=== block 1 ===
### src/rtl/dma_mem_arbiter.sv
// dma_mem_arbiter: lets NUM_REQ DMA requesters share one memc port.
// The write and read channels each have their own round-robin grant pointer.
// Reads are tagged in an in-order requester-ID FIFO, so that returning data
// and the read pause are steered to the requester that issued the read.
module dma_mem_arbiter #(
  parameter int NUM_REQ     = 2,
  parameter int ADDR_WIDTH  = 24,
  parameter int DATA_WIDTH  = 32,
  parameter int OUTST_DEPTH = 8
) (
  input  logic                             clk,
  input  logic                             reset,
  input  logic [NUM_REQ-1:0]               dma__arb__write_valid,
  input  logic [NUM_REQ*ADDR_WIDTH-1:0]    dma__arb__write_address,
  input  logic [NUM_REQ*DATA_WIDTH-1:0]    dma__arb__write_data,
  output logic [NUM_REQ-1:0]               arb__dma__write_ready,
  input  logic [NUM_REQ-1:0]               dma__arb__read_valid,
  input  logic [NUM_REQ*ADDR_WIDTH-1:0]    dma__arb__read_address,
  output logic [NUM_REQ-1:0]               arb__dma__read_ready,
  output logic [DATA_WIDTH-1:0]            arb__dma__read_data,
  output logic [NUM_REQ-1:0]               arb__dma__read_data_valid,
  input  logic [NUM_REQ-1:0]               dma__arb__read_pause,
  output logic                             arb__memc__write_valid,
  output logic [ADDR_WIDTH-1:0]            arb__memc__write_address,
  output logic [DATA_WIDTH-1:0]            arb__memc__write_data,
  input  logic                             memc__arb__write_ready,
  output logic                             arb__memc__read_valid,
  output logic [ADDR_WIDTH-1:0]            arb__memc__read_address,
  input  logic                             memc__arb__read_ready,
  input  logic [DATA_WIDTH-1:0]            memc__arb__read_data,
  input  logic                             memc__arb__read_data_valid,
  output logic                             arb__memc__read_pause,
  output logic                             arb__sys__error
);

  localparam int IDW = (NUM_REQ > 1) ? $clog2(NUM_REQ) : 1;
  localparam int PW  = (OUTST_DEPTH > 1) ? $clog2(OUTST_DEPTH) : 1;
  localparam int CW  = $clog2(OUTST_DEPTH + 1);

  typedef logic [IDW-1:0] id_t;

  // Next requester index, wrapping modulo NUM_REQ (NUM_REQ need not be a power of 2).
  function automatic id_t next_id(input id_t i);
    return (i == id_t'(NUM_REQ - 1)) ? id_t'(0) : id_t'(i + 1'b1);
  endfunction

  // First requester with valid set, scanning from ptr and wrapping around.
  function automatic id_t pick(input logic [NUM_REQ-1:0] vld, input id_t ptr);
    id_t  idx;
    id_t  gnt;
    logic found;
    idx   = ptr;
    gnt   = ptr;
    found = 1'b0;
    for (int i = 0; i < NUM_REQ; i++) begin
      if (!found && vld[idx]) begin
        gnt   = idx;
        found = 1'b1;
      end
      idx = next_id(idx);
    end
    return gnt;
  endfunction

  function automatic logic [NUM_REQ-1:0] onehot(input id_t i);
    logic [NUM_REQ-1:0] r;
    r    = '0;
    r[i] = 1'b1;
    return r;
  endfunction

  id_t              wr_ptr;
  id_t              rd_ptr;
  id_t              wr_gnt;
  id_t              rd_gnt;
  logic             wr_any;
  logic             wr_acc;
  logic             rd_any;
  logic             rd_acc;
  logic             fifo_full;
  logic             fifo_empty;
  logic             fifo_pop;
  logic             err_set;
  logic             err_q;
  id_t              fifo_mem [OUTST_DEPTH];
  logic [PW-1:0]    fifo_wr_idx;
  logic [PW-1:0]    fifo_rd_idx;
  logic [CW-1:0]    fifo_cnt;
  id_t              head_id;

  // ---------------- write channel ----------------
  assign wr_gnt = pick(dma__arb__write_valid, wr_ptr);
  assign wr_any = reset & (|dma__arb__write_valid);
  assign wr_acc = wr_any & memc__arb__write_ready;

  assign arb__memc__write_valid   = wr_any;
  assign arb__memc__write_address = reset ?
      dma__arb__write_address[int'(wr_gnt)*ADDR_WIDTH +: ADDR_WIDTH] : '0;
  assign arb__memc__write_data    = reset ?
      dma__arb__write_data[int'(wr_gnt)*DATA_WIDTH +: DATA_WIDTH] : '0;
  assign arb__dma__write_ready    = wr_acc ? onehot(wr_gnt) : '0;

  // ---------------- read request channel ----------------
  // A full ID FIFO blocks new reads even if a return frees a slot this cycle.
  assign fifo_full  = (fifo_cnt == CW'(OUTST_DEPTH));
  assign fifo_empty = (fifo_cnt == '0);

  assign rd_gnt = pick(dma__arb__read_valid, rd_ptr);
  assign rd_any = reset & (|dma__arb__read_valid) & ~fifo_full;
  assign rd_acc = rd_any & memc__arb__read_ready;

  assign arb__memc__read_valid   = rd_any;
  assign arb__memc__read_address = reset ?
      dma__arb__read_address[int'(rd_gnt)*ADDR_WIDTH +: ADDR_WIDTH] : '0;
  assign arb__dma__read_ready    = rd_acc ? onehot(rd_gnt) : '0;

  // ---------------- read return channel ----------------
  assign head_id  = fifo_mem[fifo_rd_idx];
  assign fifo_pop = reset & memc__arb__read_data_valid & ~fifo_empty;
  assign err_set  = reset & memc__arb__read_data_valid & fifo_empty;

  assign arb__dma__read_data       = reset ? memc__arb__read_data : '0;
  assign arb__dma__read_data_valid = fifo_pop ? onehot(head_id) : '0;
  assign arb__memc__read_pause     = reset & ~fifo_empty & dma__arb__read_pause[head_id];
  assign arb__sys__error           = err_q;

  // Grant pointers, FIFO bookkeeping and the sticky error flag.
  // NOTE: sequential state uses non-blocking (<=) so every register samples pre-edge values.
  always_ff @(posedge clk or negedge reset) begin
    if (!reset) begin
      wr_ptr      <= '0;
      rd_ptr      <= '0;
      fifo_wr_idx <= '0;
      fifo_rd_idx <= '0;
      fifo_cnt    <= '0;
      err_q       <= 1'b0;
    end else begin
      if (wr_acc) wr_ptr <= next_id(wr_gnt);
      if (rd_acc) begin
        rd_ptr      <= next_id(rd_gnt);
        fifo_wr_idx <= fifo_wr_idx + 1'b1;
      end
      if (fifo_pop) fifo_rd_idx <= fifo_rd_idx + 1'b1;
      case ({rd_acc, fifo_pop})
        2'b10:   fifo_cnt <= fifo_cnt + 1'b1;
        2'b01:   fifo_cnt <= fifo_cnt - 1'b1;
        default: fifo_cnt <= fifo_cnt;
      endcase
      if (err_set) err_q <= 1'b1;
    end
  end

  // ID FIFO storage: records which requester issued each outstanding read.
  // NOTE: the storage array is deliberately not reset; validity is tracked by fifo_cnt alone.
  always_ff @(posedge clk) begin
    if (rd_acc) fifo_mem[fifo_wr_idx] <= rd_gnt;
  end

endmodule

### config.mk
export PLATFORM = sky130hd
export DESIGN_NAME = dma_mem_arbiter
export DESIGN_NICKNAME = d
export VERILOG_FILES = /design/src/rtl/dma_mem_arbiter.sv
export SDC_FILE = /design/constraint.sdc
export NUM_CORES = 1
export LEC_CHECK = 0
export ABC_AREA = 1
export CAP_MARGIN = 20
export CORE_AREA = 5 5 123 125
export CTS_CLUSTER_SIZE = 12
export DETAILED_ROUTE_END_ITERATION = 10
export DIE_AREA = 0 0 128 130
export DONT_BUFFER_PORTS = 1
export GPL_TIMING_DRIVEN = 1
export MAX_ROUTING_LAYER = met4
export PLACE_DENSITY = 0.3
export RECOVER_POWER = 100
export SLEW_MARGIN = 30
export SYNTH_ARGS = -nofsm -noshare
export SYNTH_HDL_FRONTEND = slang
export SYNTH_SLANG_ARGS = --single-unit
export TNS_END_PERCENT = 5
### constraint.sdc
create_clock -name clk -period 4 [get_ports clk]
set_clock_uncertainty 0.05 [all_clocks]
set_input_delay 0.6 -clock clk [delete_from_list [all_inputs] [get_ports clk]]
set_output_delay 0.6 -clock clk [all_outputs]
set_load 0.01 [all_outputs]
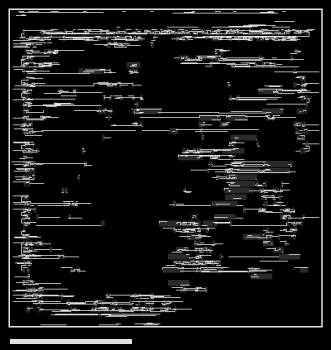
Block 1: signal wires on met1
Bar = 50 µm.
The layer carries 4340 µm of wire. The wires run mostly horizontal.
wire length reported by the detailed router: 12800 µm
met1 Use GR: 14.4%
count of vias placed by the detailed router: 2952

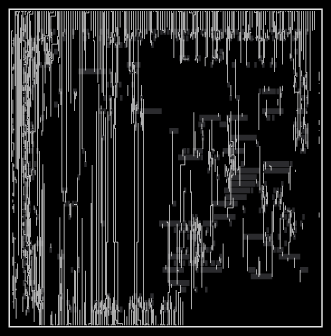
Block 1: metal 2
The longest straight run is 100 µm. The wires run mostly vertical. The layer holds 60% of the routed length. The layer carries 7630 µm of wire. 544 nets have wire on it.
met2 routing resource usage after global routing: 27.6%

==> summary.log <==
INFO  global_routing track_usage=13.8%
INFO  final_layout   flop_area=566µm²
INFO  power          p_per_area=427nW/µm²
INFO  worst_hold_path hold_class=reg2reg
INFO  clock_network  postCtsHoldBufs=1
INFO  logic_synthesis dominant_synthesized_flop_cell=dfrtp_1
INFO  worst_setup_path worst_r2r_endpoint=fifo_cnt[2]
INFO  clock_network  clk_transition_reported_paths=0.06ns
INFO  outcome        status=finished clean
INFO  final_timing   fin_tns_setup=0ns
INFO  final_timing   worst_slew_pin_slew=1.06ns
INFO  run            log.warning_count=30
INFO  floorplanning  fp.dieW=128µm
INFO  logic_synthesis synth.yosys.num_cells=488
INFO  worst_setup_path setup.worst_path.end_class=primary output
INFO  power          power.largest_group=combinational cells
INFO  global_routing grt_first_pass_wirelength=16900µm
INFO  logic_synthesis yosys.cell_count.top_type=nor2_1
INFO  final_layout   post_route_cells_drive_above_1_share=2.37%
INFO  logic_synthesis syn_avg_cell_area=5.49µm²
INFO  final_layout   syn_to_final_growth=4.57%
==> stage by stage <==
step | hold slack, ns | std cells | setup WS [ns]
2_1_floorplan | 0.254 | 488 | 1.70
3_3_place_gp | 0.258 | 638 | 0.559
6_report | 0.474 | 645 | 0.615
3_5_place_dp | 0.258 | 639 | 1.10
5_1_grt | 0.497 | 644 | 0.313
4_1_cts | 0.479 | 644 | 0.963
==> per-layer routing <==
layer	GRT usage (%)	wire [µm]
met1	14.4	4340
met5	-	0
met4	2.00	45
met3	2.05	769
met2	27.6	7630
==> cell type report <==
cell class,count,share of cell area (%)
multi-input cells,377,59.4
clock inverters,1,0.178
inverters,60,8.12
well taps,180,8.03
diodes,1,0.0892
flip-flops and latches,21,20.2
clock buffers,3,2.68
repair buffers,2,1.34
==> logic make-up (layout without fill, tap and decap cells) <==
group / Yosys count / count (layout) / synth area share (%)
compound gates: 91 / 91 / 17.7
xor+xnor: 6 / 6 / 1.96
fa+ha+maj: 5 / 5 / 2.33
buf+inv: 90 / 66 / 16.1
flops: 21 / 21 / 21.1
other cells: 0 / 1 / 0
simple gates: 275 / 275 / 40.8

=== block 2 ===
Block 2, signal wires on met1:
Bar = 50 µm.
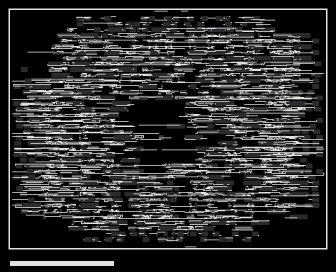
Block 2, metal 2:
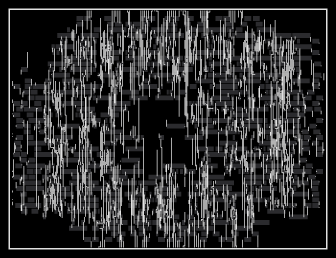
Block 2, M3 wires:
Bar = 50 µm.
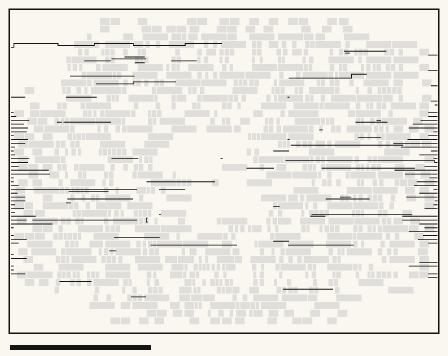
[src/rtl/ex_mem_if.sv]
// ALU-to-memory pipeline stage bus: upstream beat, downstream beat, flush and flags.
interface ex_mem_if #(
  parameter int DATA_W = 32,
  parameter int REG_W  = 4
);
  logic              flush;
  logic              in_valid;
  logic              in_ready;
  logic [DATA_W-1:0] alu_result;
  logic              alu_flagZ;
  logic              alu_flagN;
  logic [DATA_W-1:0] store_data_in;
  logic [REG_W-1:0]  rd_in;
  logic              reg_we_in;
  logic              mem_we_in;
  logic              mem_re_in;
  logic              set_flags_in;
  logic              out_valid;
  logic              out_ready;
  logic [DATA_W-1:0] result_out;
  logic [DATA_W-1:0] store_data_out;
  logic [REG_W-1:0]  rd_out;
  logic              reg_we_out;
  logic              mem_we_out;
  logic              mem_re_out;
  logic              flag_z;
  logic              flag_n;

  // Stage side
  modport slave (
    input  flush, in_valid, alu_result, alu_flagZ, alu_flagN, store_data_in,
           rd_in, reg_we_in, mem_we_in, mem_re_in, set_flags_in, out_ready,
    output in_ready, out_valid, result_out, store_data_out, rd_out,
           reg_we_out, mem_we_out, mem_re_out, flag_z, flag_n
  );

  // Surrounding pipeline side
  modport master (
    output flush, in_valid, alu_result, alu_flagZ, alu_flagN, store_data_in,
           rd_in, reg_we_in, mem_we_in, mem_re_in, set_flags_in, out_ready,
    input  in_ready, out_valid, result_out, store_data_out, rd_out,
           reg_we_out, mem_we_out, mem_re_out, flag_z, flag_n
  );
endinterface

[src/rtl/ex_mem_stage.sv]
// EX/MEM pipeline stage: 2-entry skid buffer between ALU and memory stage,
// plus the architectural Z/N flag register.
//
// state | meaning
// ------+----------------------------------------------
// EMPTY | no beat held, {main_v,skid_v} = 00
// ONE   | main holds a beat driving outputs, = 10
// FULL  | main and skid both hold beats, in_ready=0, = 11
module ex_mem_stage #(
  parameter int DATA_W = 32,
  parameter int REG_W  = 4
) (
  input  logic   clk,
  input  logic   rst,
  ex_mem_if.slave bus
);

  typedef struct packed {
    logic [DATA_W-1:0] result;
    logic [DATA_W-1:0] store_data;
    logic [REG_W-1:0]  rd;
    logic              reg_we;
    logic              mem_we;
    logic              mem_re;
  } beat_t;

  // Encoding doubles as the valid bits: state[1]=main_v, state[0]=skid_v.
  typedef enum logic [1:0] {
    EMPTY = 2'b00,
    ONE   = 2'b10,
    FULL  = 2'b11
  } state_t;

  state_t state, state_nxt;
  beat_t  main_q, skid_q, in_beat;
  logic   main_v, skid_v;
  logic   accept, deliver;
  logic   ld_main_in, ld_main_skid, ld_skid;
  logic   flag_z_q, flag_n_q;

  assign main_v  = state[1];
  assign skid_v  = state[0];
  assign accept  = bus.in_valid && !skid_v;
  assign deliver = main_v && bus.out_ready;

  assign in_beat = {bus.alu_result, bus.store_data_in, bus.rd_in,
                    bus.reg_we_in, bus.mem_we_in, bus.mem_re_in};

  // Occupancy state register
  always_ff @(posedge clk or posedge rst) begin
    if (rst) state <= EMPTY;
    else     state <= state_nxt;
  end

  // Next occupancy and payload steering
  always_comb begin
    state_nxt    = state;
    ld_main_in   = 1'b0;
    ld_main_skid = 1'b0;
    ld_skid      = 1'b0;
    unique case (state)
      EMPTY: begin
        if (accept) begin
          state_nxt  = ONE;
          ld_main_in = 1'b1;
        end
      end
      ONE: begin
        if (accept && deliver) begin
          ld_main_in = 1'b1;
        end else if (accept) begin
          state_nxt = FULL;
          ld_skid   = 1'b1;
        end else if (deliver) begin
          state_nxt = EMPTY;
        end
      end
      FULL: begin
        if (deliver) begin
          state_nxt    = ONE;
          ld_main_skid = 1'b1;
        end
      end
      default: state_nxt = EMPTY;
    endcase
    // Payload loads are harmless on flush; only occupancy matters.
    if (bus.flush) state_nxt = EMPTY;
  end

  // Payload registers for main and skid entries
  always_ff @(posedge clk or posedge rst) begin
    if (rst) begin
      main_q <= '0;
      skid_q <= '0;
    end else begin
      if (ld_main_in)        main_q <= in_beat;
      else if (ld_main_skid) main_q <= skid_q;
      if (ld_skid)           skid_q <= in_beat;
    end
  end

  // Flags commit at acceptance since ALU flags are only valid that cycle
  always_ff @(posedge clk or posedge rst) begin
    if (rst) begin
      flag_z_q <= 1'b0;
      flag_n_q <= 1'b0;
    end else if (accept && bus.set_flags_in && !bus.flush) begin
      flag_z_q <= bus.alu_flagZ;
      flag_n_q <= bus.alu_flagN;
    end
  end

  assign bus.in_ready       = !skid_v;
  assign bus.out_valid      = main_v;
  assign bus.result_out     = main_q.result;
  assign bus.store_data_out = main_q.store_data;
  assign bus.rd_out         = main_q.rd;
  assign bus.reg_we_out     = main_q.reg_we;
  assign bus.mem_we_out     = main_q.mem_we;
  assign bus.mem_re_out     = main_q.mem_re;
  assign bus.flag_z         = flag_z_q;
  assign bus.flag_n         = flag_n_q;

endmodule

[src/flat_wrapper.sv]
// flat-port wrapper written by rule: the top's interface ports become plain ports
module ex_mem_stage_flat 
#(
  parameter int DATA_W = 32,
  parameter int REG_W  = 4
)
  (clk, rst, bus_flush, bus_in_valid, bus_alu_result, bus_alu_flagZ, bus_alu_flagN, bus_store_data_in, bus_rd_in, bus_reg_we_in, bus_mem_we_in, bus_mem_re_in, bus_set_flags_in, bus_out_ready, bus_in_ready, bus_out_valid, bus_result_out, bus_store_data_out, bus_rd_out, bus_reg_we_out, bus_mem_we_out, bus_mem_re_out, bus_flag_z, bus_flag_n);
  ex_mem_if #(.DATA_W(DATA_W), .REG_W(REG_W)) bus_i ();
  input  logic clk;
  input  logic rst;
  input wire logic [$bits(bus_i.flush)-1:0] bus_flush;
  input wire logic [$bits(bus_i.in_valid)-1:0] bus_in_valid;
  input wire logic [$bits(bus_i.alu_result)-1:0] bus_alu_result;
  input wire logic [$bits(bus_i.alu_flagZ)-1:0] bus_alu_flagZ;
  input wire logic [$bits(bus_i.alu_flagN)-1:0] bus_alu_flagN;
  input wire logic [$bits(bus_i.store_data_in)-1:0] bus_store_data_in;
  input wire logic [$bits(bus_i.rd_in)-1:0] bus_rd_in;
  input wire logic [$bits(bus_i.reg_we_in)-1:0] bus_reg_we_in;
  input wire logic [$bits(bus_i.mem_we_in)-1:0] bus_mem_we_in;
  input wire logic [$bits(bus_i.mem_re_in)-1:0] bus_mem_re_in;
  input wire logic [$bits(bus_i.set_flags_in)-1:0] bus_set_flags_in;
  input wire logic [$bits(bus_i.out_ready)-1:0] bus_out_ready;
  output wire logic [$bits(bus_i.in_ready)-1:0] bus_in_ready;
  output wire logic [$bits(bus_i.out_valid)-1:0] bus_out_valid;
  output wire logic [$bits(bus_i.result_out)-1:0] bus_result_out;
  output wire logic [$bits(bus_i.store_data_out)-1:0] bus_store_data_out;
  output wire logic [$bits(bus_i.rd_out)-1:0] bus_rd_out;
  output wire logic [$bits(bus_i.reg_we_out)-1:0] bus_reg_we_out;
  output wire logic [$bits(bus_i.mem_we_out)-1:0] bus_mem_we_out;
  output wire logic [$bits(bus_i.mem_re_out)-1:0] bus_mem_re_out;
  output wire logic [$bits(bus_i.flag_z)-1:0] bus_flag_z;
  output wire logic [$bits(bus_i.flag_n)-1:0] bus_flag_n;
  assign bus_i.flush = bus_flush;
  assign bus_i.in_valid = bus_in_valid;
  assign bus_i.alu_result = bus_alu_result;
  assign bus_i.alu_flagZ = bus_alu_flagZ;
  assign bus_i.alu_flagN = bus_alu_flagN;
  assign bus_i.store_data_in = bus_store_data_in;
  assign bus_i.rd_in = bus_rd_in;
  assign bus_i.reg_we_in = bus_reg_we_in;
  assign bus_i.mem_we_in = bus_mem_we_in;
  assign bus_i.mem_re_in = bus_mem_re_in;
  assign bus_i.set_flags_in = bus_set_flags_in;
  assign bus_i.out_ready = bus_out_ready;
  assign bus_in_ready = bus_i.in_ready;
  assign bus_out_valid = bus_i.out_valid;
  assign bus_result_out = bus_i.result_out;
  assign bus_store_data_out = bus_i.store_data_out;
  assign bus_rd_out = bus_i.rd_out;
  assign bus_reg_we_out = bus_i.reg_we_out;
  assign bus_mem_we_out = bus_i.mem_we_out;
  assign bus_mem_re_out = bus_i.mem_re_out;
  assign bus_flag_z = bus_i.flag_z;
  assign bus_flag_n = bus_i.flag_n;
  ex_mem_stage #(.DATA_W(DATA_W), .REG_W(REG_W)) u_core (.clk(clk), .rst(rst), .bus(bus_i));
endmodule
[config.mk]
export PLATFORM = sky130hd
export DESIGN_NAME = ex_mem_stage_flat
export DESIGN_NICKNAME = d
export VERILOG_FILES = /design/src/rtl/ex_mem_if.sv /design/src/rtl/ex_mem_stage.sv /design/src/flat_wrapper.sv
export SDC_FILE = /design/constraint.sdc
export NUM_CORES = 1
export LEC_CHECK = 0
export ABC_AREA = 1
export CAP_MARGIN = 5
export CORE_ASPECT_RATIO = 0.75
export CORE_UTILIZATION = 39
export CTS_CLUSTER_DIAMETER = 120
export CTS_CLUSTER_SIZE = 12
export DETAILED_ROUTE_END_ITERATION = 12
export HOLD_SLACK_MARGIN = 0.15
export PLACE_DENSITY = 0.65
export SLEW_MARGIN = 0
export SYNTH_ARGS = -nofsm -noshare
export SYNTH_HDL_FRONTEND = slang
export SYNTH_SLANG_ARGS = --single-unit
[constraint.sdc]
create_clock -name clk -period 4.89 [get_ports clk]
set_clock_uncertainty 0.05 [all_clocks]
set_input_delay 0.489 -clock clk [delete_from_list [all_inputs] [get_ports clk]]
set_output_delay 0.489 -clock clk [all_outputs]
set_load 0.005 [all_outputs]
==> summary.log <==
INFO  outcome        status=finished clean
INFO  final_layout   logic_gate_count=463
INFO  worst_setup_path cp_top_family=buffers and inverters
INFO  clock_network  clk_latency_worst_skew_pair=0.41ns
INFO  final_layout   comb-cell-share=26.2%
INFO  worst_hold_path min_delay_path_depth=2
INFO  final_layout   largest_class=sequential cells
INFO  worst_setup_path r2r-start=u_core.state[0]
INFO  logic_synthesis topCombFamilyByArea=simple AND/OR/NAND/NOR gates
INFO  power          power.largest_group=sequential cells
INFO  power          total_power=0.00519W
INFO  place          finalWeightedCongestion=0.756
INFO  worst_setup_path timing.critical_path.slowest_cell_delay=0.47ns
INFO  logic_synthesis yosys-mux-area-fraction=0%
INFO  global_routing gr-max-usage-layer=met2
INFO  logic_synthesis yosysSeqAreaShare=55.8%
INFO  route          met2_wirelength=7270µm
## Picture notes: 'signal wires on met1' of block 2
The layer holds 49% of the routed length. The wires run mostly horizontal. The layer carries 8080 µm of wire.

## Picture notes: 'metal 2' of block 2
The layer holds 44% of the routed length. The wires run mostly vertical. The layer carries 7270 µm of wire.

## Picture notes: 'M3 wires' of block 2
The layer carries 1140 µm of wire. The layer holds 6.9% of the routed length. 102 nets have wire on it.
wire length reported by the detailed router: 16600 µm
met3 Resource Use GR: 5.50%
count of vias placed by the detailed router: 5581

sequential cells by signal (all words and copies together) (netlist names):
signal and cells:
u_core.bus.flag_n 1, u_core.bus.flag_z 1, u_core.bus.mem_re_out 1, u_core.bus.mem_we_out 1, u_core.bus.rd_out 4, u_core.bus.reg_we_out 1
u_core.bus.result_out 32, u_core.bus.store_data_out 32, u_core.skid_q 71, u_core.state 2
synthesized netlist by cell type (all sizes together):
cell type | n | share of area [%]
clkinv | 1 | 0.057
nand2 | 87 | 5.1
nand3 | 290 | 22
buf | 31 | 3.1
dfrtp | 146 | 56
inv | 83 | 4.8
ha | 5 | 0.96
a21oi | 1 | 0.076
o21ai | 74 | 5.8
or2 | 1 | 0.096
clkbuf | 28 | 1.6
nor2 | 5 | 0.40
cells in the final DEF (no fill, tap or decap):
cell	n
a21oi_1	1
buf_4	10
bufinv_16	3
clkbuf_1	5
clkbuf_16	17
clkbuf_8	2
clkdlybuf4s50_1	153
clkinv_1	1
clkinv_2	3
dfrtp_1	146
ha_1	5
inv_1	80
inv_2	2
inv_6	1
nand2_1	84
nand2_2	2
nand2_4	1
nand3_1	289
nand3_4	1
nor2_1	4
nor2_4	1
o21ai_0	62
o21ai_1	11
o21ai_4	1
or2_2	1

=== block 3 ===
<file path="src/rtl/cache_pkg.sv">
// Shared types and sizing for the direct-mapped write-back cache controller.
// Widths come from the project-wide macros so every file agrees on them.
`ifndef ADDRESS_WIDTH
`define ADDRESS_WIDTH 8
`endif
`ifndef DATA_WIDTH
`define DATA_WIDTH 32
`endif
`ifndef CACHE_LINES
`define CACHE_LINES 4
`endif

package cache_pkg;
    localparam int ADDR_W = `ADDRESS_WIDTH;
    localparam int DATA_W = `DATA_WIDTH;
    localparam int LINES  = `CACHE_LINES;

    function automatic int calc_idx_w(input int lines);
        return $clog2(lines);
    endfunction

    function automatic int calc_tag_w(input int addr_w, input int lines);
        return addr_w - $clog2(lines);
    endfunction

    localparam int IDX_W = calc_idx_w(LINES);
    localparam int TAG_W = calc_tag_w(ADDR_W, LINES);

    typedef enum logic [2:0] {
        ST_IDLE,
        ST_LOOKUP,
        ST_WB_REQ,
        ST_FILL_REQ,
        ST_FILL_WAIT,
        ST_RESPOND
    } cache_ctrl_state_t;

    typedef struct packed {
        logic              valid;
        logic              dirty;
        logic [TAG_W-1:0]  tag;
        logic [DATA_W-1:0] data;
    } cache_line_t;
endpackage

</file>
<file path="src/rtl/cache_ctrl_if.sv">
// CPU-side and memory-side handshake bundle for the cache controller.
// The controller is the slave of the CPU and the initiator towards memory.
interface cache_ctrl_if;
    import cache_pkg::*;

    logic              cpu_req_valid;
    logic              cpu_req_ready;
    logic              cpu_req_we;
    logic [ADDR_W-1:0] cpu_req_addr;
    logic [DATA_W-1:0] cpu_req_wdata;
    logic              cpu_resp_valid;
    logic [DATA_W-1:0] cpu_resp_rdata;
    logic              cpu_resp_hit;
    logic              mem_req_valid;
    logic              mem_req_ready;
    logic              mem_req_we;
    logic [ADDR_W-1:0] mem_req_addr;
    logic [DATA_W-1:0] mem_req_wdata;
    logic              mem_resp_valid;
    logic [DATA_W-1:0] mem_resp_rdata;

    modport slave (
        input  cpu_req_valid, cpu_req_we, cpu_req_addr, cpu_req_wdata,
        input  mem_req_ready, mem_resp_valid, mem_resp_rdata,
        output cpu_req_ready, cpu_resp_valid, cpu_resp_rdata, cpu_resp_hit,
        output mem_req_valid, mem_req_we, mem_req_addr, mem_req_wdata
    );

    modport master (
        output cpu_req_valid, cpu_req_we, cpu_req_addr, cpu_req_wdata,
        output mem_req_ready, mem_resp_valid, mem_resp_rdata,
        input  cpu_req_ready, cpu_resp_valid, cpu_resp_rdata, cpu_resp_hit,
        input  mem_req_valid, mem_req_we, mem_req_addr, mem_req_wdata
    );
endinterface

</file>
<file path="src/rtl/cache_line_store.sv">
// Line array: valid/dirty flags (reset) plus tag/data storage (not reset).
// Single synchronous write port, combinational read by index.
module cache_line_store
    import cache_pkg::*;
(
    input  logic             clk,
    input  logic             rst,
    input  logic [IDX_W-1:0] rd_idx,
    output cache_line_t      rd_line,
    input  logic             wr_en,
    input  logic [IDX_W-1:0] wr_idx,
    input  cache_line_t      wr_line
);
    logic [LINES-1:0]  valid_vec;
    logic [LINES-1:0]  dirty_vec;
    logic [TAG_W-1:0]  tag_mem  [LINES];
    logic [DATA_W-1:0] data_mem [LINES];

    genvar gi;
    generate
        for (gi = 0; gi < LINES; gi++) begin : g_flags
            logic valid_reg;
            logic dirty_reg;

            // Reset wins over a same-cycle write so an abandoned fill never lands as valid.
            always_ff @(posedge clk) begin
                if (rst) begin
                    valid_reg <= 1'b0;
                    dirty_reg <= 1'b0;
                end else if (wr_en && wr_idx == IDX_W'(gi)) begin
                    valid_reg <= wr_line.valid;
                    dirty_reg <= wr_line.dirty;
                end
            end

            assign valid_vec[gi] = valid_reg;
            assign dirty_vec[gi] = dirty_reg;
        end
    endgenerate

    always_ff @(posedge clk) begin
        if (wr_en) begin
            tag_mem[wr_idx]  <= wr_line.tag;
            data_mem[wr_idx] <= wr_line.data;
        end
    end

    assign rd_line = {valid_vec[rd_idx], dirty_vec[rd_idx], tag_mem[rd_idx], data_mem[rd_idx]};
endmodule

</file>
<file path="src/rtl/cache_ctrl.sv">
// Direct-mapped write-back, write-allocate cache sequencer: one CPU request
// at a time, dirty-victim writeback, then fill from next-level memory.
module cache_ctrl
    import cache_pkg::*;
(
    input  logic        clk,
    input  logic        rst,
    cache_ctrl_if.slave bus
);
    cache_ctrl_state_t state_reg, state_next;

    logic              req_we_reg;
    logic [ADDR_W-1:0] req_addr_reg;
    logic [DATA_W-1:0] req_wdata_reg;
    logic              resp_hit_reg;
    logic [DATA_W-1:0] resp_data_reg;

    logic [IDX_W-1:0]  req_idx;
    logic [TAG_W-1:0]  req_tag;
    cache_line_t       cur_line;
    cache_line_t       wr_line;
    logic              wr_en;
    logic              lookup_hit;
    logic              ready_c;

    assign req_idx    = req_addr_reg[IDX_W-1:0];
    assign req_tag    = req_addr_reg[ADDR_W-1:IDX_W];
    assign lookup_hit = cur_line.valid && (cur_line.tag == req_tag);

    cache_line_store u_store (
        .clk     (clk),
        .rst     (rst),
        .rd_idx  (req_idx),
        .rd_line (cur_line),
        .wr_en   (wr_en),
        .wr_idx  (req_idx),
        .wr_line (wr_line)
    );

    always_ff @(posedge clk) begin
        if (rst) state_reg <= ST_IDLE;
        else     state_reg <= state_next;
    end

    always_ff @(posedge clk) begin
        if (rst) begin
            req_we_reg    <= 1'b0;
            req_addr_reg  <= '0;
            req_wdata_reg <= '0;
        end else if (state_reg == ST_IDLE && bus.cpu_req_valid) begin
            req_we_reg    <= bus.cpu_req_we;
            req_addr_reg  <= bus.cpu_req_addr;
            req_wdata_reg <= bus.cpu_req_wdata;
        end
    end

    // Response word is the line content after this request's update.
    always_ff @(posedge clk) begin
        if (rst) begin
            resp_hit_reg  <= 1'b0;
            resp_data_reg <= '0;
        end else if (state_reg == ST_LOOKUP && lookup_hit) begin
            resp_hit_reg  <= 1'b1;
            resp_data_reg <= req_we_reg ? req_wdata_reg : cur_line.data;
        end else if (state_reg == ST_FILL_WAIT && bus.mem_resp_valid) begin
            resp_hit_reg  <= 1'b0;
            resp_data_reg <= req_we_reg ? req_wdata_reg : bus.mem_resp_rdata;
        end
    end

    always_comb begin
        state_next         = state_reg;
        wr_en              = 1'b0;
        wr_line            = '0;
        ready_c            = 1'b0;
        bus.cpu_resp_valid = 1'b0;
        bus.cpu_resp_rdata = '0;
        bus.cpu_resp_hit   = 1'b0;
        bus.mem_req_valid  = 1'b0;
        bus.mem_req_we     = 1'b0;
        bus.mem_req_addr   = '0;
        bus.mem_req_wdata  = '0;
        case (state_reg)
            ST_IDLE: begin
                ready_c = 1'b1;
                if (bus.cpu_req_valid) state_next = ST_LOOKUP;
            end
            ST_LOOKUP: begin
                if (lookup_hit) begin
                    if (req_we_reg) begin
                        wr_en   = 1'b1;
                        wr_line = '{valid: 1'b1, dirty: 1'b1, tag: req_tag, data: req_wdata_reg};
                    end
                    state_next = ST_RESPOND;
                end else if (cur_line.valid && cur_line.dirty) begin
                    state_next = ST_WB_REQ;
                end else begin
                    state_next = ST_FILL_REQ;
                end
            end
            ST_WB_REQ: begin
                // Victim line is untouched until the fill, so these fields stay stable.
                bus.mem_req_valid = 1'b1;
                bus.mem_req_we    = 1'b1;
                bus.mem_req_addr  = {cur_line.tag, req_idx};
                bus.mem_req_wdata = cur_line.data;
                if (bus.mem_req_ready) state_next = ST_FILL_REQ;
            end
            ST_FILL_REQ: begin
                bus.mem_req_valid = 1'b1;
                bus.mem_req_addr  = req_addr_reg;
                if (bus.mem_req_ready) state_next = ST_FILL_WAIT;
            end
            ST_FILL_WAIT: begin
                if (bus.mem_resp_valid) begin
                    wr_en      = 1'b1;
                    wr_line    = '{valid: 1'b1, dirty: req_we_reg, tag: req_tag,
                                   data: req_we_reg ? req_wdata_reg : bus.mem_resp_rdata};
                    state_next = ST_RESPOND;
                end
            end
            ST_RESPOND: begin
                bus.cpu_resp_valid = 1'b1;
                bus.cpu_resp_rdata = resp_data_reg;
                bus.cpu_resp_hit   = resp_hit_reg;
                state_next         = ST_IDLE;
            end
            default: state_next = ST_IDLE;
        endcase
    end

    assign bus.cpu_req_ready = ready_c && !rst;
endmodule

</file>
<file path="src/flat_wrapper.sv">
// flat-port wrapper written by rule: the top's interface ports become plain ports
module cache_ctrl_flat import cache_pkg::*;
  (clk, rst, bus_cpu_req_valid, bus_cpu_req_we, bus_cpu_req_addr, bus_cpu_req_wdata, bus_mem_req_ready, bus_mem_resp_valid, bus_mem_resp_rdata, bus_cpu_req_ready, bus_cpu_resp_valid, bus_cpu_resp_rdata, bus_cpu_resp_hit, bus_mem_req_valid, bus_mem_req_we, bus_mem_req_addr, bus_mem_req_wdata);
  cache_ctrl_if bus_i ();
  input  logic clk;
  input  logic rst;
  input wire logic [$bits(bus_i.cpu_req_valid)-1:0] bus_cpu_req_valid;
  input wire logic [$bits(bus_i.cpu_req_we)-1:0] bus_cpu_req_we;
  input wire logic [$bits(bus_i.cpu_req_addr)-1:0] bus_cpu_req_addr;
  input wire logic [$bits(bus_i.cpu_req_wdata)-1:0] bus_cpu_req_wdata;
  input wire logic [$bits(bus_i.mem_req_ready)-1:0] bus_mem_req_ready;
  input wire logic [$bits(bus_i.mem_resp_valid)-1:0] bus_mem_resp_valid;
  input wire logic [$bits(bus_i.mem_resp_rdata)-1:0] bus_mem_resp_rdata;
  output wire logic [$bits(bus_i.cpu_req_ready)-1:0] bus_cpu_req_ready;
  output wire logic [$bits(bus_i.cpu_resp_valid)-1:0] bus_cpu_resp_valid;
  output wire logic [$bits(bus_i.cpu_resp_rdata)-1:0] bus_cpu_resp_rdata;
  output wire logic [$bits(bus_i.cpu_resp_hit)-1:0] bus_cpu_resp_hit;
  output wire logic [$bits(bus_i.mem_req_valid)-1:0] bus_mem_req_valid;
  output wire logic [$bits(bus_i.mem_req_we)-1:0] bus_mem_req_we;
  output wire logic [$bits(bus_i.mem_req_addr)-1:0] bus_mem_req_addr;
  output wire logic [$bits(bus_i.mem_req_wdata)-1:0] bus_mem_req_wdata;
  assign bus_i.cpu_req_valid = bus_cpu_req_valid;
  assign bus_i.cpu_req_we = bus_cpu_req_we;
  assign bus_i.cpu_req_addr = bus_cpu_req_addr;
  assign bus_i.cpu_req_wdata = bus_cpu_req_wdata;
  assign bus_i.mem_req_ready = bus_mem_req_ready;
  assign bus_i.mem_resp_valid = bus_mem_resp_valid;
  assign bus_i.mem_resp_rdata = bus_mem_resp_rdata;
  assign bus_cpu_req_ready = bus_i.cpu_req_ready;
  assign bus_cpu_resp_valid = bus_i.cpu_resp_valid;
  assign bus_cpu_resp_rdata = bus_i.cpu_resp_rdata;
  assign bus_cpu_resp_hit = bus_i.cpu_resp_hit;
  assign bus_mem_req_valid = bus_i.mem_req_valid;
  assign bus_mem_req_we = bus_i.mem_req_we;
  assign bus_mem_req_addr = bus_i.mem_req_addr;
  assign bus_mem_req_wdata = bus_i.mem_req_wdata;
  cache_ctrl u_core (.clk(clk), .rst(rst), .bus(bus_i));
endmodule
</file>
<file path="config.mk">
export PLATFORM = sky130hd
export DESIGN_NAME = cache_ctrl_flat
export DESIGN_NICKNAME = d
export VERILOG_FILES = /design/src/rtl/cache_pkg.sv /design/src/rtl/cache_ctrl_if.sv /design/src/rtl/cache_line_store.sv /design/src/rtl/cache_ctrl.sv /design/src/flat_wrapper.sv
export SDC_FILE = /design/constraint.sdc
export NUM_CORES = 1
export LEC_CHECK = 0
export CAP_MARGIN = 0
export CORE_AREA = 2 2 197 102
export DETAILED_ROUTE_END_ITERATION = 8
export DIE_AREA = 0 0 199 104
export PLACE_DENSITY = 0.81
export SYNTH_ARGS = -nofsm -noshare
export SYNTH_HDL_FRONTEND = slang
export SYNTH_SLANG_ARGS = --single-unit
</file>
<file path="constraint.sdc">
create_clock -name clk -period 6 [get_ports clk]
set_clock_uncertainty 0.15 [all_clocks]
set_input_delay 1.2 -clock clk [delete_from_list [all_inputs] [get_ports clk]]
set_output_delay 1.2 -clock clk [all_outputs]
set_load 0.01 [all_outputs]
</file>
==> summary.log <==
INFO  final_layout   finalCoreUtilization=67.6%
INFO  final_layout   syn_to_final_growth=22.9%
INFO  final_layout   finish.instance_area=12900µm²
INFO  route          drc_errors=0
INFO  final_layout   nNetsFinal=1026
INFO  outcome        status=finished clean
INFO  route          route.antenna.remaining_nets=0
INFO  power          combinationalPower=0.000458W
INFO  worst_setup_path ff2ff_setup_slack=1.90ns
INFO  final_layout   fill_cells=1313
INFO  final_layout   clock_buf_inv_share=5.35%
INFO  place          placedInstanceArea=12200µm²
INFO  final_layout   nonClockBufferCount=164
INFO  logic_synthesis synth.yosys.num_cells=826
INFO  logic_synthesis area_leaders=edfxtp_1 (44%), dfxtp_1 (17%), mux4_2 (8.6%)
INFO  final_layout   multiInputGateArea=3910µm²
==> critical path: stages, from the launching register on <==
cell             delay, ns
dfxtp_1               0.78
nor3b_2               0.76
buf_4                 0.42
and2_1                0.18
clkdlybuf4s50_1       0.54
==> synthesized netlist by cell type <==
library cell	number
edfxtp_1	152
nand2_1	100
dfxtp_1	87
and2_1	69
clkbuf_1	51
nor2_1	47
a21oi_1	46
mux4_2	40
mux2i_1	38
nor2b_1	29
o21ai_0	28
a211oi_1	23
a21o_1	23
a2111oi_2	18
nand3_1	11
o221ai_1	9
xnor2_1	6
a2111oi_0	5
buf_1	5
buf_6	5
nand2b_1	5
o21ba_2	4
o32ai_1	4
buf_2	3
nor3_1	3
inv_1	2
or3_1	2
a21boi_0	1
a2bb2oi_1	1
a31oi_1	1
buf_4	1
nand4_1	1
nor3b_1	1
nor4_1	1
o22ai_1	1
o31a_1	1
or2_1	1
or2_2	1
==> kinds of logic (layout without fill, tap and decap cells) <==
kind of cell | count (synthesis) | in the layout | synth area share, %
flops | 239 | 239 | 60.2
simple gates | 271 | 271 | 12.5
buf+inv | 67 | 204 | 2.83
xor+xnor | 6 | 6 | 0.502
mux | 78 | 78 | 12.2
compound gates | 165 | 165 | 11.7
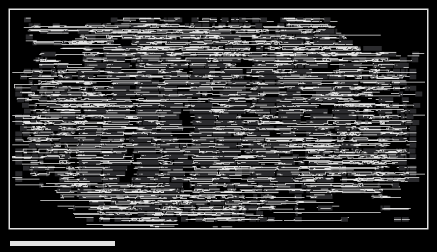
Block 3: signal wires on met1
Bar = 50 µm.
The wires run mostly horizontal. The longest straight run is 64.9 µm.
met1 Use GR: 42.1%
wire length reported by the detailed router: 27500 µm
count of vias placed by the detailed router: 7334

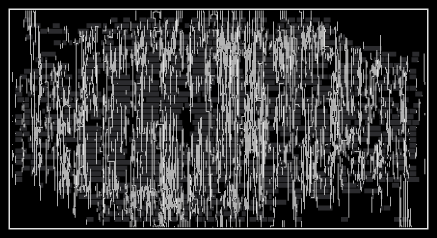
Block 3: metal 2
The layer carries 11800 µm of wire. The wires run mostly vertical. The layer holds 43% of the routed length.


=== block 4 ===
Block 4, signal wires on met1:
Bar = 20 µm.
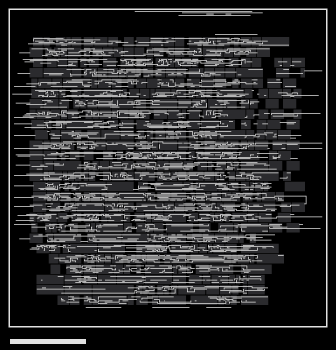
Block 4, metal 2:
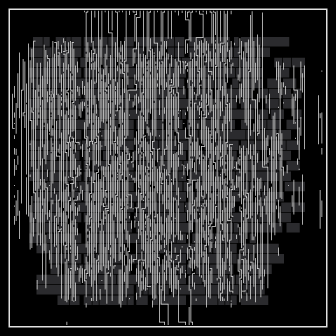
Block 4, M3 wires:
Bar = 20 µm.
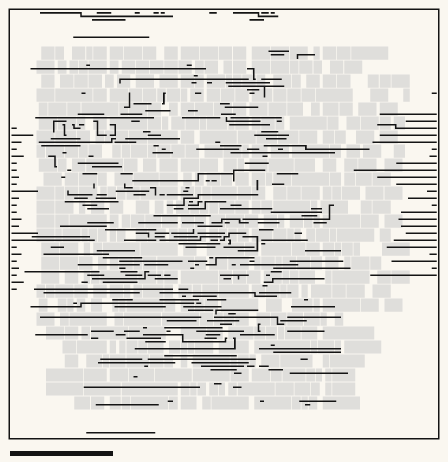
**config.mk**
```make
export PLATFORM = sky130hd
export DESIGN_NAME = regfile_port_arbiter
export DESIGN_NICKNAME = d
export VERILOG_FILES = /design/src/rtl/regfile_port_arbiter_pkg.sv /design/src/rtl/regfile_port_arbiter_rr_pick.sv /design/src/rtl/regfile_port_arbiter.sv
export SDC_FILE = /design/constraint.sdc
export NUM_CORES = 1
export LEC_CHECK = 0
export ABC_CLOCK_PERIOD_IN_PS = 4080
export CORE_MARGIN = 5
export CORE_UTILIZATION = 44
export CTS_BUF_LIST = sky130_fd_sc_hd__clkbuf_2 sky130_fd_sc_hd__clkbuf_4 sky130_fd_sc_hd__clkbuf_8
export DETAILED_ROUTE_END_ITERATION = 12
export PLACE_DENSITY = 0.89
export SLEW_MARGIN = 10
export SYNTH_ARGS = -nofsm -noshare
export SYNTH_HDL_FRONTEND = slang
export SYNTH_SLANG_ARGS = --single-unit
```
**constraint.sdc**
```tcl
create_clock -name clk -period 4.08 [get_ports clk]
set_input_delay 1.224 -clock clk [delete_from_list [all_inputs] [get_ports clk]]
set_output_delay 1.224 -clock clk [all_outputs]
set_load 0.01 [all_outputs]
```
**src/rtl/regfile_port_arbiter_pkg.sv**
```systemverilog
// rtl/regfile_port_arbiter_pkg.sv - shared constants for the register-file port arbiter
//
// Purpose: default register-file geometry, motor-controller register map helpers,
//          requester index assignments and the arbiter state type.
// Ports:   none (package).
package regfile_port_arbiter_pkg;

  localparam int RF_ADDR_W = 7;
  localparam int RF_DATA_W = 8;

  // Requester indices; index 0 is the fixed-priority SPI slave.
  localparam int REQ_SPI = 0;
  localparam int REQ_MC  = 1;
  localparam int REQ_IRQ = 2;

  // Register map: each channel owns a 4-byte slot in the low half (flags then
  // 24-bit position) and another in the upper half (speed then target).
  localparam int REG_CH_STRIDE  = 4;
  localparam int REG_FLAGS_OFS  = 0;
  localparam int REG_POS_OFS    = 1;
  localparam int REG_SPEED_BASE = 64;
  localparam int REG_SPEED_OFS  = 0;
  localparam int REG_TARGET_OFS = 2;

  typedef enum logic {
    ST_IDLE   = 1'b0,
    ST_LOCKED = 1'b1
  } arb_state_e;

  function automatic logic [RF_ADDR_W-1:0] ch_flags_addr(input int ch);
    return RF_ADDR_W'(ch * REG_CH_STRIDE + REG_FLAGS_OFS);
  endfunction

  function automatic logic [RF_ADDR_W-1:0] ch_pos_addr(input int ch);
    return RF_ADDR_W'(ch * REG_CH_STRIDE + REG_POS_OFS);
  endfunction

  function automatic logic [RF_ADDR_W-1:0] ch_speed_addr(input int ch);
    return RF_ADDR_W'(REG_SPEED_BASE + ch * REG_CH_STRIDE + REG_SPEED_OFS);
  endfunction

  function automatic logic [RF_ADDR_W-1:0] ch_target_addr(input int ch);
    return RF_ADDR_W'(REG_SPEED_BASE + ch * REG_CH_STRIDE + REG_TARGET_OFS);
  endfunction

endpackage

```
**src/rtl/regfile_port_arbiter_rr_pick.sv**
```systemverilog
// rtl/regfile_port_arbiter_rr_pick.sv - round-robin pick over the non-priority requesters
//
// Purpose: picks the first requesting bit strictly above ptr, wrapping to the
//          lowest requesting bit when nothing above ptr is requesting.
// Ports:
//   req   in  N   request bits (bit j = round-robin requester j)
//   ptr   in  IW  index of the most recently served requester
//   any   out 1   at least one request present
//   pick  out IW  chosen index (valid when any=1)
module regfile_port_arbiter_rr_pick #(
  parameter int N  = 2,
  parameter int IW = 1
) (
  input  logic [N-1:0]  req,
  input  logic [IW-1:0] ptr,
  output logic          any,
  output logic [IW-1:0] pick
);

  logic [N-1:0] above;
  logic [N-1:0] masked;

  function automatic logic [IW-1:0] lowest(input logic [N-1:0] v);
    logic [IW-1:0] r;
    r = '0;
    for (int j = N - 1; j >= 0; j--) begin
      if (v[j]) r = IW'(j);
    end
    return r;
  endfunction

  always_comb begin
    above = '0;
    for (int j = 0; j < N; j++) begin
      above[j] = (j > int'(ptr));
    end
  end

  assign masked = req & above;
  assign any    = |req;

  always_comb begin
    pick = '0;
    if (|masked) pick = lowest(masked);
    else         pick = lowest(req);
  end

endmodule

```
**src/rtl/regfile_port_arbiter.sv**
```systemverilog
// rtl/regfile_port_arbiter.sv - shares one register-file port between N_REQ requesters
//
// Purpose: requester 0 (SPI) has fixed top priority; requesters 1..N_REQ-1 are
//          served round-robin, with a lock for uninterrupted multi-byte accesses
//          and sticky per-requester starvation flags.
// Ports:
//   clk, reset             clock, synchronous active-high reset
//   req_valid/write/lock   per-requester request, direction, keep-ownership
//   req_addr/req_wdata     packed per-requester address and write data
//   req_grant              one-hot, access accepted this cycle
//   rsp_valid/rsp_rdata    one-hot read-response strobe and shared read data
//   ram_we/addr/wdata      register-file port (driven in the grant cycle)
//   ram_rdata              register-file read data, one cycle after the address
//   starve/starve_clr      sticky starvation flags and their clear
module regfile_port_arbiter
  import regfile_port_arbiter_pkg::*;
#(
  parameter int N_REQ      = 3,
  parameter int ADDR_W     = RF_ADDR_W,
  parameter int DATA_W     = RF_DATA_W,
  parameter int STARVE_MAX = 64
) (
  input  logic                  clk,
  input  logic                  reset,
  input  logic [N_REQ-1:0]      req_valid,
  input  logic [N_REQ-1:0]      req_write,
  input  logic [N_REQ-1:0]      req_lock,
  input  logic [N_REQ*ADDR_W-1:0] req_addr,
  input  logic [N_REQ*DATA_W-1:0] req_wdata,
  output logic [N_REQ-1:0]      req_grant,
  output logic [N_REQ-1:0]      rsp_valid,
  output logic [DATA_W-1:0]     rsp_rdata,
  output logic                  ram_we,
  output logic [ADDR_W-1:0]     ram_addr,
  output logic [DATA_W-1:0]     ram_wdata,
  input  logic [DATA_W-1:0]     ram_rdata,
  output logic [N_REQ-1:0]      starve,
  input  logic                  starve_clr
);

  localparam int IW  = $clog2(N_REQ);
  localparam int NRR = N_REQ - 1;
  localparam int CW  = $clog2(STARVE_MAX + 1);
  localparam logic [CW-1:0] CNT_MAX = CW'(STARVE_MAX);

  arb_state_e    state, state_nxt;
  logic [IW-1:0] owner, owner_nxt;
  logic [IW-1:0] rr_ptr, rr_ptr_nxt;
  logic [IW-1:0] rr_ptr_idx;
  logic [IW-1:0] rr_idx;
  logic [IW-1:0] rr_win;
  logic          rr_any;
  logic [IW-1:0] win;
  logic          win_en;
  logic [ADDR_W-1:0] addr_q;
  logic [DATA_W-1:0] wdata_q;
  logic [N_REQ-1:0]  rsp_q;
  logic [NRR-1:0]    starve_rr;

  // rr_pick works in 0-based round-robin space; requester k maps to bit k-1.
  assign rr_ptr_idx = rr_ptr - IW'(1);
  assign rr_win     = rr_idx + IW'(1);

  regfile_port_arbiter_rr_pick #(
    .N  (NRR),
    .IW (IW)
  ) u_rr_pick (
    .req  (req_valid[N_REQ-1:1]),
    .ptr  (rr_ptr_idx),
    .any  (rr_any),
    .pick (rr_idx)
  );

  always_ff @(posedge clk) begin
    if (reset) begin
      state   <= ST_IDLE;
      owner   <= '0;
      rr_ptr  <= IW'(N_REQ - 1);
      addr_q  <= '0;
      wdata_q <= '0;
      rsp_q   <= '0;
    end else begin
      state   <= state_nxt;
      owner   <= owner_nxt;
      rr_ptr  <= rr_ptr_nxt;
      addr_q  <= ram_addr;
      wdata_q <= ram_wdata;
      rsp_q   <= req_grant & ~req_write;
    end
  end

  // SPI preempts everything without disturbing lock owner or rr_ptr.
  always_comb begin
    state_nxt  = state;
    owner_nxt  = owner;
    rr_ptr_nxt = rr_ptr;
    req_grant  = '0;
    win        = '0;
    win_en     = 1'b0;
    if (!reset) begin
      if (req_valid[REQ_SPI]) begin
        win    = IW'(REQ_SPI);
        win_en = 1'b1;
      end else if (state == ST_IDLE) begin
        if (rr_any) begin
          win        = rr_win;
          win_en     = 1'b1;
          rr_ptr_nxt = rr_win;
          if (req_lock[rr_win]) begin
            state_nxt = ST_LOCKED;
            owner_nxt = rr_win;
          end
        end
      end else begin
        if (req_valid[owner]) begin
          win    = owner;
          win_en = 1'b1;
          if (!req_lock[owner]) state_nxt = ST_IDLE;
        end
      end
      if (win_en) req_grant[win] = 1'b1;
    end
  end

  // Address and write data hold their last value when nobody is granted.
  always_comb begin
    ram_we    = 1'b0;
    ram_addr  = addr_q;
    ram_wdata = wdata_q;
    if (win_en) begin
      ram_we    = req_write[win];
      ram_addr  = req_addr[int'(win)*ADDR_W +: ADDR_W];
      ram_wdata = req_wdata[int'(win)*DATA_W +: DATA_W];
    end
  end

  // A reset cycle swallows any read response already in flight.
  assign rsp_valid = reset ? '0 : rsp_q;
  assign rsp_rdata = (|rsp_valid) ? ram_rdata : '0;

  assign starve = {starve_rr, 1'b0};

  for (genvar gi = 1; gi < N_REQ; gi++) begin : g_starve
    logic [CW-1:0] cnt;
    logic [CW-1:0] cnt_nxt;
    logic          flag;

    always_comb begin
      cnt_nxt = cnt;
      if (req_grant[gi])                          cnt_nxt = '0;
      else if (req_valid[gi] && cnt != CNT_MAX)   cnt_nxt = cnt + CW'(1);
    end

    always_ff @(posedge clk) begin
      if (reset || starve_clr) begin
        cnt  <= '0;
        flag <= 1'b0;
      end else begin
        cnt <= cnt_nxt;
        if (cnt_nxt == CNT_MAX) flag <= 1'b1;
      end
    end

    assign starve_rr[gi-1] = flag;
  end

endmodule

```
==> summary.log <==
INFO  outcome        status=finished with violations
INFO  outcome        failing_checks=negative setup slack
INFO  logic_synthesis cell_type_contributing_the_most_total_cell_area_after_synthesis=dfxtp_1
INFO  final_timing   fin_ws=-0.613ns
INFO  global_routing maximum_number_of_pins_on_one_net_before_global_route_repair=36
INFO  final_timing   setup_violations=19
INFO  final_layout   finalCoreUtilization=85.9%
INFO  floorplanning  nWellTaps=70
INFO  final_layout   nNetsFinal=571
INFO  logic_synthesis synth.lib_cells_used.distinct=53
INFO  worst_setup_path critPathLaunchType=primary input
INFO  place          worst_slack_after_detailed_placement=-1.11ns
INFO  clock_network  cts.repair.resized=104
INFO  final_timing   fin_tns_setup=-6.05ns
INFO  final_layout   nonClockBufferCount=222
INFO  final_layout   layout_top_registers=g_starve.cnt (14), wdata_q (8), addr_q (7)
About 'signal wires on met1' of block 4:
The longest straight run is 30.8 µm. 539 nets have wire on it. The layer carries 4640 µm of wire. The wires run mostly horizontal. The layer holds 32% of the routed length.
met1 Use GR: 34.7%
wire length reported by the detailed router: 14400 µm
count of vias placed by the detailed router: 3789

About 'metal 2' of block 4:
534 nets have wire on it. The wires run mostly vertical. The layer carries 6490 µm of wire. The layer holds 45% of the routed length. The longest straight run is 45.4 µm.
met2 routing resource usage after global routing: 58.8%

About 'M3 wires' of block 4:
The layer holds 12% of the routed length. The wires run mostly horizontal. The longest straight run is 33.8 µm. 203 nets have wire on it. The layer carries 1700 µm of wire.

## final timing paths
kind / slack [ns] / cells past startpoint / startpoint / endpoint
hold reg to reg: 0.50 / 2 / g_starve[2].flag / g_starve[2].flag
setup / recovery: -0.61 / 11 / req_valid[0] / ram_addr[2]
hold / removal: 0.50 / 2 / g_starve[2].flag / g_starve[2].flag
setup reg to reg: 0.38 / 18 / state / addr_q[2]
## synth_stat cells, types with 2 or more instances
cell type,n
nor2_1,42
a21oi_1,40
dfxtp_1,39
o21ai_0,22
a222oi_1,15
and2_1,11
inv_1,10
buf_4,8
nand2_1,8
xnor2_1,8
clkbuf_1,7
nor3_1,7
nor2b_1,5
and3_1,4
buf_2,4
ha_1,4
nand3_1,4
nand3b_1,4
xor2_1,4
mux2i_1,3
nand4_1,3
or3_1,3
a211oi_1,2
buf_6,2
mux2_2,2
nand2b_1,2
nor3b_1,2
nor4_1,2
o41ai_2,2
## worst max-delay path, delay by kind of cell
family                 cells  cell delay (ns)
AND/OR/NAND/NOR            2             0.57
AND-OR/OR-AND              3             0.87
buffers and inverters      6             0.79
## routing by layer
metal	GRT usage [%]	up-vias
li1	-	1493
met1	34.7	1718
met5	0	-
met2	58.8	424
met4	25.6	2
met3	7.03	152

=== block 5 ===
## src/rtl/mem_arb_pkg.sv

```systemverilog
// Shared types and constants for the instruction/data memory port arbiter.
package mem_arb_pkg;

  typedef enum logic [1:0] {
    ARB_IDLE  = 2'd0,
    ARB_IBUSY = 2'd1,
    ARB_DBUSY = 2'd2
  } arb_state_t;

  // Wide enough for any supported DATA_W; users slice the low DATA_W/8 bits.
  localparam logic [63:0] ARB_MASK_ALL = '1;

endpackage

```

## src/rtl/mem_arb_resp_buf.sv

```systemverilog
// Per-port response holding register: captures a completed read until the pipeline advances,
// otherwise passes the live memory read data straight through.
module mem_arb_resp_buf #(
  parameter int unsigned DATA_W = 32
) (
  input  logic              clk,
  input  logic              reset,
  input  logic              load,
  input  logic              clear,
  input  logic [DATA_W-1:0] memData,
  output logic              valid,
  output logic [DATA_W-1:0] data
);

  logic [DATA_W-1:0] bufData;

  // Clear wins: an advance consumes the response even if it completes this cycle.
  always_ff @(posedge clk) begin
    if (reset) begin
      valid   <= 1'b0;
      bufData <= '0;
    end else if (clear) begin
      valid   <= 1'b0;
    end else if (load) begin
      valid   <= 1'b1;
      bufData <= memData;
    end
  end

  assign data = valid ? bufData : memData;

endmodule

```

## src/rtl/mem_port_arbiter.sv

```systemverilog
// Arbitrates the core's fetch and data ports onto one single-ported memory, data first.
// Define MEM_ARB_PERF_EN to build the grant/conflict performance counters.
module mem_port_arbiter
  import mem_arb_pkg::*;
#(
  parameter int unsigned ADDR_W = 32,
  parameter int unsigned DATA_W = 32
) (
  input  logic                clk,
  input  logic                reset,
  input  logic [ADDR_W-1:0]   pc_imem,
  input  logic                imem_req,
  output logic [DATA_W-1:0]   imem_instn,
  output logic                Iwait,
  input  logic                dmem_req,
  input  logic                dmem_we,
  input  logic [ADDR_W-1:0]   dmem_addr,
  input  logic [DATA_W-1:0]   dmem_wd,
  input  logic [DATA_W/8-1:0] dmem_mask,
  output logic [DATA_W-1:0]   dmem_rd,
  output logic                Dwait,
  output logic                mem_req,
  output logic                mem_we,
  output logic [ADDR_W-1:0]   mem_addr,
  output logic [DATA_W-1:0]   mem_wd,
  output logic [DATA_W/8-1:0] mem_mask,
  input  logic [DATA_W-1:0]   mem_rdata,
  input  logic                mem_ready,
  output logic [31:0]         perf_igrant,
  output logic [31:0]         perf_dgrant,
  output logic [31:0]         perf_conflict
);

  localparam int unsigned MASK_W = DATA_W / 8;
  localparam logic [MASK_W-1:0] MaskAll = ARB_MASK_ALL[MASK_W-1:0];

  arb_state_t state;

  logic ibufV, dbufV;
  logic iPend, dPend;
  logic iServed, dServed;
  logic iDone, dDone;
  logic adv;
  logic grantI, grantD, release_;

  assign iPend   = imem_req & ~ibufV;
  assign dPend   = dmem_req & ~dbufV;
  assign iServed = (state == ARB_IBUSY) & mem_ready;
  assign dServed = (state == ARB_DBUSY) & mem_ready;
  assign iDone   = ibufV | iServed;
  assign dDone   = dbufV | dServed;
  assign Iwait   = imem_req & ~iDone;
  assign Dwait   = dmem_req & ~dDone;
  assign adv     = ~Iwait & ~Dwait;

  // On completion the port just served is excluded, so the other one goes back-to-back.
  always_comb begin
    grantI   = 1'b0;
    grantD   = 1'b0;
    release_ = 1'b0;
    unique case (state)
      ARB_IDLE: begin
        grantD = dPend;
        grantI = ~dPend & iPend;
      end
      ARB_IBUSY: begin
        if (mem_ready) begin
          grantD   = dPend;
          release_ = ~dPend;
        end
      end
      ARB_DBUSY: begin
        if (mem_ready) begin
          grantI   = iPend;
          release_ = ~iPend;
        end
      end
      default: release_ = 1'b1;
    endcase
  end

  always_ff @(posedge clk) begin
    if (reset) begin
      state    <= ARB_IDLE;
      mem_req  <= 1'b0;
      mem_we   <= 1'b0;
      mem_addr <= '0;
      mem_wd   <= '0;
      mem_mask <= '0;
    end else if (grantD) begin
      state    <= ARB_DBUSY;
      mem_req  <= 1'b1;
      mem_we   <= dmem_we;
      mem_addr <= dmem_addr;
      mem_wd   <= dmem_wd;
      mem_mask <= dmem_mask;
    end else if (grantI) begin
      state    <= ARB_IBUSY;
      mem_req  <= 1'b1;
      mem_we   <= 1'b0;
      mem_addr <= pc_imem;
      mem_wd   <= '0;
      mem_mask <= MaskAll;
    end else if (release_) begin
      state    <= ARB_IDLE;
      mem_req  <= 1'b0;
    end
  end

  mem_arb_resp_buf #(
    .DATA_W (DATA_W)
  ) u_ibuf (
    .clk     (clk),
    .reset   (reset),
    .load    (iServed),
    .clear   (adv),
    .memData (mem_rdata),
    .valid   (ibufV),
    .data    (imem_instn)
  );

  // Stores set the valid flag too; the captured read data is simply unused.
  mem_arb_resp_buf #(
    .DATA_W (DATA_W)
  ) u_dbuf (
    .clk     (clk),
    .reset   (reset),
    .load    (dServed),
    .clear   (adv),
    .memData (mem_rdata),
    .valid   (dbufV),
    .data    (dmem_rd)
  );

`ifdef MEM_ARB_PERF_EN
  always_ff @(posedge clk) begin
    if (reset) begin
      perf_igrant   <= '0;
      perf_dgrant   <= '0;
      perf_conflict <= '0;
    end else begin
      if (grantI) perf_igrant <= perf_igrant + 32'd1;
      if (grantD) perf_dgrant <= perf_dgrant + 32'd1;
      if (iPend & dPend) perf_conflict <= perf_conflict + 32'd1;
    end
  end
`else
  assign perf_igrant   = 32'd0;
  assign perf_dgrant   = 32'd0;
  assign perf_conflict = 32'd0;
`endif

endmodule

```

## config.mk

```make
export PLATFORM = sky130hd
export DESIGN_NAME = mem_port_arbiter
export DESIGN_NICKNAME = d
export VERILOG_FILES = /design/src/rtl/mem_arb_pkg.sv /design/src/rtl/mem_arb_resp_buf.sv /design/src/rtl/mem_port_arbiter.sv
export SDC_FILE = /design/constraint.sdc
export NUM_CORES = 1
export LEC_CHECK = 0
export CORE_AREA = 4 4 152 154
export CTS_BUF_LIST = sky130_fd_sc_hd__clkbuf_8
export DETAILED_ROUTE_END_ITERATION = 6
export DIE_AREA = 0 0 156 158
export PLACE_DENSITY = 0.65
export SYNTH_ARGS = -nofsm -noshare
export SYNTH_HDL_FRONTEND = slang
export SYNTH_SLANG_ARGS = --single-unit
```

## constraint.sdc

```tcl
create_clock -name clk -period 2.5 [get_ports clk]
set_input_delay 0.5 -clock clk [delete_from_list [all_inputs] [get_ports clk]]
set_output_delay 0.5 -clock clk [all_outputs]
set_load 0.01 [all_outputs]
```

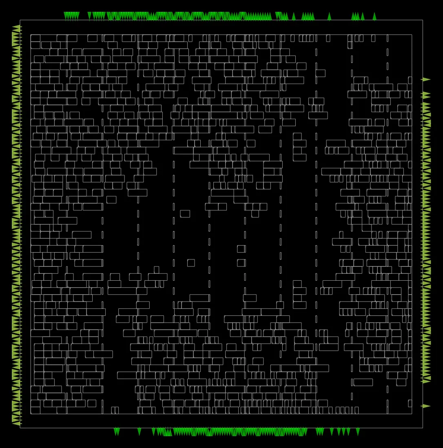
Block 5: placed standard cells
area of the core region: 21700 µm²
flop share of the area: 28.8%
Layout Utilization: 44.3%
Layout Cells excl Fill: 1245

==> summary.log <==
INFO  worst_hold_path hold_class=reg2reg
INFO  logic_synthesis yosys.area.top_type_share=42.9%
INFO  worst_setup_path critical_path.endpoint=dmem_rd[27]
INFO  clock_network  htree_num_levels=4
INFO  global_routing maximum_number_of_pins_on_one_net_before_global_route_repair=66
INFO  logic_synthesis cell_type_contributing_the_most_total_cell_area_after_synthesis=dfxtp_1
INFO  final_timing   fin_crit=2.38ns
INFO  route          detail_route.wl_per_cell=16.4µm
INFO  global_routing grt_first_pass_wirelength=30600µm
INFO  final_timing   final_min_period_over_clock_period=95.1%
INFO  outcome        status=finished clean
INFO  final_layout   post_route_cells_drive_above_1_share=13.2%
INFO  logic_synthesis synth-warning-count=0
INFO  place          placedInstanceArea=9190µm²
INFO  logic_synthesis yosys_stat_chip_area=6440µm²
INFO  worst_hold_path min_delay_path_depth=2
INFO  route          route.antenna.remaining_nets=0
INFO  floorplanning  fp.dieW=156µm
INFO  logic_synthesis topCombFamilyByArea=multiplexers
INFO  worst_setup_path cp_data_arrival_time=1.88ns
INFO  clock_network  numCtsBuffers=17
INFO  final_timing   final_max_slew_viol_count=0
INFO  place          place_inst=1214
INFO  clock_network  cts_tree=built
INFO  power          sequentialPowerShare=41.8%
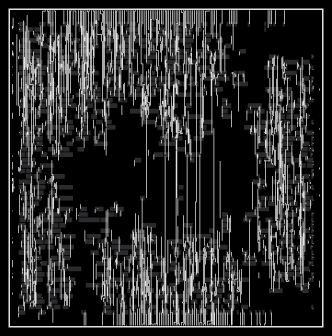
Block 5: metal 2
930 nets have wire on it. The longest straight run is 84.5 µm. The layer holds 50% of the routed length. The wires run mostly vertical. The layer carries 10300 µm of wire.

area by class of cell:
class	instances	area [µm²]	area share [%]
Clock inverter	14	161	1.68
Clock buffer	17	234	2.44
Multi-Input combinational cell	498	3120	32.5
Tap cell	280	350	3.65
Sequential cell	138	2770	28.8
Timing Repair Buffer	295	2960	30.8
Inverter	3	11.3	0.117
placed cells by master, fill, tap and decap left out, types with 3 or more instances in the layout:
| master | n |
|---|---|
| inv_6 | 5 |
| nand2_1 | 131 |
| nor2_1 | 7 |
| clkdlybuf4s50_1 | 268 |
| clkinvlp_4 | 5 |
| buf_12 | 4 |
| mux2i_1 | 33 |
| nor3_1 | 8 |
| clkbuf_8 | 17 |
| conb_1 | 96 |
| o2bb2ai_1 | 32 |
| o22ai_1 | 3 |
| mux2_2 | 64 |
| a21oi_1 | 69 |
| dfxtp_1 | 136 |
| nor3b_1 | 3 |
| inv_1 | 3 |
| a22o_1 | 33 |
| ha_1 | 4 |
| or3_1 | 3 |
| buf_4 | 16 |
critical path: cells and delay by family (launching register included):
kind,cells,cell delay [ns]
buffers and inverters,2,0.68
DFF,1,0.40
muxes,1,0.35
timing repair:
action / CTS / global route
gates resized: 4 / 4
setup endpoints to repair: 17 / 7
hold buffers: 0 / 0

=== block 6 ===
Block 6, signal wires on met1:
Bar = 50 µm.
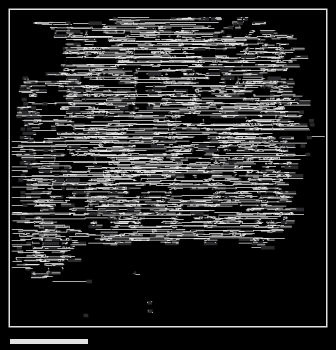
Block 6, metal 2:
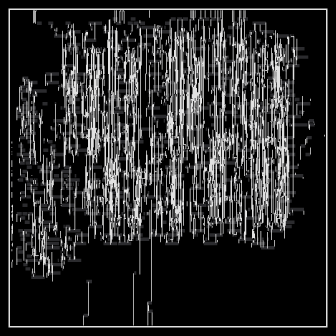
<file path="config.mk">
export PLATFORM = sky130hd
export DESIGN_NAME = ula_wb
export DESIGN_NICKNAME = d
export VERILOG_FILES = /design/src/rtl/ula_wb.sv
export SDC_FILE = /design/constraint.sdc
export NUM_CORES = 1
export LEC_CHECK = 0
export ABC_AREA = 1
export CAP_MARGIN = 30
export CORE_MARGIN = 4
export CORE_UTILIZATION = 25
export CTS_CLUSTER_DIAMETER = 120
export CTS_CLUSTER_SIZE = 25
export DETAILED_ROUTE_END_ITERATION = 16
export GPL_ROUTABILITY_DRIVEN = 1
export PLACE_DENSITY = 0.42
export SETUP_SLACK_MARGIN = 0.05
export SLEW_MARGIN = 20
export SYNTH_ARGS = -nofsm -noshare
export SYNTH_HDL_FRONTEND = slang
export SYNTH_SLANG_ARGS = --single-unit
</file>
<file path="constraint.sdc">
create_clock -name CLK -period 6.6 [get_ports CLK]
set_input_delay 1.65 -clock CLK [delete_from_list [all_inputs] [get_ports CLK]]
set_output_delay 1.65 -clock CLK [all_outputs]
set_load 0.02 [all_outputs]
</file>
<file path="src/rtl/ula_wb.sv">
// Write-back stage for the ULA: one pending-entry skid register, an 8-entry
// register file with forwarding read ports, architectural flags and a retire counter.
module ula_wb #(
  parameter int bits = 16
) (
  input  logic            CLK,
  input  logic            RST,
  input  logic            IN_VALID,
  output logic            IN_READY,
  input  logic [bits-1:0] RESU,
  input  logic            O,
  input  logic            C,
  input  logic            S,
  input  logic            Z,
  input  logic [2:0]      RD,
  input  logic            WE,
  input  logic [3:0]      FMASK,
  input  logic            HOLD,
  input  logic [2:0]      RA1,
  input  logic [2:0]      RA2,
  output logic [bits-1:0] RD1,
  output logic [bits-1:0] RD2,
  output logic [3:0]      FLAGS,
  output logic            WB_VALID,
  output logic [15:0]     WB_COUNT
);

  // Handshake: a result transfers on a rising edge where IN_VALID && IN_READY;
  // the pending entry retires on any edge where WB_VALID is high.
  logic            pvalid_q,  pvalid_d;
  logic [bits-1:0] p_resu_q,  p_resu_d;
  logic [3:0]      p_flag_q,  p_flag_d;
  logic [2:0]      p_rd_q,    p_rd_d;
  logic            p_we_q,    p_we_d;
  logic [3:0]      p_fmask_q, p_fmask_d;
  logic [3:0]      flags_q,   flags_d;
  logic [15:0]     count_q,   count_d;
  logic [bits-1:0] rf_q [8];
  logic            rf_we;
  logic            accept;

  assign IN_READY = !pvalid_q || !HOLD;
  assign WB_VALID = pvalid_q && !HOLD;
  assign accept   = IN_VALID && IN_READY;
  assign FLAGS    = flags_q;
  assign WB_COUNT = count_q;

  always_comb begin
    pvalid_d  = pvalid_q;
    p_resu_d  = p_resu_q;
    p_flag_d  = p_flag_q;
    p_rd_d    = p_rd_q;
    p_we_d    = p_we_q;
    p_fmask_d = p_fmask_q;
    flags_d   = flags_q;
    count_d   = count_q;
    rf_we     = 1'b0;
    if (WB_VALID) begin
      pvalid_d = 1'b0;
      rf_we    = p_we_q && (p_rd_q != 3'd0);
      flags_d  = (flags_q & ~p_fmask_q) | (p_flag_q & p_fmask_q);
      count_d  = count_q + 16'd1;
    end
    // A same-cycle accept overrides the clear above, keeping throughput at 1/cycle.
    if (accept) begin
      pvalid_d  = 1'b1;
      p_resu_d  = RESU;
      p_flag_d  = {O, C, S, Z};
      p_rd_d    = RD;
      p_we_d    = WE;
      p_fmask_d = FMASK;
    end
  end

  always_ff @(posedge CLK or posedge RST) begin
    if (RST) begin
      pvalid_q  <= 1'b0;
      p_resu_q  <= '0;
      p_flag_q  <= '0;
      p_rd_q    <= '0;
      p_we_q    <= 1'b0;
      p_fmask_q <= '0;
      flags_q   <= '0;
      count_q   <= '0;
    end else begin
      pvalid_q  <= pvalid_d;
      p_resu_q  <= p_resu_d;
      p_flag_q  <= p_flag_d;
      p_rd_q    <= p_rd_d;
      p_we_q    <= p_we_d;
      p_fmask_q <= p_fmask_d;
      flags_q   <= flags_d;
      count_q   <= count_d;
    end
  end

  always_ff @(posedge CLK or posedge RST) begin
    if (RST) begin
      for (int i = 0; i < 8; i++) rf_q[i] <= '0;
    end else if (rf_we) begin
      rf_q[p_rd_q] <= p_resu_q;
    end
  end

  // The pending value is already committed, so it forwards even while HOLD stalls it.
  always_comb begin
    RD1 = rf_q[RA1];
    if (RA1 == 3'd0)                                 RD1 = '0;
    else if (pvalid_q && p_we_q && (p_rd_q == RA1)) RD1 = p_resu_q;
  end

  always_comb begin
    RD2 = rf_q[RA2];
    if (RA2 == 3'd0)                                 RD2 = '0;
    else if (pvalid_q && p_we_q && (p_rd_q == RA2)) RD2 = p_resu_q;
  end

endmodule

</file>
==> summary.log <==
INFO  outcome        status=finished clean
INFO  global_routing grt_first_pass_wirelength=54100µm
INFO  power          power.ir.vdd_worst=0.192mV
INFO  logic_synthesis yosysSeqAreaShare=46.6%
INFO  logic_synthesis area_leaders=dfrtp_1 (47%), nand2_1 (18%), nand3_1 (9.5%)
INFO  power          clock_power_share=24.8%
INFO  power          sequentialPowerShare=45.1%
INFO  global_routing track_usage=17.1%
INFO  worst_setup_path r2r-start=pvalid_q
INFO  worst_setup_path ordered_cell_list_for_the_critical_path=clkdlybuf4s50_1 > inv_2 > nand2_1 > nand2_1 > nor2_2 > nand2_2 > inv_2 > nor2_1 > nor2_1 > clkdlybuf4s50_1
INFO  final_layout   layout_top_cell_excl_fill_tap=nand2_1
INFO  logic_synthesis synth.cellmix.compoundShare=9.61%
INFO  logic_synthesis synth.yosys.num_cells=1292
INFO  clock_network  clk_transition_reported_paths=0.07ns
INFO  final_layout   fill_cells=4052
INFO  final_layout   insertedDiodeCount=0
INFO  power          total_leakage_power=5.31nW
About 'signal wires on met1' of block 6:
The wires run mostly horizontal. The longest straight run is 81.6 µm. 1238 nets have wire on it.

About 'metal 2' of block 6:
The layer holds 45% of the routed length. The layer carries 15500 µm of wire. The wires run mostly vertical. The longest straight run is 92.6 µm.

## through the flow
stage | cells | utilization, % | setup WS [ns] | hold WS (ns)
after global routing | 1857 | 30.5 | 0.370 | 0.417
after detailed placement | 1824 | 28.9 | 0.493 | 0.390
after floorplan | 1292 | - | 0.148 | 0.451
after CTS | 1856 | 30.4 | 0.479 | 0.406
final | 1857 | 30.5 | 0.512 | 0.402
after global placement | 1821 | 28.7 | 0.573 | 0.389
## layout make-up
type / instances / area [µm²] / area share, %
well taps: 511 / 639 / 5.58
multi-input cells: 963 / 4430 / 38.7
clock inverters: 12 / 98.8 / 0.862
flip-flops and latches: 177 / 4430 / 38.6
inverters: 54 / 213 / 1.86
repair buffers: 120 / 1190 / 10.4
clock buffers: 20 / 457 / 3.98
## power by group through the flow
stage	clock [W]	combinational [W]	sequential, W
detailed placement	0	0.00122	0.00181
floorplan	0	0.000805	0.00176
global route	0.00106	0.00139	0.00186
CTS	0.00102	0.00123	0.00180
global placement	0	0.00120	0.00182
finish	0.000994	0.00121	0.00181
## kinds of logic after synthesis
logic type	after synthesis
AND-OR/OR-AND	166
XOR/XNOR	14
flip-flops	177
adder cells (fa/ha/maj)	1
buffers and inverters	152
multiplexers	12
AND/OR/NAND/NOR	770

=== block 7 ===
[src/rtl/sterowanie_pobierania_if.sv]
// rtl/sterowanie_pobierania_if.sv - decoder-side instruction handshake and redirect bundle
interface sterowanie_pobierania_if #(
  parameter int ADDR_WIDTH = 8,
  parameter int DATA_WIDTH = 16
);
  logic [DATA_WIDTH-1:0] instr;
  logic [ADDR_WIDTH-1:0] instr_pc;
  logic                  instr_valid;
  logic                  instr_ready;
  logic                  jump_en;
  logic [ADDR_WIDTH-1:0] jump_addr;
  logic                  branch_en;
  logic [ADDR_WIDTH-1:0] branch_off;
  logic                  call_en;
  logic                  ret_en;

  modport master (
    output instr, instr_pc, instr_valid,
    input  instr_ready, jump_en, jump_addr, branch_en, branch_off, call_en, ret_en
  );

  modport slave (
    input  instr, instr_pc, instr_valid,
    output instr_ready, jump_en, jump_addr, branch_en, branch_off, call_en, ret_en
  );
endinterface

[src/rtl/sterowanie_pobierania.sv]
// rtl/sterowanie_pobierania.sv - instruction fetch controller with redirects and return stack
module sterowanie_pobierania #(
  parameter int ADDR_WIDTH  = 8,
  parameter int DATA_WIDTH  = 16,
  parameter int STACK_DEPTH = 4
) (
  input  logic                  clk,
  input  logic                  rst,
  sterowanie_pobierania_if.master dec,
  output logic [ADDR_WIDTH-1:0] rom_addr,
  input  logic [DATA_WIDTH-1:0] rom_data,
  input  logic                  halt,
  output logic                  halted,
  output logic                  stack_err
);
  localparam int SP_W  = $clog2(STACK_DEPTH + 1);
  localparam int IDX_W = (STACK_DEPTH > 1) ? $clog2(STACK_DEPTH) : 1;

  typedef enum logic [1:0] {S_RUN, S_HALT, S_ERROR} state_t;

  state_t                state_q, state_d;
  logic [ADDR_WIDTH-1:0] pc_q, pc_d;
  logic [DATA_WIDTH-1:0] instr_q, instr_d;
  logic [ADDR_WIDTH-1:0] instr_pc_q, instr_pc_d;
  logic                  valid_q, valid_d;
  logic [SP_W-1:0]       sp_q, sp_d;
  logic [ADDR_WIDTH-1:0] stack [2**IDX_W];
  logic                  push;
  logic [ADDR_WIDTH-1:0] push_data;
  logic [IDX_W-1:0]      rd_idx, wr_idx;
  logic                  consume;

  assign rd_idx  = IDX_W'(sp_q - SP_W'(1));
  assign wr_idx  = IDX_W'(sp_q);
  assign consume = valid_q && dec.instr_ready;

  always_comb begin
    state_d    = state_q;
    pc_d       = pc_q;
    instr_d    = instr_q;
    instr_pc_d = instr_pc_q;
    valid_d    = valid_q;
    sp_d       = sp_q;
    push       = 1'b0;
    push_data  = instr_pc_q + ADDR_WIDTH'(1);
    case (state_q)
      S_RUN: begin
        // Any redirect implies the decoder took the current word, so it flushes without instr_ready.
        if (dec.ret_en) begin
          valid_d = 1'b0;
          if (sp_q == '0) begin
            state_d = S_ERROR;
          end else begin
            pc_d = stack[rd_idx];
            sp_d = sp_q - SP_W'(1);
          end
        end else if (dec.call_en) begin
          valid_d = 1'b0;
          if (sp_q == SP_W'(STACK_DEPTH)) begin
            state_d = S_ERROR;
          end else begin
            push = 1'b1;
            sp_d = sp_q + SP_W'(1);
            pc_d = dec.jump_addr;
          end
        end else if (dec.jump_en) begin
          valid_d = 1'b0;
          pc_d    = dec.jump_addr;
        end else if (dec.branch_en) begin
          valid_d = 1'b0;
          pc_d    = instr_pc_q + dec.branch_off;
        end else if (halt) begin
          if (consume) valid_d = 1'b0;
        end else if (!valid_q || dec.instr_ready) begin
          instr_d    = rom_data;
          instr_pc_d = pc_q;
          valid_d    = 1'b1;
          pc_d       = pc_q + ADDR_WIDTH'(1);
        end
        if (halt && state_d != S_ERROR) state_d = S_HALT;
      end
      S_HALT: begin
        if (consume) valid_d = 1'b0;
      end
      default: begin
      end
    endcase
  end

  always_ff @(posedge clk) begin
    if (rst) begin
      state_q    <= S_RUN;
      pc_q       <= '0;
      instr_q    <= '0;
      instr_pc_q <= '0;
      valid_q    <= 1'b0;
      sp_q       <= '0;
    end else begin
      state_q    <= state_d;
      pc_q       <= pc_d;
      instr_q    <= instr_d;
      instr_pc_q <= instr_pc_d;
      valid_q    <= valid_d;
      sp_q       <= sp_d;
    end
  end

  // Stack contents are don't-care after reset; only sp is cleared.
  always_ff @(posedge clk) begin
    if (push) stack[wr_idx] <= push_data;
  end

  assign rom_addr        = pc_q;
  assign dec.instr       = instr_q;
  assign dec.instr_pc    = instr_pc_q;
  assign dec.instr_valid = valid_q;
  assign halted          = (state_q == S_HALT);
  assign stack_err       = (state_q == S_ERROR);
endmodule

[src/flat_wrapper.sv]
// flat-port wrapper written by rule: the top's interface ports become plain ports
module sterowanie_pobierania_flat 
#(
  parameter int ADDR_WIDTH  = 8,
  parameter int DATA_WIDTH  = 16,
  parameter int STACK_DEPTH = 4
)
  (clk, rst, rom_addr, rom_data, halt, halted, stack_err, dec_instr, dec_instr_pc, dec_instr_valid, dec_instr_ready, dec_jump_en, dec_jump_addr, dec_branch_en, dec_branch_off, dec_call_en, dec_ret_en);
  sterowanie_pobierania_if #(.ADDR_WIDTH(ADDR_WIDTH), .DATA_WIDTH(DATA_WIDTH)) dec_i ();
  input  logic clk;
  input  logic rst;
  output logic [ADDR_WIDTH-1:0] rom_addr;
  input  logic [DATA_WIDTH-1:0] rom_data;
  input  logic halt;
  output logic halted;
  output logic stack_err;
  output wire logic [$bits(dec_i.instr)-1:0] dec_instr;
  output wire logic [$bits(dec_i.instr_pc)-1:0] dec_instr_pc;
  output wire logic [$bits(dec_i.instr_valid)-1:0] dec_instr_valid;
  input wire logic [$bits(dec_i.instr_ready)-1:0] dec_instr_ready;
  input wire logic [$bits(dec_i.jump_en)-1:0] dec_jump_en;
  input wire logic [$bits(dec_i.jump_addr)-1:0] dec_jump_addr;
  input wire logic [$bits(dec_i.branch_en)-1:0] dec_branch_en;
  input wire logic [$bits(dec_i.branch_off)-1:0] dec_branch_off;
  input wire logic [$bits(dec_i.call_en)-1:0] dec_call_en;
  input wire logic [$bits(dec_i.ret_en)-1:0] dec_ret_en;
  assign dec_instr = dec_i.instr;
  assign dec_instr_pc = dec_i.instr_pc;
  assign dec_instr_valid = dec_i.instr_valid;
  assign dec_i.instr_ready = dec_instr_ready;
  assign dec_i.jump_en = dec_jump_en;
  assign dec_i.jump_addr = dec_jump_addr;
  assign dec_i.branch_en = dec_branch_en;
  assign dec_i.branch_off = dec_branch_off;
  assign dec_i.call_en = dec_call_en;
  assign dec_i.ret_en = dec_ret_en;
  sterowanie_pobierania #(.ADDR_WIDTH(ADDR_WIDTH), .DATA_WIDTH(DATA_WIDTH), .STACK_DEPTH(STACK_DEPTH)) u_core (.clk(clk), .rst(rst), .dec(dec_i), .rom_addr(rom_addr), .rom_data(rom_data), .halt(halt), .halted(halted), .stack_err(stack_err));
endmodule
[config.mk]
export PLATFORM = sky130hd
export DESIGN_NAME = sterowanie_pobierania_flat
export DESIGN_NICKNAME = d
export VERILOG_FILES = /design/src/rtl/sterowanie_pobierania_if.sv /design/src/rtl/sterowanie_pobierania.sv /design/src/flat_wrapper.sv
export SDC_FILE = /design/constraint.sdc
export NUM_CORES = 1
export LEC_CHECK = 0
export CAP_MARGIN = 10
export CELL_PAD_IN_SITES_DETAIL_PLACEMENT = 0
export CELL_PAD_IN_SITES_GLOBAL_PLACEMENT = 1
export CORE_ASPECT_RATIO = 0.8
export CORE_MARGIN = 4
export CORE_UTILIZATION = 39
export CTS_CLUSTER_SIZE = 24
export DETAILED_ROUTE_END_ITERATION = 12
export HOLD_SLACK_MARGIN = 0.08
export PLACE_DENSITY_LB_ADDON = 0.15
export SYNTH_ARGS = -nofsm -noshare
export SYNTH_HDL_FRONTEND = slang
export SYNTH_SLANG_ARGS = --single-unit
[constraint.sdc]
create_clock -name clk -period 2.7 [get_ports clk]
set_clock_uncertainty 0.2 [all_clocks]
set_input_delay 0.405 -clock clk [delete_from_list [all_inputs] [get_ports clk]]
set_output_delay 0.405 -clock clk [all_outputs]
set_load 0.05 [all_outputs]
==> summary.log <==
INFO  final_timing   worst_slew_pin_slew=0.518ns
INFO  route          detailedRoute.firstPassIterationCount=4
INFO  clock_network  max-clock-path-buffers=2
INFO  power          p_int=0.00260W
INFO  logic_synthesis synth-xor-area-share=3.72%
INFO  logic_synthesis synth.ff_latch_count=70
INFO  floorplanning  design.core.area=8630µm²
INFO  outcome        status=finished clean
INFO  power          sequentialPowerShare=34.9%
INFO  final_timing   fin_crit=2.49ns
INFO  place          place_inst=541
INFO  worst_hold_path min_delay_path_depth=2
INFO  global_routing use_met1=24.2%
INFO  logic_synthesis synth.yosys.num_cells=349
INFO  final_layout   post_layout_nonfiller_instances=557
INFO  power          power.ir.vdd_worst=0.402mV
INFO  route          detail_route.wl_per_cell=16.2µm
INFO  final_timing   final_max_slew_viol_count=0
INFO  logic_synthesis post_synth_inst_count=349
INFO  worst_setup_path cpMaxStageDelayCell=clkdlybuf4s50_1
INFO  worst_setup_path ordered_cell_list_for_the_critical_path=clkdlybuf4s50_1 > ha_1 > inv_1 > fa_1 > nor2b_2 > o31a_1 > nor4_1 > o31ai_1 > o211ai_1 > a311oi_1
INFO  logic_synthesis synth.cells.most_frequent=nand2_1 (60), dfxtp_1 (38), a21oi_1 (34)
INFO  logic_synthesis synth_adder_area_share=5.53%
INFO  logic_synthesis yosysSeqAreaShare=48.8%
INFO  clock_network  numCtsBuffers=9
INFO  worst_setup_path crit_start=dec_branch_off[0]
INFO  floorplanning  rows=30
tightest hold or removal path, delay by kind of cell, from the launching register on:
kind	cells	cell delay (ns)
and+or+nand+nor	1	0.05
AOI/OAI and AO/OA	1	0.05
DFF	1	0.30
stage by stage:
step / setup TNS, ns / setup WS (ns)
6_report: 0 / 0.207
5_1_grt: 0 / 0.0409
4_1_cts: 0 / 0.197
3_5_place_dp: -0.279 / -0.106
3_3_place_gp: -0.149 / -0.0624
2_1_floorplan: 0 / 0.0826
state kept, by name (all words and copies together), names as in the netlist:
signal	cells
u_core.dec.instr_valid	1
u_core.stack	32
u_core.dec.instr	16
u_core.rom_addr	8
u_core.dec.instr_pc	8
u_core.sp_q	3
u_core.state_q	2
layout make-up:
cell class | instances | area [µm²] | share of cell area, %
Inverter | 10 | 37.5 | 0.778
Clock buffer | 10 | 239 | 4.95
Timing Repair Buffer | 98 | 933 | 19.3
Tap cell | 112 | 140 | 2.90
Clock inverter | 6 | 85.1 | 1.76
Sequential cell | 70 | 1720 | 35.7
Multi-Input combinational cell | 251 | 1670 | 34.6
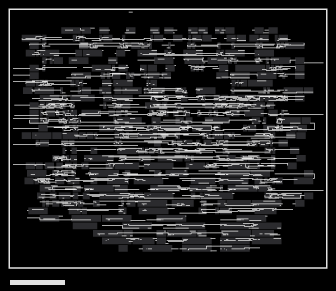
Block 7: signal wires on met1
Bar = 20 µm.
The longest straight run is 40.0 µm. The layer carries 4190 µm of wire. 435 nets have wire on it. The wires run mostly horizontal. The layer holds 46% of the routed length.

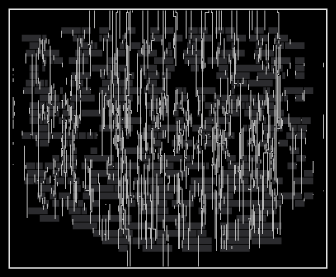
Block 7: metal 2
The wires run mostly vertical. The layer carries 4200 µm of wire. 403 nets have wire on it.
count of vias placed by the detailed router: 2904
met2 routing resource usage after global routing: 27.5%
wire length reported by the detailed router: 9020 µm

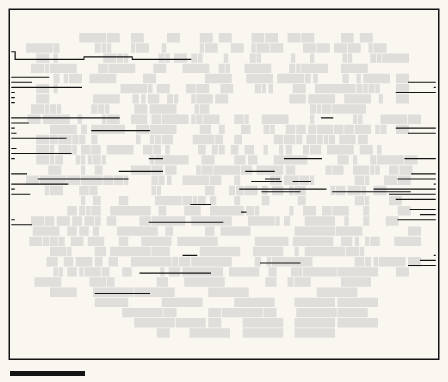
Block 7: M3 wires
Bar = 20 µm.
The longest straight run is 28.8 µm. The layer holds 5.9% of the routed length. 50 nets have wire on it. The wires run mostly horizontal. The layer carries 533 µm of wire.
met3 Resource Use GR: 5.05%


=== block 8 ===
Block 8, signal wires on met1:
Bar = 50 µm.
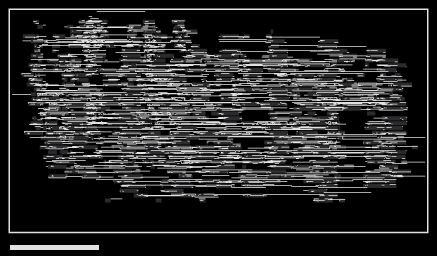
Block 8, metal 2:
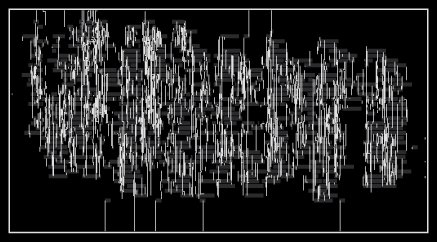
==> src/rtl/pix_serial_framer.sv <==
// Pixel FIFO plus UART-style serializer: start, 12 data bits LSB first, frame marker, stop.
// The first pixel written after each vsync rising edge carries marker=1.
//
// state | meaning
// IDLE  | line high, pops the FIFO head into the shift register when data is waiting
// SHIFT | line driven from the shift register, one bit per BAUD_DIV clk cycles
module pix_serial_framer #(
  parameter int DEPTH    = 16,
  parameter int BAUD_DIV = 4
) (
  input  logic                   clk,
  input  logic                   nrst,
  input  logic                   vsync,
  input  logic                   pix_wr,
  input  logic [11:0]            pix_data,
  output logic                   ser_out,
  output logic                   busy,
  output logic                   ovf,
  output logic [$clog2(DEPTH):0] fifo_level
);

  localparam int AW = $clog2(DEPTH);
  localparam int CW = (BAUD_DIV > 1) ? $clog2(BAUD_DIV) : 1;
  localparam logic [AW:0]   LEVEL_FULL = (AW+1)'(DEPTH);
  localparam logic [CW-1:0] BAUD_TC    = CW'(BAUD_DIV - 1);
  localparam logic [3:0]    LAST_BIT   = 4'd14;

  typedef enum logic {IDLE, SHIFT} state_t;

  state_t        state, state_nxt;
  logic [12:0]   mem [DEPTH];
  logic [AW-1:0] wr_ptr, rd_ptr;
  logic          vsync_d, marker_pending;
  logic          vsync_rise, pop, wr_ok;
  logic [CW-1:0] baud_cnt, baud_nxt;
  logic [3:0]    bit_idx, bit_nxt;
  logic [14:0]   shreg, shreg_nxt;
  logic          ser_nxt, busy_nxt;

  assign vsync_rise = vsync & ~vsync_d;
  // A full FIFO still takes the word when the head leaves in the same cycle.
  assign wr_ok = pix_wr & ((fifo_level != LEVEL_FULL) | pop);

  always_comb begin
    state_nxt = state;
    baud_nxt  = baud_cnt;
    bit_nxt   = bit_idx;
    shreg_nxt = shreg;
    ser_nxt   = ser_out;
    busy_nxt  = busy;
    pop       = 1'b0;
    case (state)
      IDLE: begin
        ser_nxt  = 1'b1;
        busy_nxt = 1'b0;
        if (fifo_level != '0) begin
          pop       = 1'b1;
          shreg_nxt = {1'b1, mem[rd_ptr], 1'b0};
          ser_nxt   = 1'b0;
          busy_nxt  = 1'b1;
          baud_nxt  = '0;
          bit_nxt   = '0;
          state_nxt = SHIFT;
        end
      end
      SHIFT: begin
        busy_nxt = 1'b1;
        if (baud_cnt == BAUD_TC) begin
          baud_nxt = '0;
          if (bit_idx == LAST_BIT) begin
            state_nxt = IDLE;
            ser_nxt   = 1'b1;
            busy_nxt  = 1'b0;
            bit_nxt   = '0;
          end else begin
            bit_nxt   = bit_idx + 4'd1;
            shreg_nxt = {1'b1, shreg[14:1]};
            ser_nxt   = shreg[1];
          end
        end else begin
          baud_nxt = baud_cnt + 1'b1;
        end
      end
      default: state_nxt = IDLE;
    endcase
  end

  always_ff @(posedge clk) begin
    if (!nrst) begin
      state    <= IDLE;
      baud_cnt <= '0;
      bit_idx  <= '0;
      shreg    <= '1;
      ser_out  <= 1'b1;
      busy     <= 1'b0;
    end else begin
      state    <= state_nxt;
      baud_cnt <= baud_nxt;
      bit_idx  <= bit_nxt;
      shreg    <= shreg_nxt;
      ser_out  <= ser_nxt;
      busy     <= busy_nxt;
    end
  end

  always_ff @(posedge clk) begin
    if (wr_ok) mem[wr_ptr] <= {marker_pending | vsync_rise, pix_data};
  end

  always_ff @(posedge clk) begin
    if (!nrst) begin
      wr_ptr         <= '0;
      rd_ptr         <= '0;
      fifo_level     <= '0;
      vsync_d        <= 1'b0;
      marker_pending <= 1'b0;
      ovf            <= 1'b0;
    end else begin
      vsync_d <= vsync;
      if (wr_ok) wr_ptr <= wr_ptr + 1'b1;
      if (pop)   rd_ptr <= rd_ptr + 1'b1;
      case ({wr_ok, pop})
        2'b10:   fifo_level <= fifo_level + 1'b1;
        2'b01:   fifo_level <= fifo_level - 1'b1;
        default: fifo_level <= fifo_level;
      endcase
      if (vsync_rise)  marker_pending <= 1'b1;
      else if (wr_ok)  marker_pending <= 1'b0;
      // A drop in the same cycle as a vsync edge leaves the flag set.
      if (pix_wr && !wr_ok) ovf <= 1'b1;
      else if (vsync_rise)  ovf <= 1'b0;
    end
  end

endmodule

==> config.mk <==
export PLATFORM = sky130hd
export DESIGN_NAME = pix_serial_framer
export DESIGN_NICKNAME = d
export VERILOG_FILES = /design/src/rtl/pix_serial_framer.sv
export SDC_FILE = /design/constraint.sdc
export NUM_CORES = 1
export LEC_CHECK = 0
export CAP_MARGIN = 30
export CORE_AREA = 5 5 230 120
export CTS_BUF_LIST = sky130_fd_sc_hd__clkbuf_2 sky130_fd_sc_hd__clkbuf_4 sky130_fd_sc_hd__clkbuf_8
export DETAILED_ROUTE_END_ITERATION = 10
export DIE_AREA = 0 0 235 125
export GPL_TIMING_DRIVEN = 0
export SYNTH_ARGS = -nofsm -noshare
export SYNTH_HDL_FRONTEND = slang
export SYNTH_SLANG_ARGS = --single-unit
==> constraint.sdc <==
create_clock -name clk -period 2.8 [get_ports clk]
set_input_delay 0.56 -clock clk [delete_from_list [all_inputs] [get_ports clk]]
set_output_delay 0.56 -clock clk [all_outputs]
set_load 0.05 [all_outputs]
==> summary.log <==
INFO  global_routing use_met1=23.2%
INFO  worst_setup_path cp_data_arrival_time=2.03ns
INFO  logic_synthesis synth-xor-area-share=1.05%
INFO  logic_synthesis synth-warning-count=0
INFO  logic_synthesis yosys.cell_count.top_type=edfxtp_1
INFO  logic_synthesis synth.cellmix.compoundShare=4.17%
INFO  run            log.warning_count=30
INFO  route          detail_route.wirelength=21800µm
INFO  final_layout   flop_area=7070µm²
INFO  worst_setup_path timing_worst_setup_path_type=reg2out
INFO  worst_setup_path critPathBufInv=1
INFO  route          met1_length=11100µm
INFO  route          route.antenna.remaining_nets=0
INFO  final_layout   post_layout_nonfiller_instances=1066
INFO  place          placedInstanceArea=10900µm²
INFO  logic_synthesis yosys_stat_chip_area=10000µm²
INFO  route          route.detailed.vias_per_inst=5.20
INFO  outcome        status=finished clean
INFO  route          dr_total_vias=5548
INFO  place          finalWeightedCongestion=0.833
INFO  worst_setup_path cpMaxStageDelayCell=clkdlybuf4s50_1
About 'signal wires on met1' of block 8:
684 nets have wire on it. The longest straight run is 132 µm. The layer holds 51% of the routed length. The layer carries 11100 µm of wire. The wires run mostly horizontal.

About 'metal 2' of block 8:
The layer holds 42% of the routed length. The wires run mostly vertical. The longest straight run is 68.7 µm. The layer carries 9120 µm of wire.

-- where the power goes --
| group | switching, W | leakage [nW] | internal [W] |
|---|---|---|---|
| Combinational | 0.00158 | 1.22 | 0.00112 |
| Sequential | 0.000207 | 2.22 | 0.00428 |
| Clock | 0.00136 | 0.381 | 0.00157 |
| Total | 0.00315 | 3.82 | 0.00697 |
-- path summary, 6_finish.rpt --
check	start	endpoint	depth (start not counted)
setup reg to reg	fifo_level[3]	fifo_level[4]	9
hold / removal	marker_pending	marker_pending	2
hold reg to reg	marker_pending	marker_pending	2
setup / recovery	state	busy	1
-- cells in the final DEF (no fill, tap or decap), drive strengths merged, types with 8 or more instances in the layout --
master         instances
clkinv                 8
clkbuf                66
edfxtp               208
ha                    11
inv                    9
mux2i                 56
a41oi                 12
dfxtp                 41
nand4                 15
xnor2                  9
clkdlybuf4s50         23
and2                  10
a22oi                 14
buf                   33
nor2                  36
nand2                 66
mux4                  27
mux2                  13
nor2b                  9
-- final cells by class --
type	count	area share (%)
Sequential cell	249	60.8
Timing Repair Buffer	39	3.40
Buffer	29	1.28
Inverter	9	0.291
Tap cell	352	3.79
Clock inverter	12	0.743
Multi-Input combinational cell	322	24.2
Clock buffer	54	5.53

=== block 9 ===
Block 9, signal wires on met1:
Bar = 50 µm.
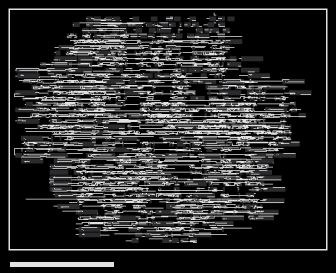
Block 9, metal 2:
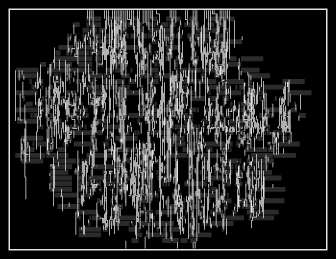
File: src/rtl/conv33_output_arbiter.sv
// Round-robin arbiter that merges NUM_CH first-word-fall-through conv33 output
// buffers into one registered, channel-tagged output stream, framed by FRAME_LEN words per channel.
module conv33_output_arbiter #(
  parameter int OUT_WIDTH = 8,
  parameter int NUM_CH    = 4,
  parameter int FRAME_LEN = 16,
  parameter int CH_W      = (NUM_CH > 1) ? $clog2(NUM_CH) : 1
) (
  input  logic                        clk,
  input  logic                        rst,
  input  logic                        start,
  input  logic [NUM_CH-1:0]           ch_valid,
  input  logic [NUM_CH*OUT_WIDTH-1:0] ch_data,
  output logic [NUM_CH-1:0]           ch_read_en,
  output logic                        out_valid,
  output logic [OUT_WIDTH-1:0]        out_data,
  output logic [CH_W-1:0]             out_ch,
  output logic                        out_last,
  input  logic                        out_ready,
  output logic                        busy,
  output logic                        frame_done
);

  typedef enum logic [1:0] {IDLE, RUN, FLUSH} state_t;

  state_t                 state_reg, state_next;
  logic [15:0]            cnt_reg [NUM_CH];
  logic [CH_W-1:0]        ptr_reg;
  logic [CH_W-1:0]        ptr_next;
  logic [NUM_CH-1:0]      eligible;
  logic [OUT_WIDTH-1:0]   ch_word [NUM_CH];
  logic                   any_eligible;
  logic [CH_W-1:0]        grant;
  logic                   load;
  logic                   accept;
  logic                   final_pop;
  logic                   all_full_after;

  genvar gi;
  generate
    for (gi = 0; gi < NUM_CH; gi++) begin : g_ch
      assign eligible[gi]   = ch_valid[gi] && (cnt_reg[gi] < 16'(FRAME_LEN));
      assign ch_word[gi]    = ch_data[gi*OUT_WIDTH +: OUT_WIDTH];
      assign ch_read_en[gi] = load && (grant == CH_W'(gi));
    end
  endgenerate

  // Scan from the farthest offset back towards ptr so the closest eligible channel wins.
  always_comb begin
    int sum;
    logic [CH_W-1:0] idx;
    grant        = '0;
    any_eligible = 1'b0;
    sum          = 0;
    idx          = '0;
    for (int k = NUM_CH - 1; k >= 0; k--) begin
      sum = int'(ptr_reg) + k;
      if (sum >= NUM_CH) sum = sum - NUM_CH;
      idx = CH_W'(sum);
      if (eligible[idx]) begin
        grant        = idx;
        any_eligible = 1'b1;
      end
    end
  end

  assign accept     = out_valid && out_ready;
  assign load       = !rst && (state_reg == RUN) && (!out_valid || out_ready) && any_eligible;
  assign busy       = (state_reg != IDLE);
  // In FLUSH no further loads happen, so the held word is the frame's last one.
  assign frame_done = !rst && (state_reg == FLUSH) && accept && out_last;
  assign ptr_next   = (grant == CH_W'(NUM_CH - 1)) ? '0 : grant + CH_W'(1);

  // The final pop is the one after which every channel count reaches FRAME_LEN.
  always_comb begin
    logic [16:0] cnt_after;
    all_full_after = 1'b1;
    cnt_after      = '0;
    for (int i = 0; i < NUM_CH; i++) begin
      cnt_after = {1'b0, cnt_reg[i]} + (ch_read_en[i] ? 17'd1 : 17'd0);
      if (cnt_after != 17'(FRAME_LEN)) all_full_after = 1'b0;
    end
    final_pop = load && all_full_after;
  end

  always_comb begin
    state_next = state_reg;
    case (state_reg)
      IDLE:    if (start) state_next = RUN;
      RUN:     if (final_pop) state_next = FLUSH;
      FLUSH:   if (frame_done) state_next = IDLE;
      default: state_next = IDLE;
    endcase
  end

  always_ff @(posedge clk) begin
    if (rst) begin
      state_reg <= IDLE;
      ptr_reg   <= '0;
      out_valid <= 1'b0;
      out_data  <= '0;
      out_ch    <= '0;
      out_last  <= 1'b0;
    end else begin
      state_reg <= state_next;
      if (load) begin
        out_data  <= ch_word[grant];
        out_ch    <= grant;
        out_valid <= 1'b1;
        out_last  <= final_pop;
        ptr_reg   <= ptr_next;
      end else if (accept) begin
        out_valid <= 1'b0;
      end
    end
  end

  always_ff @(posedge clk) begin
    for (int i = 0; i < NUM_CH; i++) begin
      if (rst || (state_reg == IDLE && start)) begin
        cnt_reg[i] <= '0;
      end else if (ch_read_en[i]) begin
        cnt_reg[i] <= cnt_reg[i] + 16'd1;
      end
    end
  end

endmodule

File: config.mk
export PLATFORM = sky130hd
export DESIGN_NAME = conv33_output_arbiter
export DESIGN_NICKNAME = d
export VERILOG_FILES = /design/src/rtl/conv33_output_arbiter.sv
export SDC_FILE = /design/constraint.sdc
export NUM_CORES = 1
export LEC_CHECK = 0
export ABC_AREA = 1
export CAP_MARGIN = 30
export CORE_ASPECT_RATIO = 0.75
export CORE_MARGIN = 2
export CORE_UTILIZATION = 40
export DETAILED_ROUTE_END_ITERATION = 10
export PLACE_DENSITY = 0.68
export SLEW_MARGIN = 20
export SYNTH_ARGS = -nofsm -noshare
export SYNTH_HDL_FRONTEND = slang
export SYNTH_SLANG_ARGS = --single-unit
File: constraint.sdc
create_clock -name clk -period 8.5 [get_ports clk]
set_input_delay 1.7 -clock clk [delete_from_list [all_inputs] [get_ports clk]]
set_output_delay 1.7 -clock clk [all_outputs]
set_load 0.005 [all_outputs]
==> summary.log <==
INFO  logic_synthesis synth.ff_latch_count=80
INFO  floorplanning  design.die.area=17300µm²
INFO  logic_synthesis dominant_synthesized_flop_cell=edfxtp_1
INFO  logic_synthesis synth.cells.most_frequent=nand2_1 (235), nor2_1 (163), inv_1 (97)
INFO  final_layout   n_all_inverters=110
INFO  power          netSwitchingFraction=29.2%
INFO  clock_network  cts.sinks=80
INFO  route          detailedRoute.firstPassIterationCount=5
INFO  clock_network  cts.root.buffer_cell=clkbuf_16
INFO  place          numPortBuffers=57
INFO  final_layout   comb-cell-share=49.4%
INFO  clock_network  clk_latency_worst_skew_pair=0.35ns
INFO  clock_network  max-clock-path-buffers=2
INFO  logic_synthesis synth.lib_cells_used.distinct=43
INFO  final_layout   layout_top_cell_excl_fill_tap=nand2_1
INFO  worst_setup_path cpMaxStageDelayCell=clkdlybuf4s50_1
INFO  worst_setup_path crit_required=6.80ns
INFO  final_timing   max_freq=0.163GHz
INFO  final_timing   setup_violations=0
INFO  final_timing   final_min_period_over_clock_period=72.2%
INFO  route          route.antenna.remaining_nets=0
INFO  power          combinationalPower=0.000185W
INFO  power          power.ir.vdd_worst=0.0994mV
INFO  worst_setup_path cell_with_the_most_instances_on_the_worst_path=nand2_1
INFO  outcome        status=finished clean
INFO  logic_synthesis synth-async-reset-ratio=0%
INFO  floorplanning  die_y=114µm
## Picture notes: 'signal wires on met1' of block 9
The layer holds 51% of the routed length. 963 nets have wire on it. The layer carries 8350 µm of wire. The wires run mostly horizontal. The longest straight run is 45.5 µm.
count of vias placed by the detailed router: 5912
met1 Use GR: 30.0%
wire length reported by the detailed router: 16300 µm

## Picture notes: 'metal 2' of block 9
805 nets have wire on it. The longest straight run is 40.1 µm. The wires run mostly vertical.

==> stage by stage <==
stage	hold slack [ns]	area, µm²	setup slack (ns)	utilization, %	cells
after global placement	0.468	7200	2.41	45.1	1165
final	0.478	7490	2.36	46.9	1181
after global routing	0.501	7490	2.11	46.9	1181
after CTS	0.478	7490	2.37	46.9	1181
after floorplan	0.463	6500	3.61	-	913
after detailed placement	0.472	7200	2.37	45.1	1165
==> kinds of logic (layout without fill, tap and decap cells) <==
logic type	count (synthesis)	count (layout)	share of synthesized area (%)
AND-OR/OR-AND	42	42	3.83
XOR/XNOR	66	66	9.18
adder cells (fa/ha/maj)	16	16	3.08
buffers and inverters	125	183	8.62
flip-flops	80	80	34.5
AND/OR/NAND/NOR	584	584	40.8
==> critical path: cells and delay by family <==
family,cells,cell delay (ns)
adders and majority gates,1,0.23
buffers and inverters,5,1.35
and+or+nand+nor,11,1.14
==> final timing paths <==
check                start            end  depth (start not counted)  slack [ns]
max            ch_valid[2]  ch_read_en[3]                         17        2.36
max reg2reg  cnt_reg[2][7]   state_reg[0]                         28        4.03
min            out_data[3]    out_data[3]                          2        0.48
min reg2reg    out_data[3]    out_data[3]                          2        0.48

=== block 10 ===
Block 10, signal wires on met1:
Bar = 50 µm.
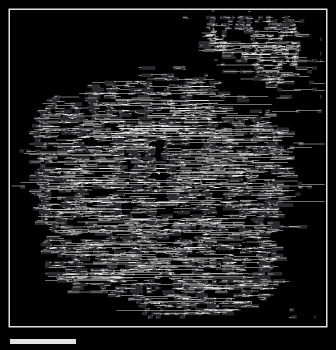
Block 10, metal 2:
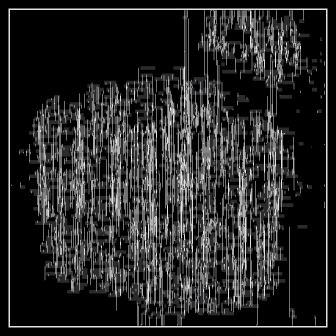
Block 10, M3 wires:
Bar = 50 µm.
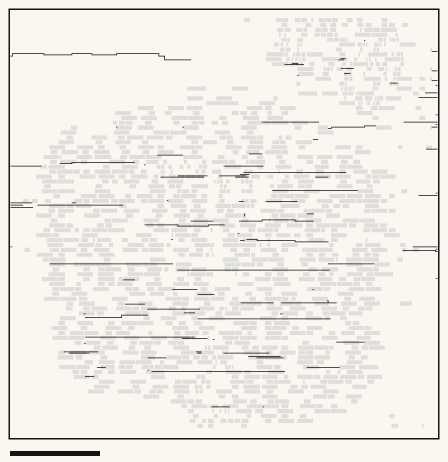
**config.mk**
```make
export PLATFORM = sky130hd
export DESIGN_NAME = prog_sequencer
export DESIGN_NICKNAME = d
export VERILOG_FILES = /design/src/rtl/prog_sequencer.sv
export SDC_FILE = /design/constraint.sdc
export NUM_CORES = 1
export LEC_CHECK = 0
export ABC_CLOCK_PERIOD_IN_PS = 27500
export CORE_MARGIN = 3
export CORE_UTILIZATION = 30
export DETAILED_ROUTE_END_ITERATION = 7
export PLACE_DENSITY = 0.52
export SYNTH_ARGS = -nofsm -noshare
export SYNTH_HDL_FRONTEND = slang
export SYNTH_SLANG_ARGS = --single-unit
```
**constraint.sdc**
```tcl
create_clock -name CLK -period 27.5 [get_ports CLK]
set_clock_uncertainty 0.15 [all_clocks]
set_input_delay 4.125 -clock CLK [delete_from_list [all_inputs] [get_ports CLK]]
set_output_delay 4.125 -clock CLK [all_outputs]
set_load 0.03 [all_outputs]
```
**src/rtl/prog_sequencer.sv**
```systemverilog
// Control-side sequencer for the program counter: start/init/launch/run/done
// handshake, branch resolution through a loadable target LUT, end/timeout detect.
module prog_sequencer #(
    parameter int unsigned PC_W       = 10,
    parameter int unsigned TGT_W      = 16,
    parameter int unsigned LUT_AW     = 5,
    parameter int unsigned END_PC     = 63,
    parameter logic [15:0] MAX_CYCLES = 16'hFFFF,
    parameter int unsigned BASE1      = 0,
    parameter int unsigned BASE2      = 128,
    parameter int unsigned BASE3      = 256
) (
    input  logic              CLK,
    input  logic              Reset,
    input  logic              Start,
    input  logic [1:0]        ProgSel,
    input  logic [PC_W-1:0]   PC,
    input  logic              InstrHalt,
    input  logic              BrUncond,
    input  logic              BrZero,
    input  logic              ALU_zero,
    input  logic [LUT_AW-1:0] LutIdx,
    input  logic              LutWe,
    input  logic [LUT_AW-1:0] LutWAddr,
    input  logic [PC_W-1:0]   LutWData,
    output logic              init,
    output logic              halt,
    output logic              Branch_abs,
    output logic [TGT_W-1:0]  Target,
    output logic              Done,
    output logic              Timeout,
    output logic [15:0]       CycleCount
);

    typedef enum logic [2:0] {
        S_IDLE,
        S_INIT,
        S_LAUNCH,
        S_RUN,
        S_DONE
    } state_e;

    state_e          state_q, state_d;
    logic [1:0]      sel_q, sel_d;
    logic [15:0]     cnt_q, cnt_d;
    logic            tmo_q, tmo_d;
    logic [PC_W-1:0] lut_q [2**LUT_AW];
    logic [PC_W-1:0] base;
    logic            cyc_lim;
    logic            halt_evt;
    logic            br_take;

    always_comb begin
        unique case (sel_q)
            2'd2:    base = PC_W'(BASE2);
            2'd3:    base = PC_W'(BASE3);
            default: base = PC_W'(BASE1);
        endcase
    end

    assign cyc_lim  = (cnt_q == (MAX_CYCLES - 16'd1));
    assign halt_evt = InstrHalt | (PC == PC_W'(END_PC)) | cyc_lim;
    assign br_take  = BrUncond | (BrZero & ALU_zero);

    assign Timeout    = tmo_q;
    assign CycleCount = cnt_q;

    always_ff @(posedge CLK or posedge Reset) begin
        if (Reset) begin
            state_q <= S_IDLE;
            sel_q   <= 2'd1;
            cnt_q   <= '0;
            tmo_q   <= 1'b0;
        end else begin
            state_q <= state_d;
            sel_q   <= sel_d;
            cnt_q   <= cnt_d;
            tmo_q   <= tmo_d;
        end
    end

    // Write lands at the edge, so a same-cycle read still sees the old entry
    always_ff @(posedge CLK or posedge Reset) begin
        if (Reset) begin
            for (int i = 0; i < 2**LUT_AW; i++) begin
                lut_q[i] <= '0;
            end
        end else if (LutWe) begin
            lut_q[LutWAddr] <= LutWData;
        end
    end

    always_comb begin
        state_d    = state_q;
        sel_d      = sel_q;
        cnt_d      = cnt_q;
        tmo_d      = tmo_q;
        init       = 1'b0;
        halt       = 1'b1;
        Branch_abs = 1'b0;
        Target     = '0;
        Done       = 1'b0;
        unique case (state_q)
            S_IDLE: begin
                if (Start) begin
                    state_d = S_INIT;
                    sel_d   = (ProgSel == 2'd0) ? 2'd1 : ProgSel;
                end
            end
            S_INIT: begin
                init    = 1'b1;
                halt    = 1'b0;
                cnt_d   = '0;
                tmo_d   = 1'b0;
                state_d = (base != '0) ? S_LAUNCH : S_RUN;
            end
            S_LAUNCH: begin
                halt       = 1'b0;
                Branch_abs = 1'b1;
                Target     = TGT_W'(base);
                state_d    = S_RUN;
            end
            S_RUN: begin
                halt       = halt_evt;
                Branch_abs = !halt_evt && br_take;
                Target     = TGT_W'(lut_q[LutIdx]);
                cnt_d      = (cnt_q == 16'hFFFF) ? cnt_q : cnt_q + 16'd1;
                if (halt_evt) begin
                    state_d = S_DONE;
                    tmo_d   = cyc_lim;
                end
            end
            S_DONE: begin
                Done = 1'b1;
                if (Start) begin
                    state_d = S_INIT;
                    sel_d   = (ProgSel == 2'd0) ? 2'd1 : ProgSel;
                end
            end
            default: state_d = S_IDLE;
        endcase
    end

endmodule

```
==> summary.log <==
INFO  worst_setup_path crit_start=LutIdx[0]
INFO  outcome        status=finished clean
INFO  worst_setup_path cp_num_cells=8
INFO  final_layout   multiInputGateArea=7090µm²
INFO  clock_network  cts.repair.resized=0
INFO  logic_synthesis synth-async-reset-ratio=100%
INFO  power          total_leakage_power=8.21nW
INFO  final_timing   timing.max_slew.rel_slack=14.5%
INFO  route          met1_length=19100µm
INFO  global_routing vias_in_the_first_global_route=9821
INFO  clock_network  cts.root.buffer_cell=clkbuf_16
INFO  clock_network  clk_latency_worst_skew_pair=0.55ns
INFO  run            log.warning_count=31
INFO  clock_network  numCtsBuffers=42
INFO  final_layout   finish.instance_area=18900µm²
INFO  clock_network  clk_transition_reported_paths=0.05ns
INFO  logic_synthesis synth.cells.most_frequent=dfrtp_1 (341), mux2_2 (322), mux4_2 (52)
INFO  place          place_inst=1776
INFO  worst_setup_path cp_data_arrival_time=7.77ns
INFO  logic_synthesis post_synth_and_or_nand_nor_area_fraction=4.40%
INFO  power          p_per_area=80.7nW/µm²
INFO  worst_setup_path ordered_cell_list_for_the_critical_path=buf_6 > buf_4 > mux4_2 > a22oi_1 > a21oi_1 > a21oi_1 > nor2_1 > clkdlybuf4s50_1
INFO  power          power.ir.vdd_worst=0.0369mV
INFO  worst_setup_path path_max_fanout=50
INFO  worst_setup_path timing_worst_setup_path_type=in2out
INFO  final_timing   setup_repair_after_global_routing_missed_its_margin=no
INFO  route          routed.top_layer=met4
INFO  floorplanning  design.die.area=56700µm²
INFO  worst_setup_path critical_path.endpoint=Target[9]
INFO  logic_synthesis post_synth_instance_area=16200µm²
## Picture notes: 'signal wires on met1' of block 10
1093 nets have wire on it. The layer holds 46% of the routed length. The wires run mostly horizontal. The longest straight run is 71.3 µm. The layer carries 19100 µm of wire.
count of vias placed by the detailed router: 9426
wire length reported by the detailed router: 41500 µm
met1 Use GR: 20.9%

## Picture notes: 'metal 2' of block 10
The layer carries 20.1 mm of wire. The layer holds 48% of the routed length. 1086 nets have wire on it.
met2 routing resource usage after global routing: 24.3%

## Picture notes: 'M3 wires' of block 10
The layer carries 1560 µm of wire. 60 nets have wire on it. The wires run mostly horizontal.
met3 Resource Use GR: 2.15%

[cell type report]
type	instances	area share, %
clock buffer	58	6.37
sequential	342	45.4
clock inverter	16	1.53
multi-input combinational	652	37.6
inverter	10	0.239
timing repair buffer	84	4.33
tap	688	4.56
[logic make-up (layout without fill, tap and decap cells)]
| family | Yosys count | count (layout) |
|---|---|---|
| muxes | 419 | 419 |
| DFF | 342 | 342 |
| and+or+nand+nor | 129 | 129 |
| AOI/OAI and AO/OA | 90 | 90 |
| buffers and inverters | 86 | 168 |
| xor gates and xnor gates | 6 | 6 |
| adders and majority gates | 2 | 2 |
| other | 1 | 6 |
[power by group through the flow]
stage / Clock, W / Sequential, W / Combinational, W
2_1_floorplan: 0 / 0.000647 / 0.000210
3_3_place_gp: 0 / 0.000657 / 0.000276
3_5_place_dp: 0 / 0.000660 / 0.000281
4_1_cts: 0.000610 / 0.000651 / 0.000282
5_1_grt: 0.000631 / 0.000664 / 0.000302
6_report: 0.000594 / 0.000651 / 0.000277

=== block 11 ===
## src/rtl/ahb_mtx_input_stage.sv

```systemverilog
// AHB bus-matrix input stage: forwards the live address phase to the decoder, or
// parks it in a holding register and stalls the master until the output stage grants it.
module ahb_mtx_input_stage (
  input  logic        HCLK,
  input  logic        HRESET,
  input  logic        HSELS,
  input  logic [31:0] HADDRS,
  input  logic [1:0]  HTRANSS,
  input  logic        HWRITES,
  input  logic [2:0]  HSIZES,
  input  logic [2:0]  HBURSTS,
  input  logic [3:0]  HPROTS,
  input  logic        HMASTLOCKS,
  input  logic        HREADYS,
  output logic        HREADYOUTS,
  output logic [1:0]  HRESPS,
  output logic        sel_in,
  output logic [31:0] addr_in,
  output logic [1:0]  trans_in,
  output logic        write_in,
  output logic [2:0]  size_in,
  output logic [2:0]  burst_in,
  output logic [3:0]  prot_in,
  output logic        mastlock_in,
  output logic        ready_in,
  output logic        held_tran,
  input  logic        active_in,
  input  logic        readyout_in,
  input  logic [1:0]  resp_in
);

  typedef enum logic {
    PEND_IDLE = 1'b0,
    PEND_HELD = 1'b1
  } pend_t;

  pend_t       pend_q, pend_d;
  logic        new_tran;
  logic        hold_load;

  logic [31:0] reg_addr;
  logic [1:0]  reg_trans;
  logic        reg_write;
  logic [2:0]  reg_size;
  logic [2:0]  reg_burst;
  logic [3:0]  reg_prot;
  logic        reg_mastlock;

  assign new_tran  = HSELS & HTRANSS[1] & HREADYS;
  // Loading is suppressed while held so an illegal new_tran cannot corrupt the parked phase.
  assign hold_load = HREADYS & (pend_q == PEND_IDLE);

  always_ff @(posedge HCLK) begin
    if (HRESET) begin
      pend_q       <= PEND_IDLE;
      reg_addr     <= '0;
      reg_trans    <= '0;
      reg_write    <= 1'b0;
      reg_size     <= '0;
      reg_burst    <= '0;
      reg_prot     <= '0;
      reg_mastlock <= 1'b0;
    end else begin
      pend_q <= pend_d;
      if (hold_load) begin
        reg_addr     <= HADDRS;
        reg_trans    <= HTRANSS;
        reg_write    <= HWRITES;
        reg_size     <= HSIZES;
        reg_burst    <= HBURSTS;
        reg_prot     <= HPROTS;
        reg_mastlock <= HMASTLOCKS;
      end
    end
  end

  always_comb begin
    pend_d = pend_q;
    unique case (pend_q)
      PEND_IDLE: if (new_tran && !active_in)    pend_d = PEND_HELD;
      PEND_HELD: if (active_in && readyout_in)  pend_d = PEND_IDLE;
      default:                                  pend_d = PEND_IDLE;
    endcase
  end

  always_comb begin
    sel_in      = HSELS;
    addr_in     = HADDRS;
    trans_in    = HTRANSS;
    write_in    = HWRITES;
    size_in     = HSIZES;
    burst_in    = HBURSTS;
    prot_in     = HPROTS;
    mastlock_in = HMASTLOCKS;
    ready_in    = HREADYS;
    held_tran   = 1'b0;
    HREADYOUTS  = readyout_in;
    HRESPS      = resp_in;
    if (pend_q == PEND_HELD) begin
      sel_in      = 1'b1;
      addr_in     = reg_addr;
      // Output stage may have re-arbitrated, so a parked SEQ is re-issued as NONSEQ.
      trans_in    = reg_trans[1] ? 2'b10 : reg_trans;
      write_in    = reg_write;
      size_in     = reg_size;
      burst_in    = reg_burst;
      prot_in     = reg_prot;
      mastlock_in = reg_mastlock;
      ready_in    = readyout_in;
      held_tran   = 1'b1;
      HREADYOUTS  = 1'b0;
      HRESPS      = 2'b00;
    end
  end

endmodule

```

## config.mk

```make
export PLATFORM = sky130hd
export DESIGN_NAME = ahb_mtx_input_stage
export DESIGN_NICKNAME = d
export VERILOG_FILES = /design/src/rtl/ahb_mtx_input_stage.sv
export SDC_FILE = /design/constraint.sdc
export NUM_CORES = 1
export LEC_CHECK = 0
export CELL_PAD_IN_SITES_DETAIL_PLACEMENT = 1
export CELL_PAD_IN_SITES_GLOBAL_PLACEMENT = 1
export CORE_UTILIZATION = 29
export DETAILED_ROUTE_END_ITERATION = 16
export MAX_ROUTING_LAYER = met4
export PLACE_DENSITY = 0.78
export SLEW_MARGIN = 30
export SYNTH_ARGS = -nofsm -noshare
export SYNTH_HDL_FRONTEND = slang
export SYNTH_SLANG_ARGS = --single-unit
```

## constraint.sdc

```tcl
create_clock -name HCLK -period 1.7 [get_ports HCLK]
set_clock_uncertainty 0.1 [all_clocks]
set_input_delay 0.34 -clock HCLK [delete_from_list [all_inputs] [get_ports HCLK]]
set_output_delay 0.34 -clock HCLK [all_outputs]
set_load 0.005 [all_outputs]
```

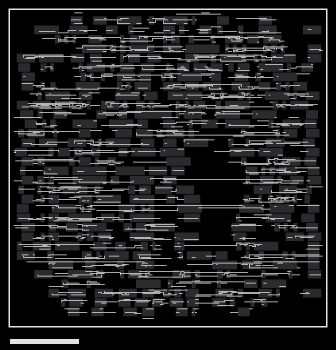
Block 11: signal wires on met1
Bar = 20 µm.
The layer carries 3350 µm of wire. The longest straight run is 44.2 µm.
wire length reported by the detailed router: 8000 µm
met1 Use GR: 21.8%

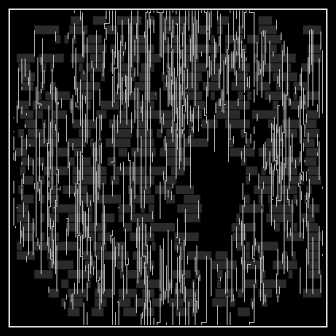
Block 11: metal 2
The layer carries 4270 µm of wire. 400 nets have wire on it. The layer holds 53% of the routed length. The wires run mostly vertical. The longest straight run is 51.2 µm.

## where the power goes
group          total (W)  switching (W)  leakage (nW)  internal (W)
Sequential       0.00120      0.0000378         0.388       0.00116
Combinational   0.000673       0.000255          1.29      0.000418
Clock           0.000860       0.000384        0.0612      0.000476
Total            0.00273       0.000677          1.74       0.00206
## flip-flops by register name, indices dropped and copies added (netlist names)
signal,cells
reg_size,3
reg_write,1
reg_mastlock,1
reg_addr,32
reg_burst,3
pend_q,1
reg_prot,4
reg_trans,2
## logic make-up (layout without fill, tap and decap cells)
family          count (synthesis)  count (layout)  synth area share, %
simple gates                  101             101                 18.4
compound gates                 49              49                 12.5
flops                          47              47                 40.6
buf+inv                        23             148                 6.69
mux                            45              45                 21.8
## area by class of cell
type	count	area, µm²	share of cell area, %
well taps	102	128	3.12
clock buffers	6	82.6	2.02
inverters	2	7.51	0.184
flip-flops and latches	47	945	23.1
repair buffers	138	1500	36.7
clock inverters	2	35.0	0.858
multi-input cells	195	1390	34.0
## routing by layer
metal  global-route usage [%]  wire, µm  vias up
met2                     36.8      4270       63
met1                     21.8      3350     1125
met3                     2.60       232       11
met4                     6.48       157        0
met5                        -         0        -
li1                         -         -     1123
==> summary.log <==
INFO  final_timing   fin_crit=1.95ns
INFO  worst_setup_path path_max_fanout=6
INFO  logic_synthesis dominant_synthesized_flop_cell=dfxtp_1
INFO  final_timing   fin_ws=-0.249ns
INFO  final_layout   finalCoreUtilization=52.9%
INFO  power          total_leakage_power=1.74nW
INFO  worst_setup_path cpMaxStageDelayCell=dfxtp_4
INFO  logic_synthesis post_synth_instance_area=2320µm²
INFO  final_layout   syn_to_final_growth=76.1%
INFO  final_timing   final_min_period_over_clock_period=115%
INFO  floorplanning  fp.dieW=91.4µm
INFO  final_timing   setup_violations=51
INFO  logic_synthesis yosys.area.top_type_share=40.6%
INFO  outcome        failing_checks=negative setup slack
INFO  outcome        status=finished with violations
INFO  clock_network  cts_tree=built
INFO  logic_synthesis synth-warning-count=0
INFO  clock_network  cts.repair.resized=259
INFO  global_routing vias_in_the_first_global_route=2554
INFO  clock_network  cts.root.buffer_cell=clkbuf_8


==> notes/layouts.md <==
Pictures saved along the way, in no particular order.

Placed standard cells.
(a)
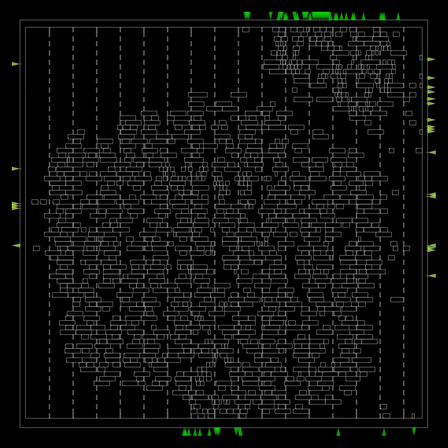
(b)
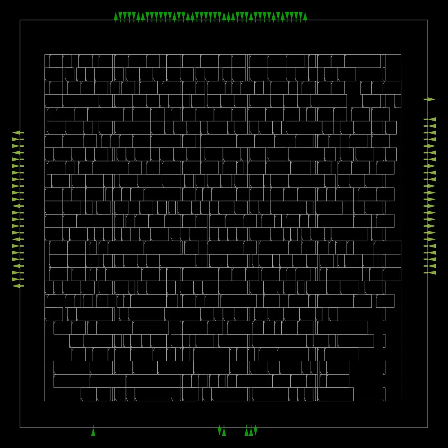
(c)
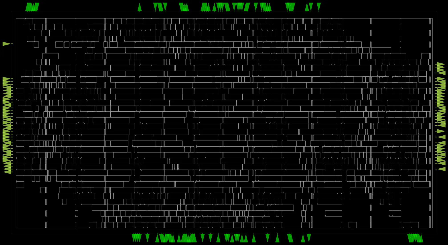
(d)
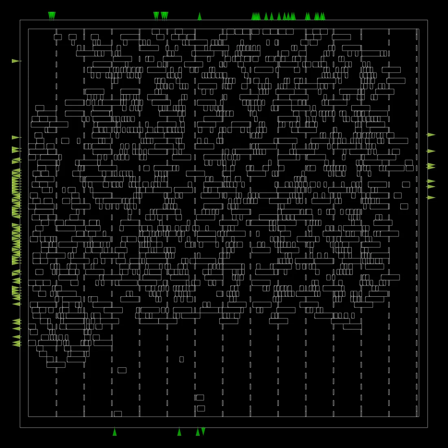
(e)
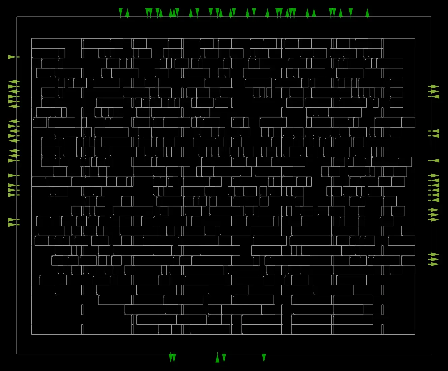
(f)
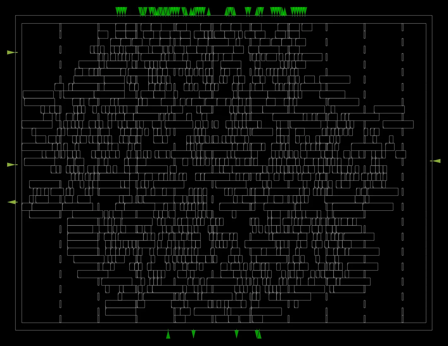
The one with the highest utilization is (b).
- block 10 = (a)
- block 3 = (c)
- block 9 = (f)
- block 4 = (b)
- block 7 = (e)
- block 6 = (d)


## Gallery

M3 wires.
panel A
Bar = 50 µm.
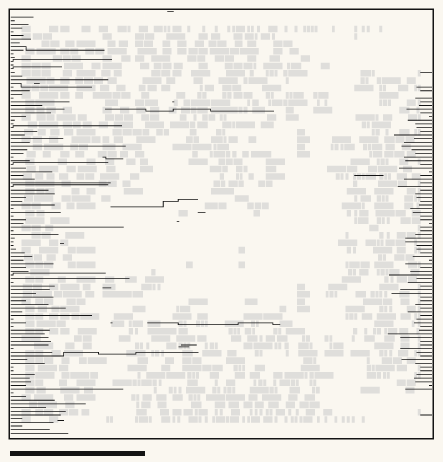
panel B
Bar = 50 µm.
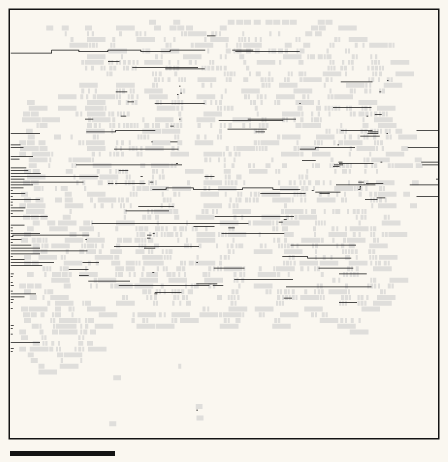
panel C
Bar = 50 µm.
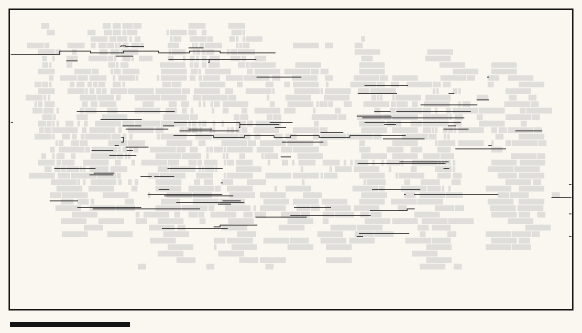
panel D
Bar = 50 µm.
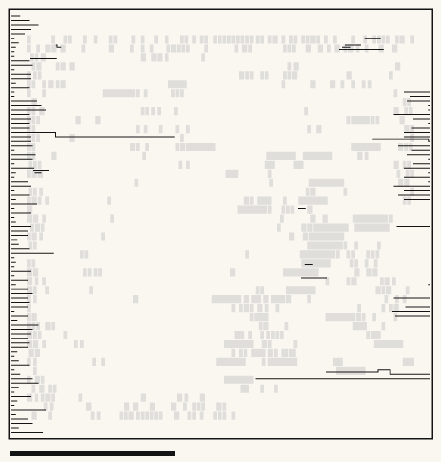
panel E
Bar = 20 µm.
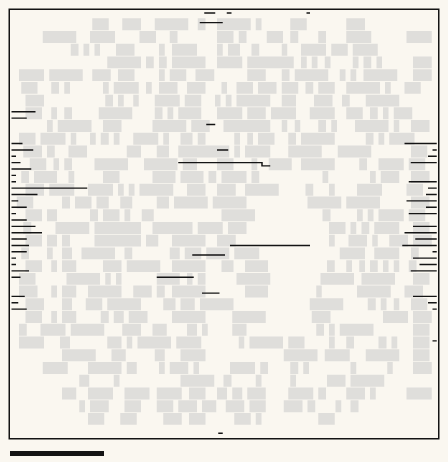
panel F
Bar = 50 µm.
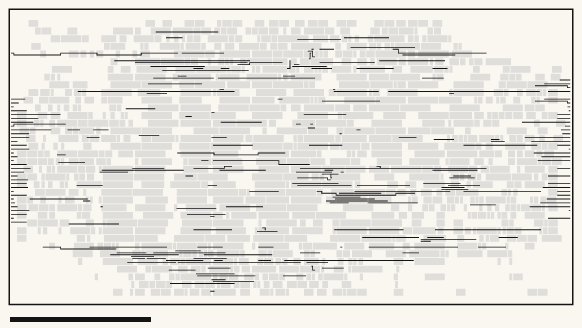
panel A -> block 5
panel E -> block 11
panel C -> block 8
panel F -> block 3
panel B -> block 6
panel D -> block 1

Power is estimated from default activity; no workload was simulated.
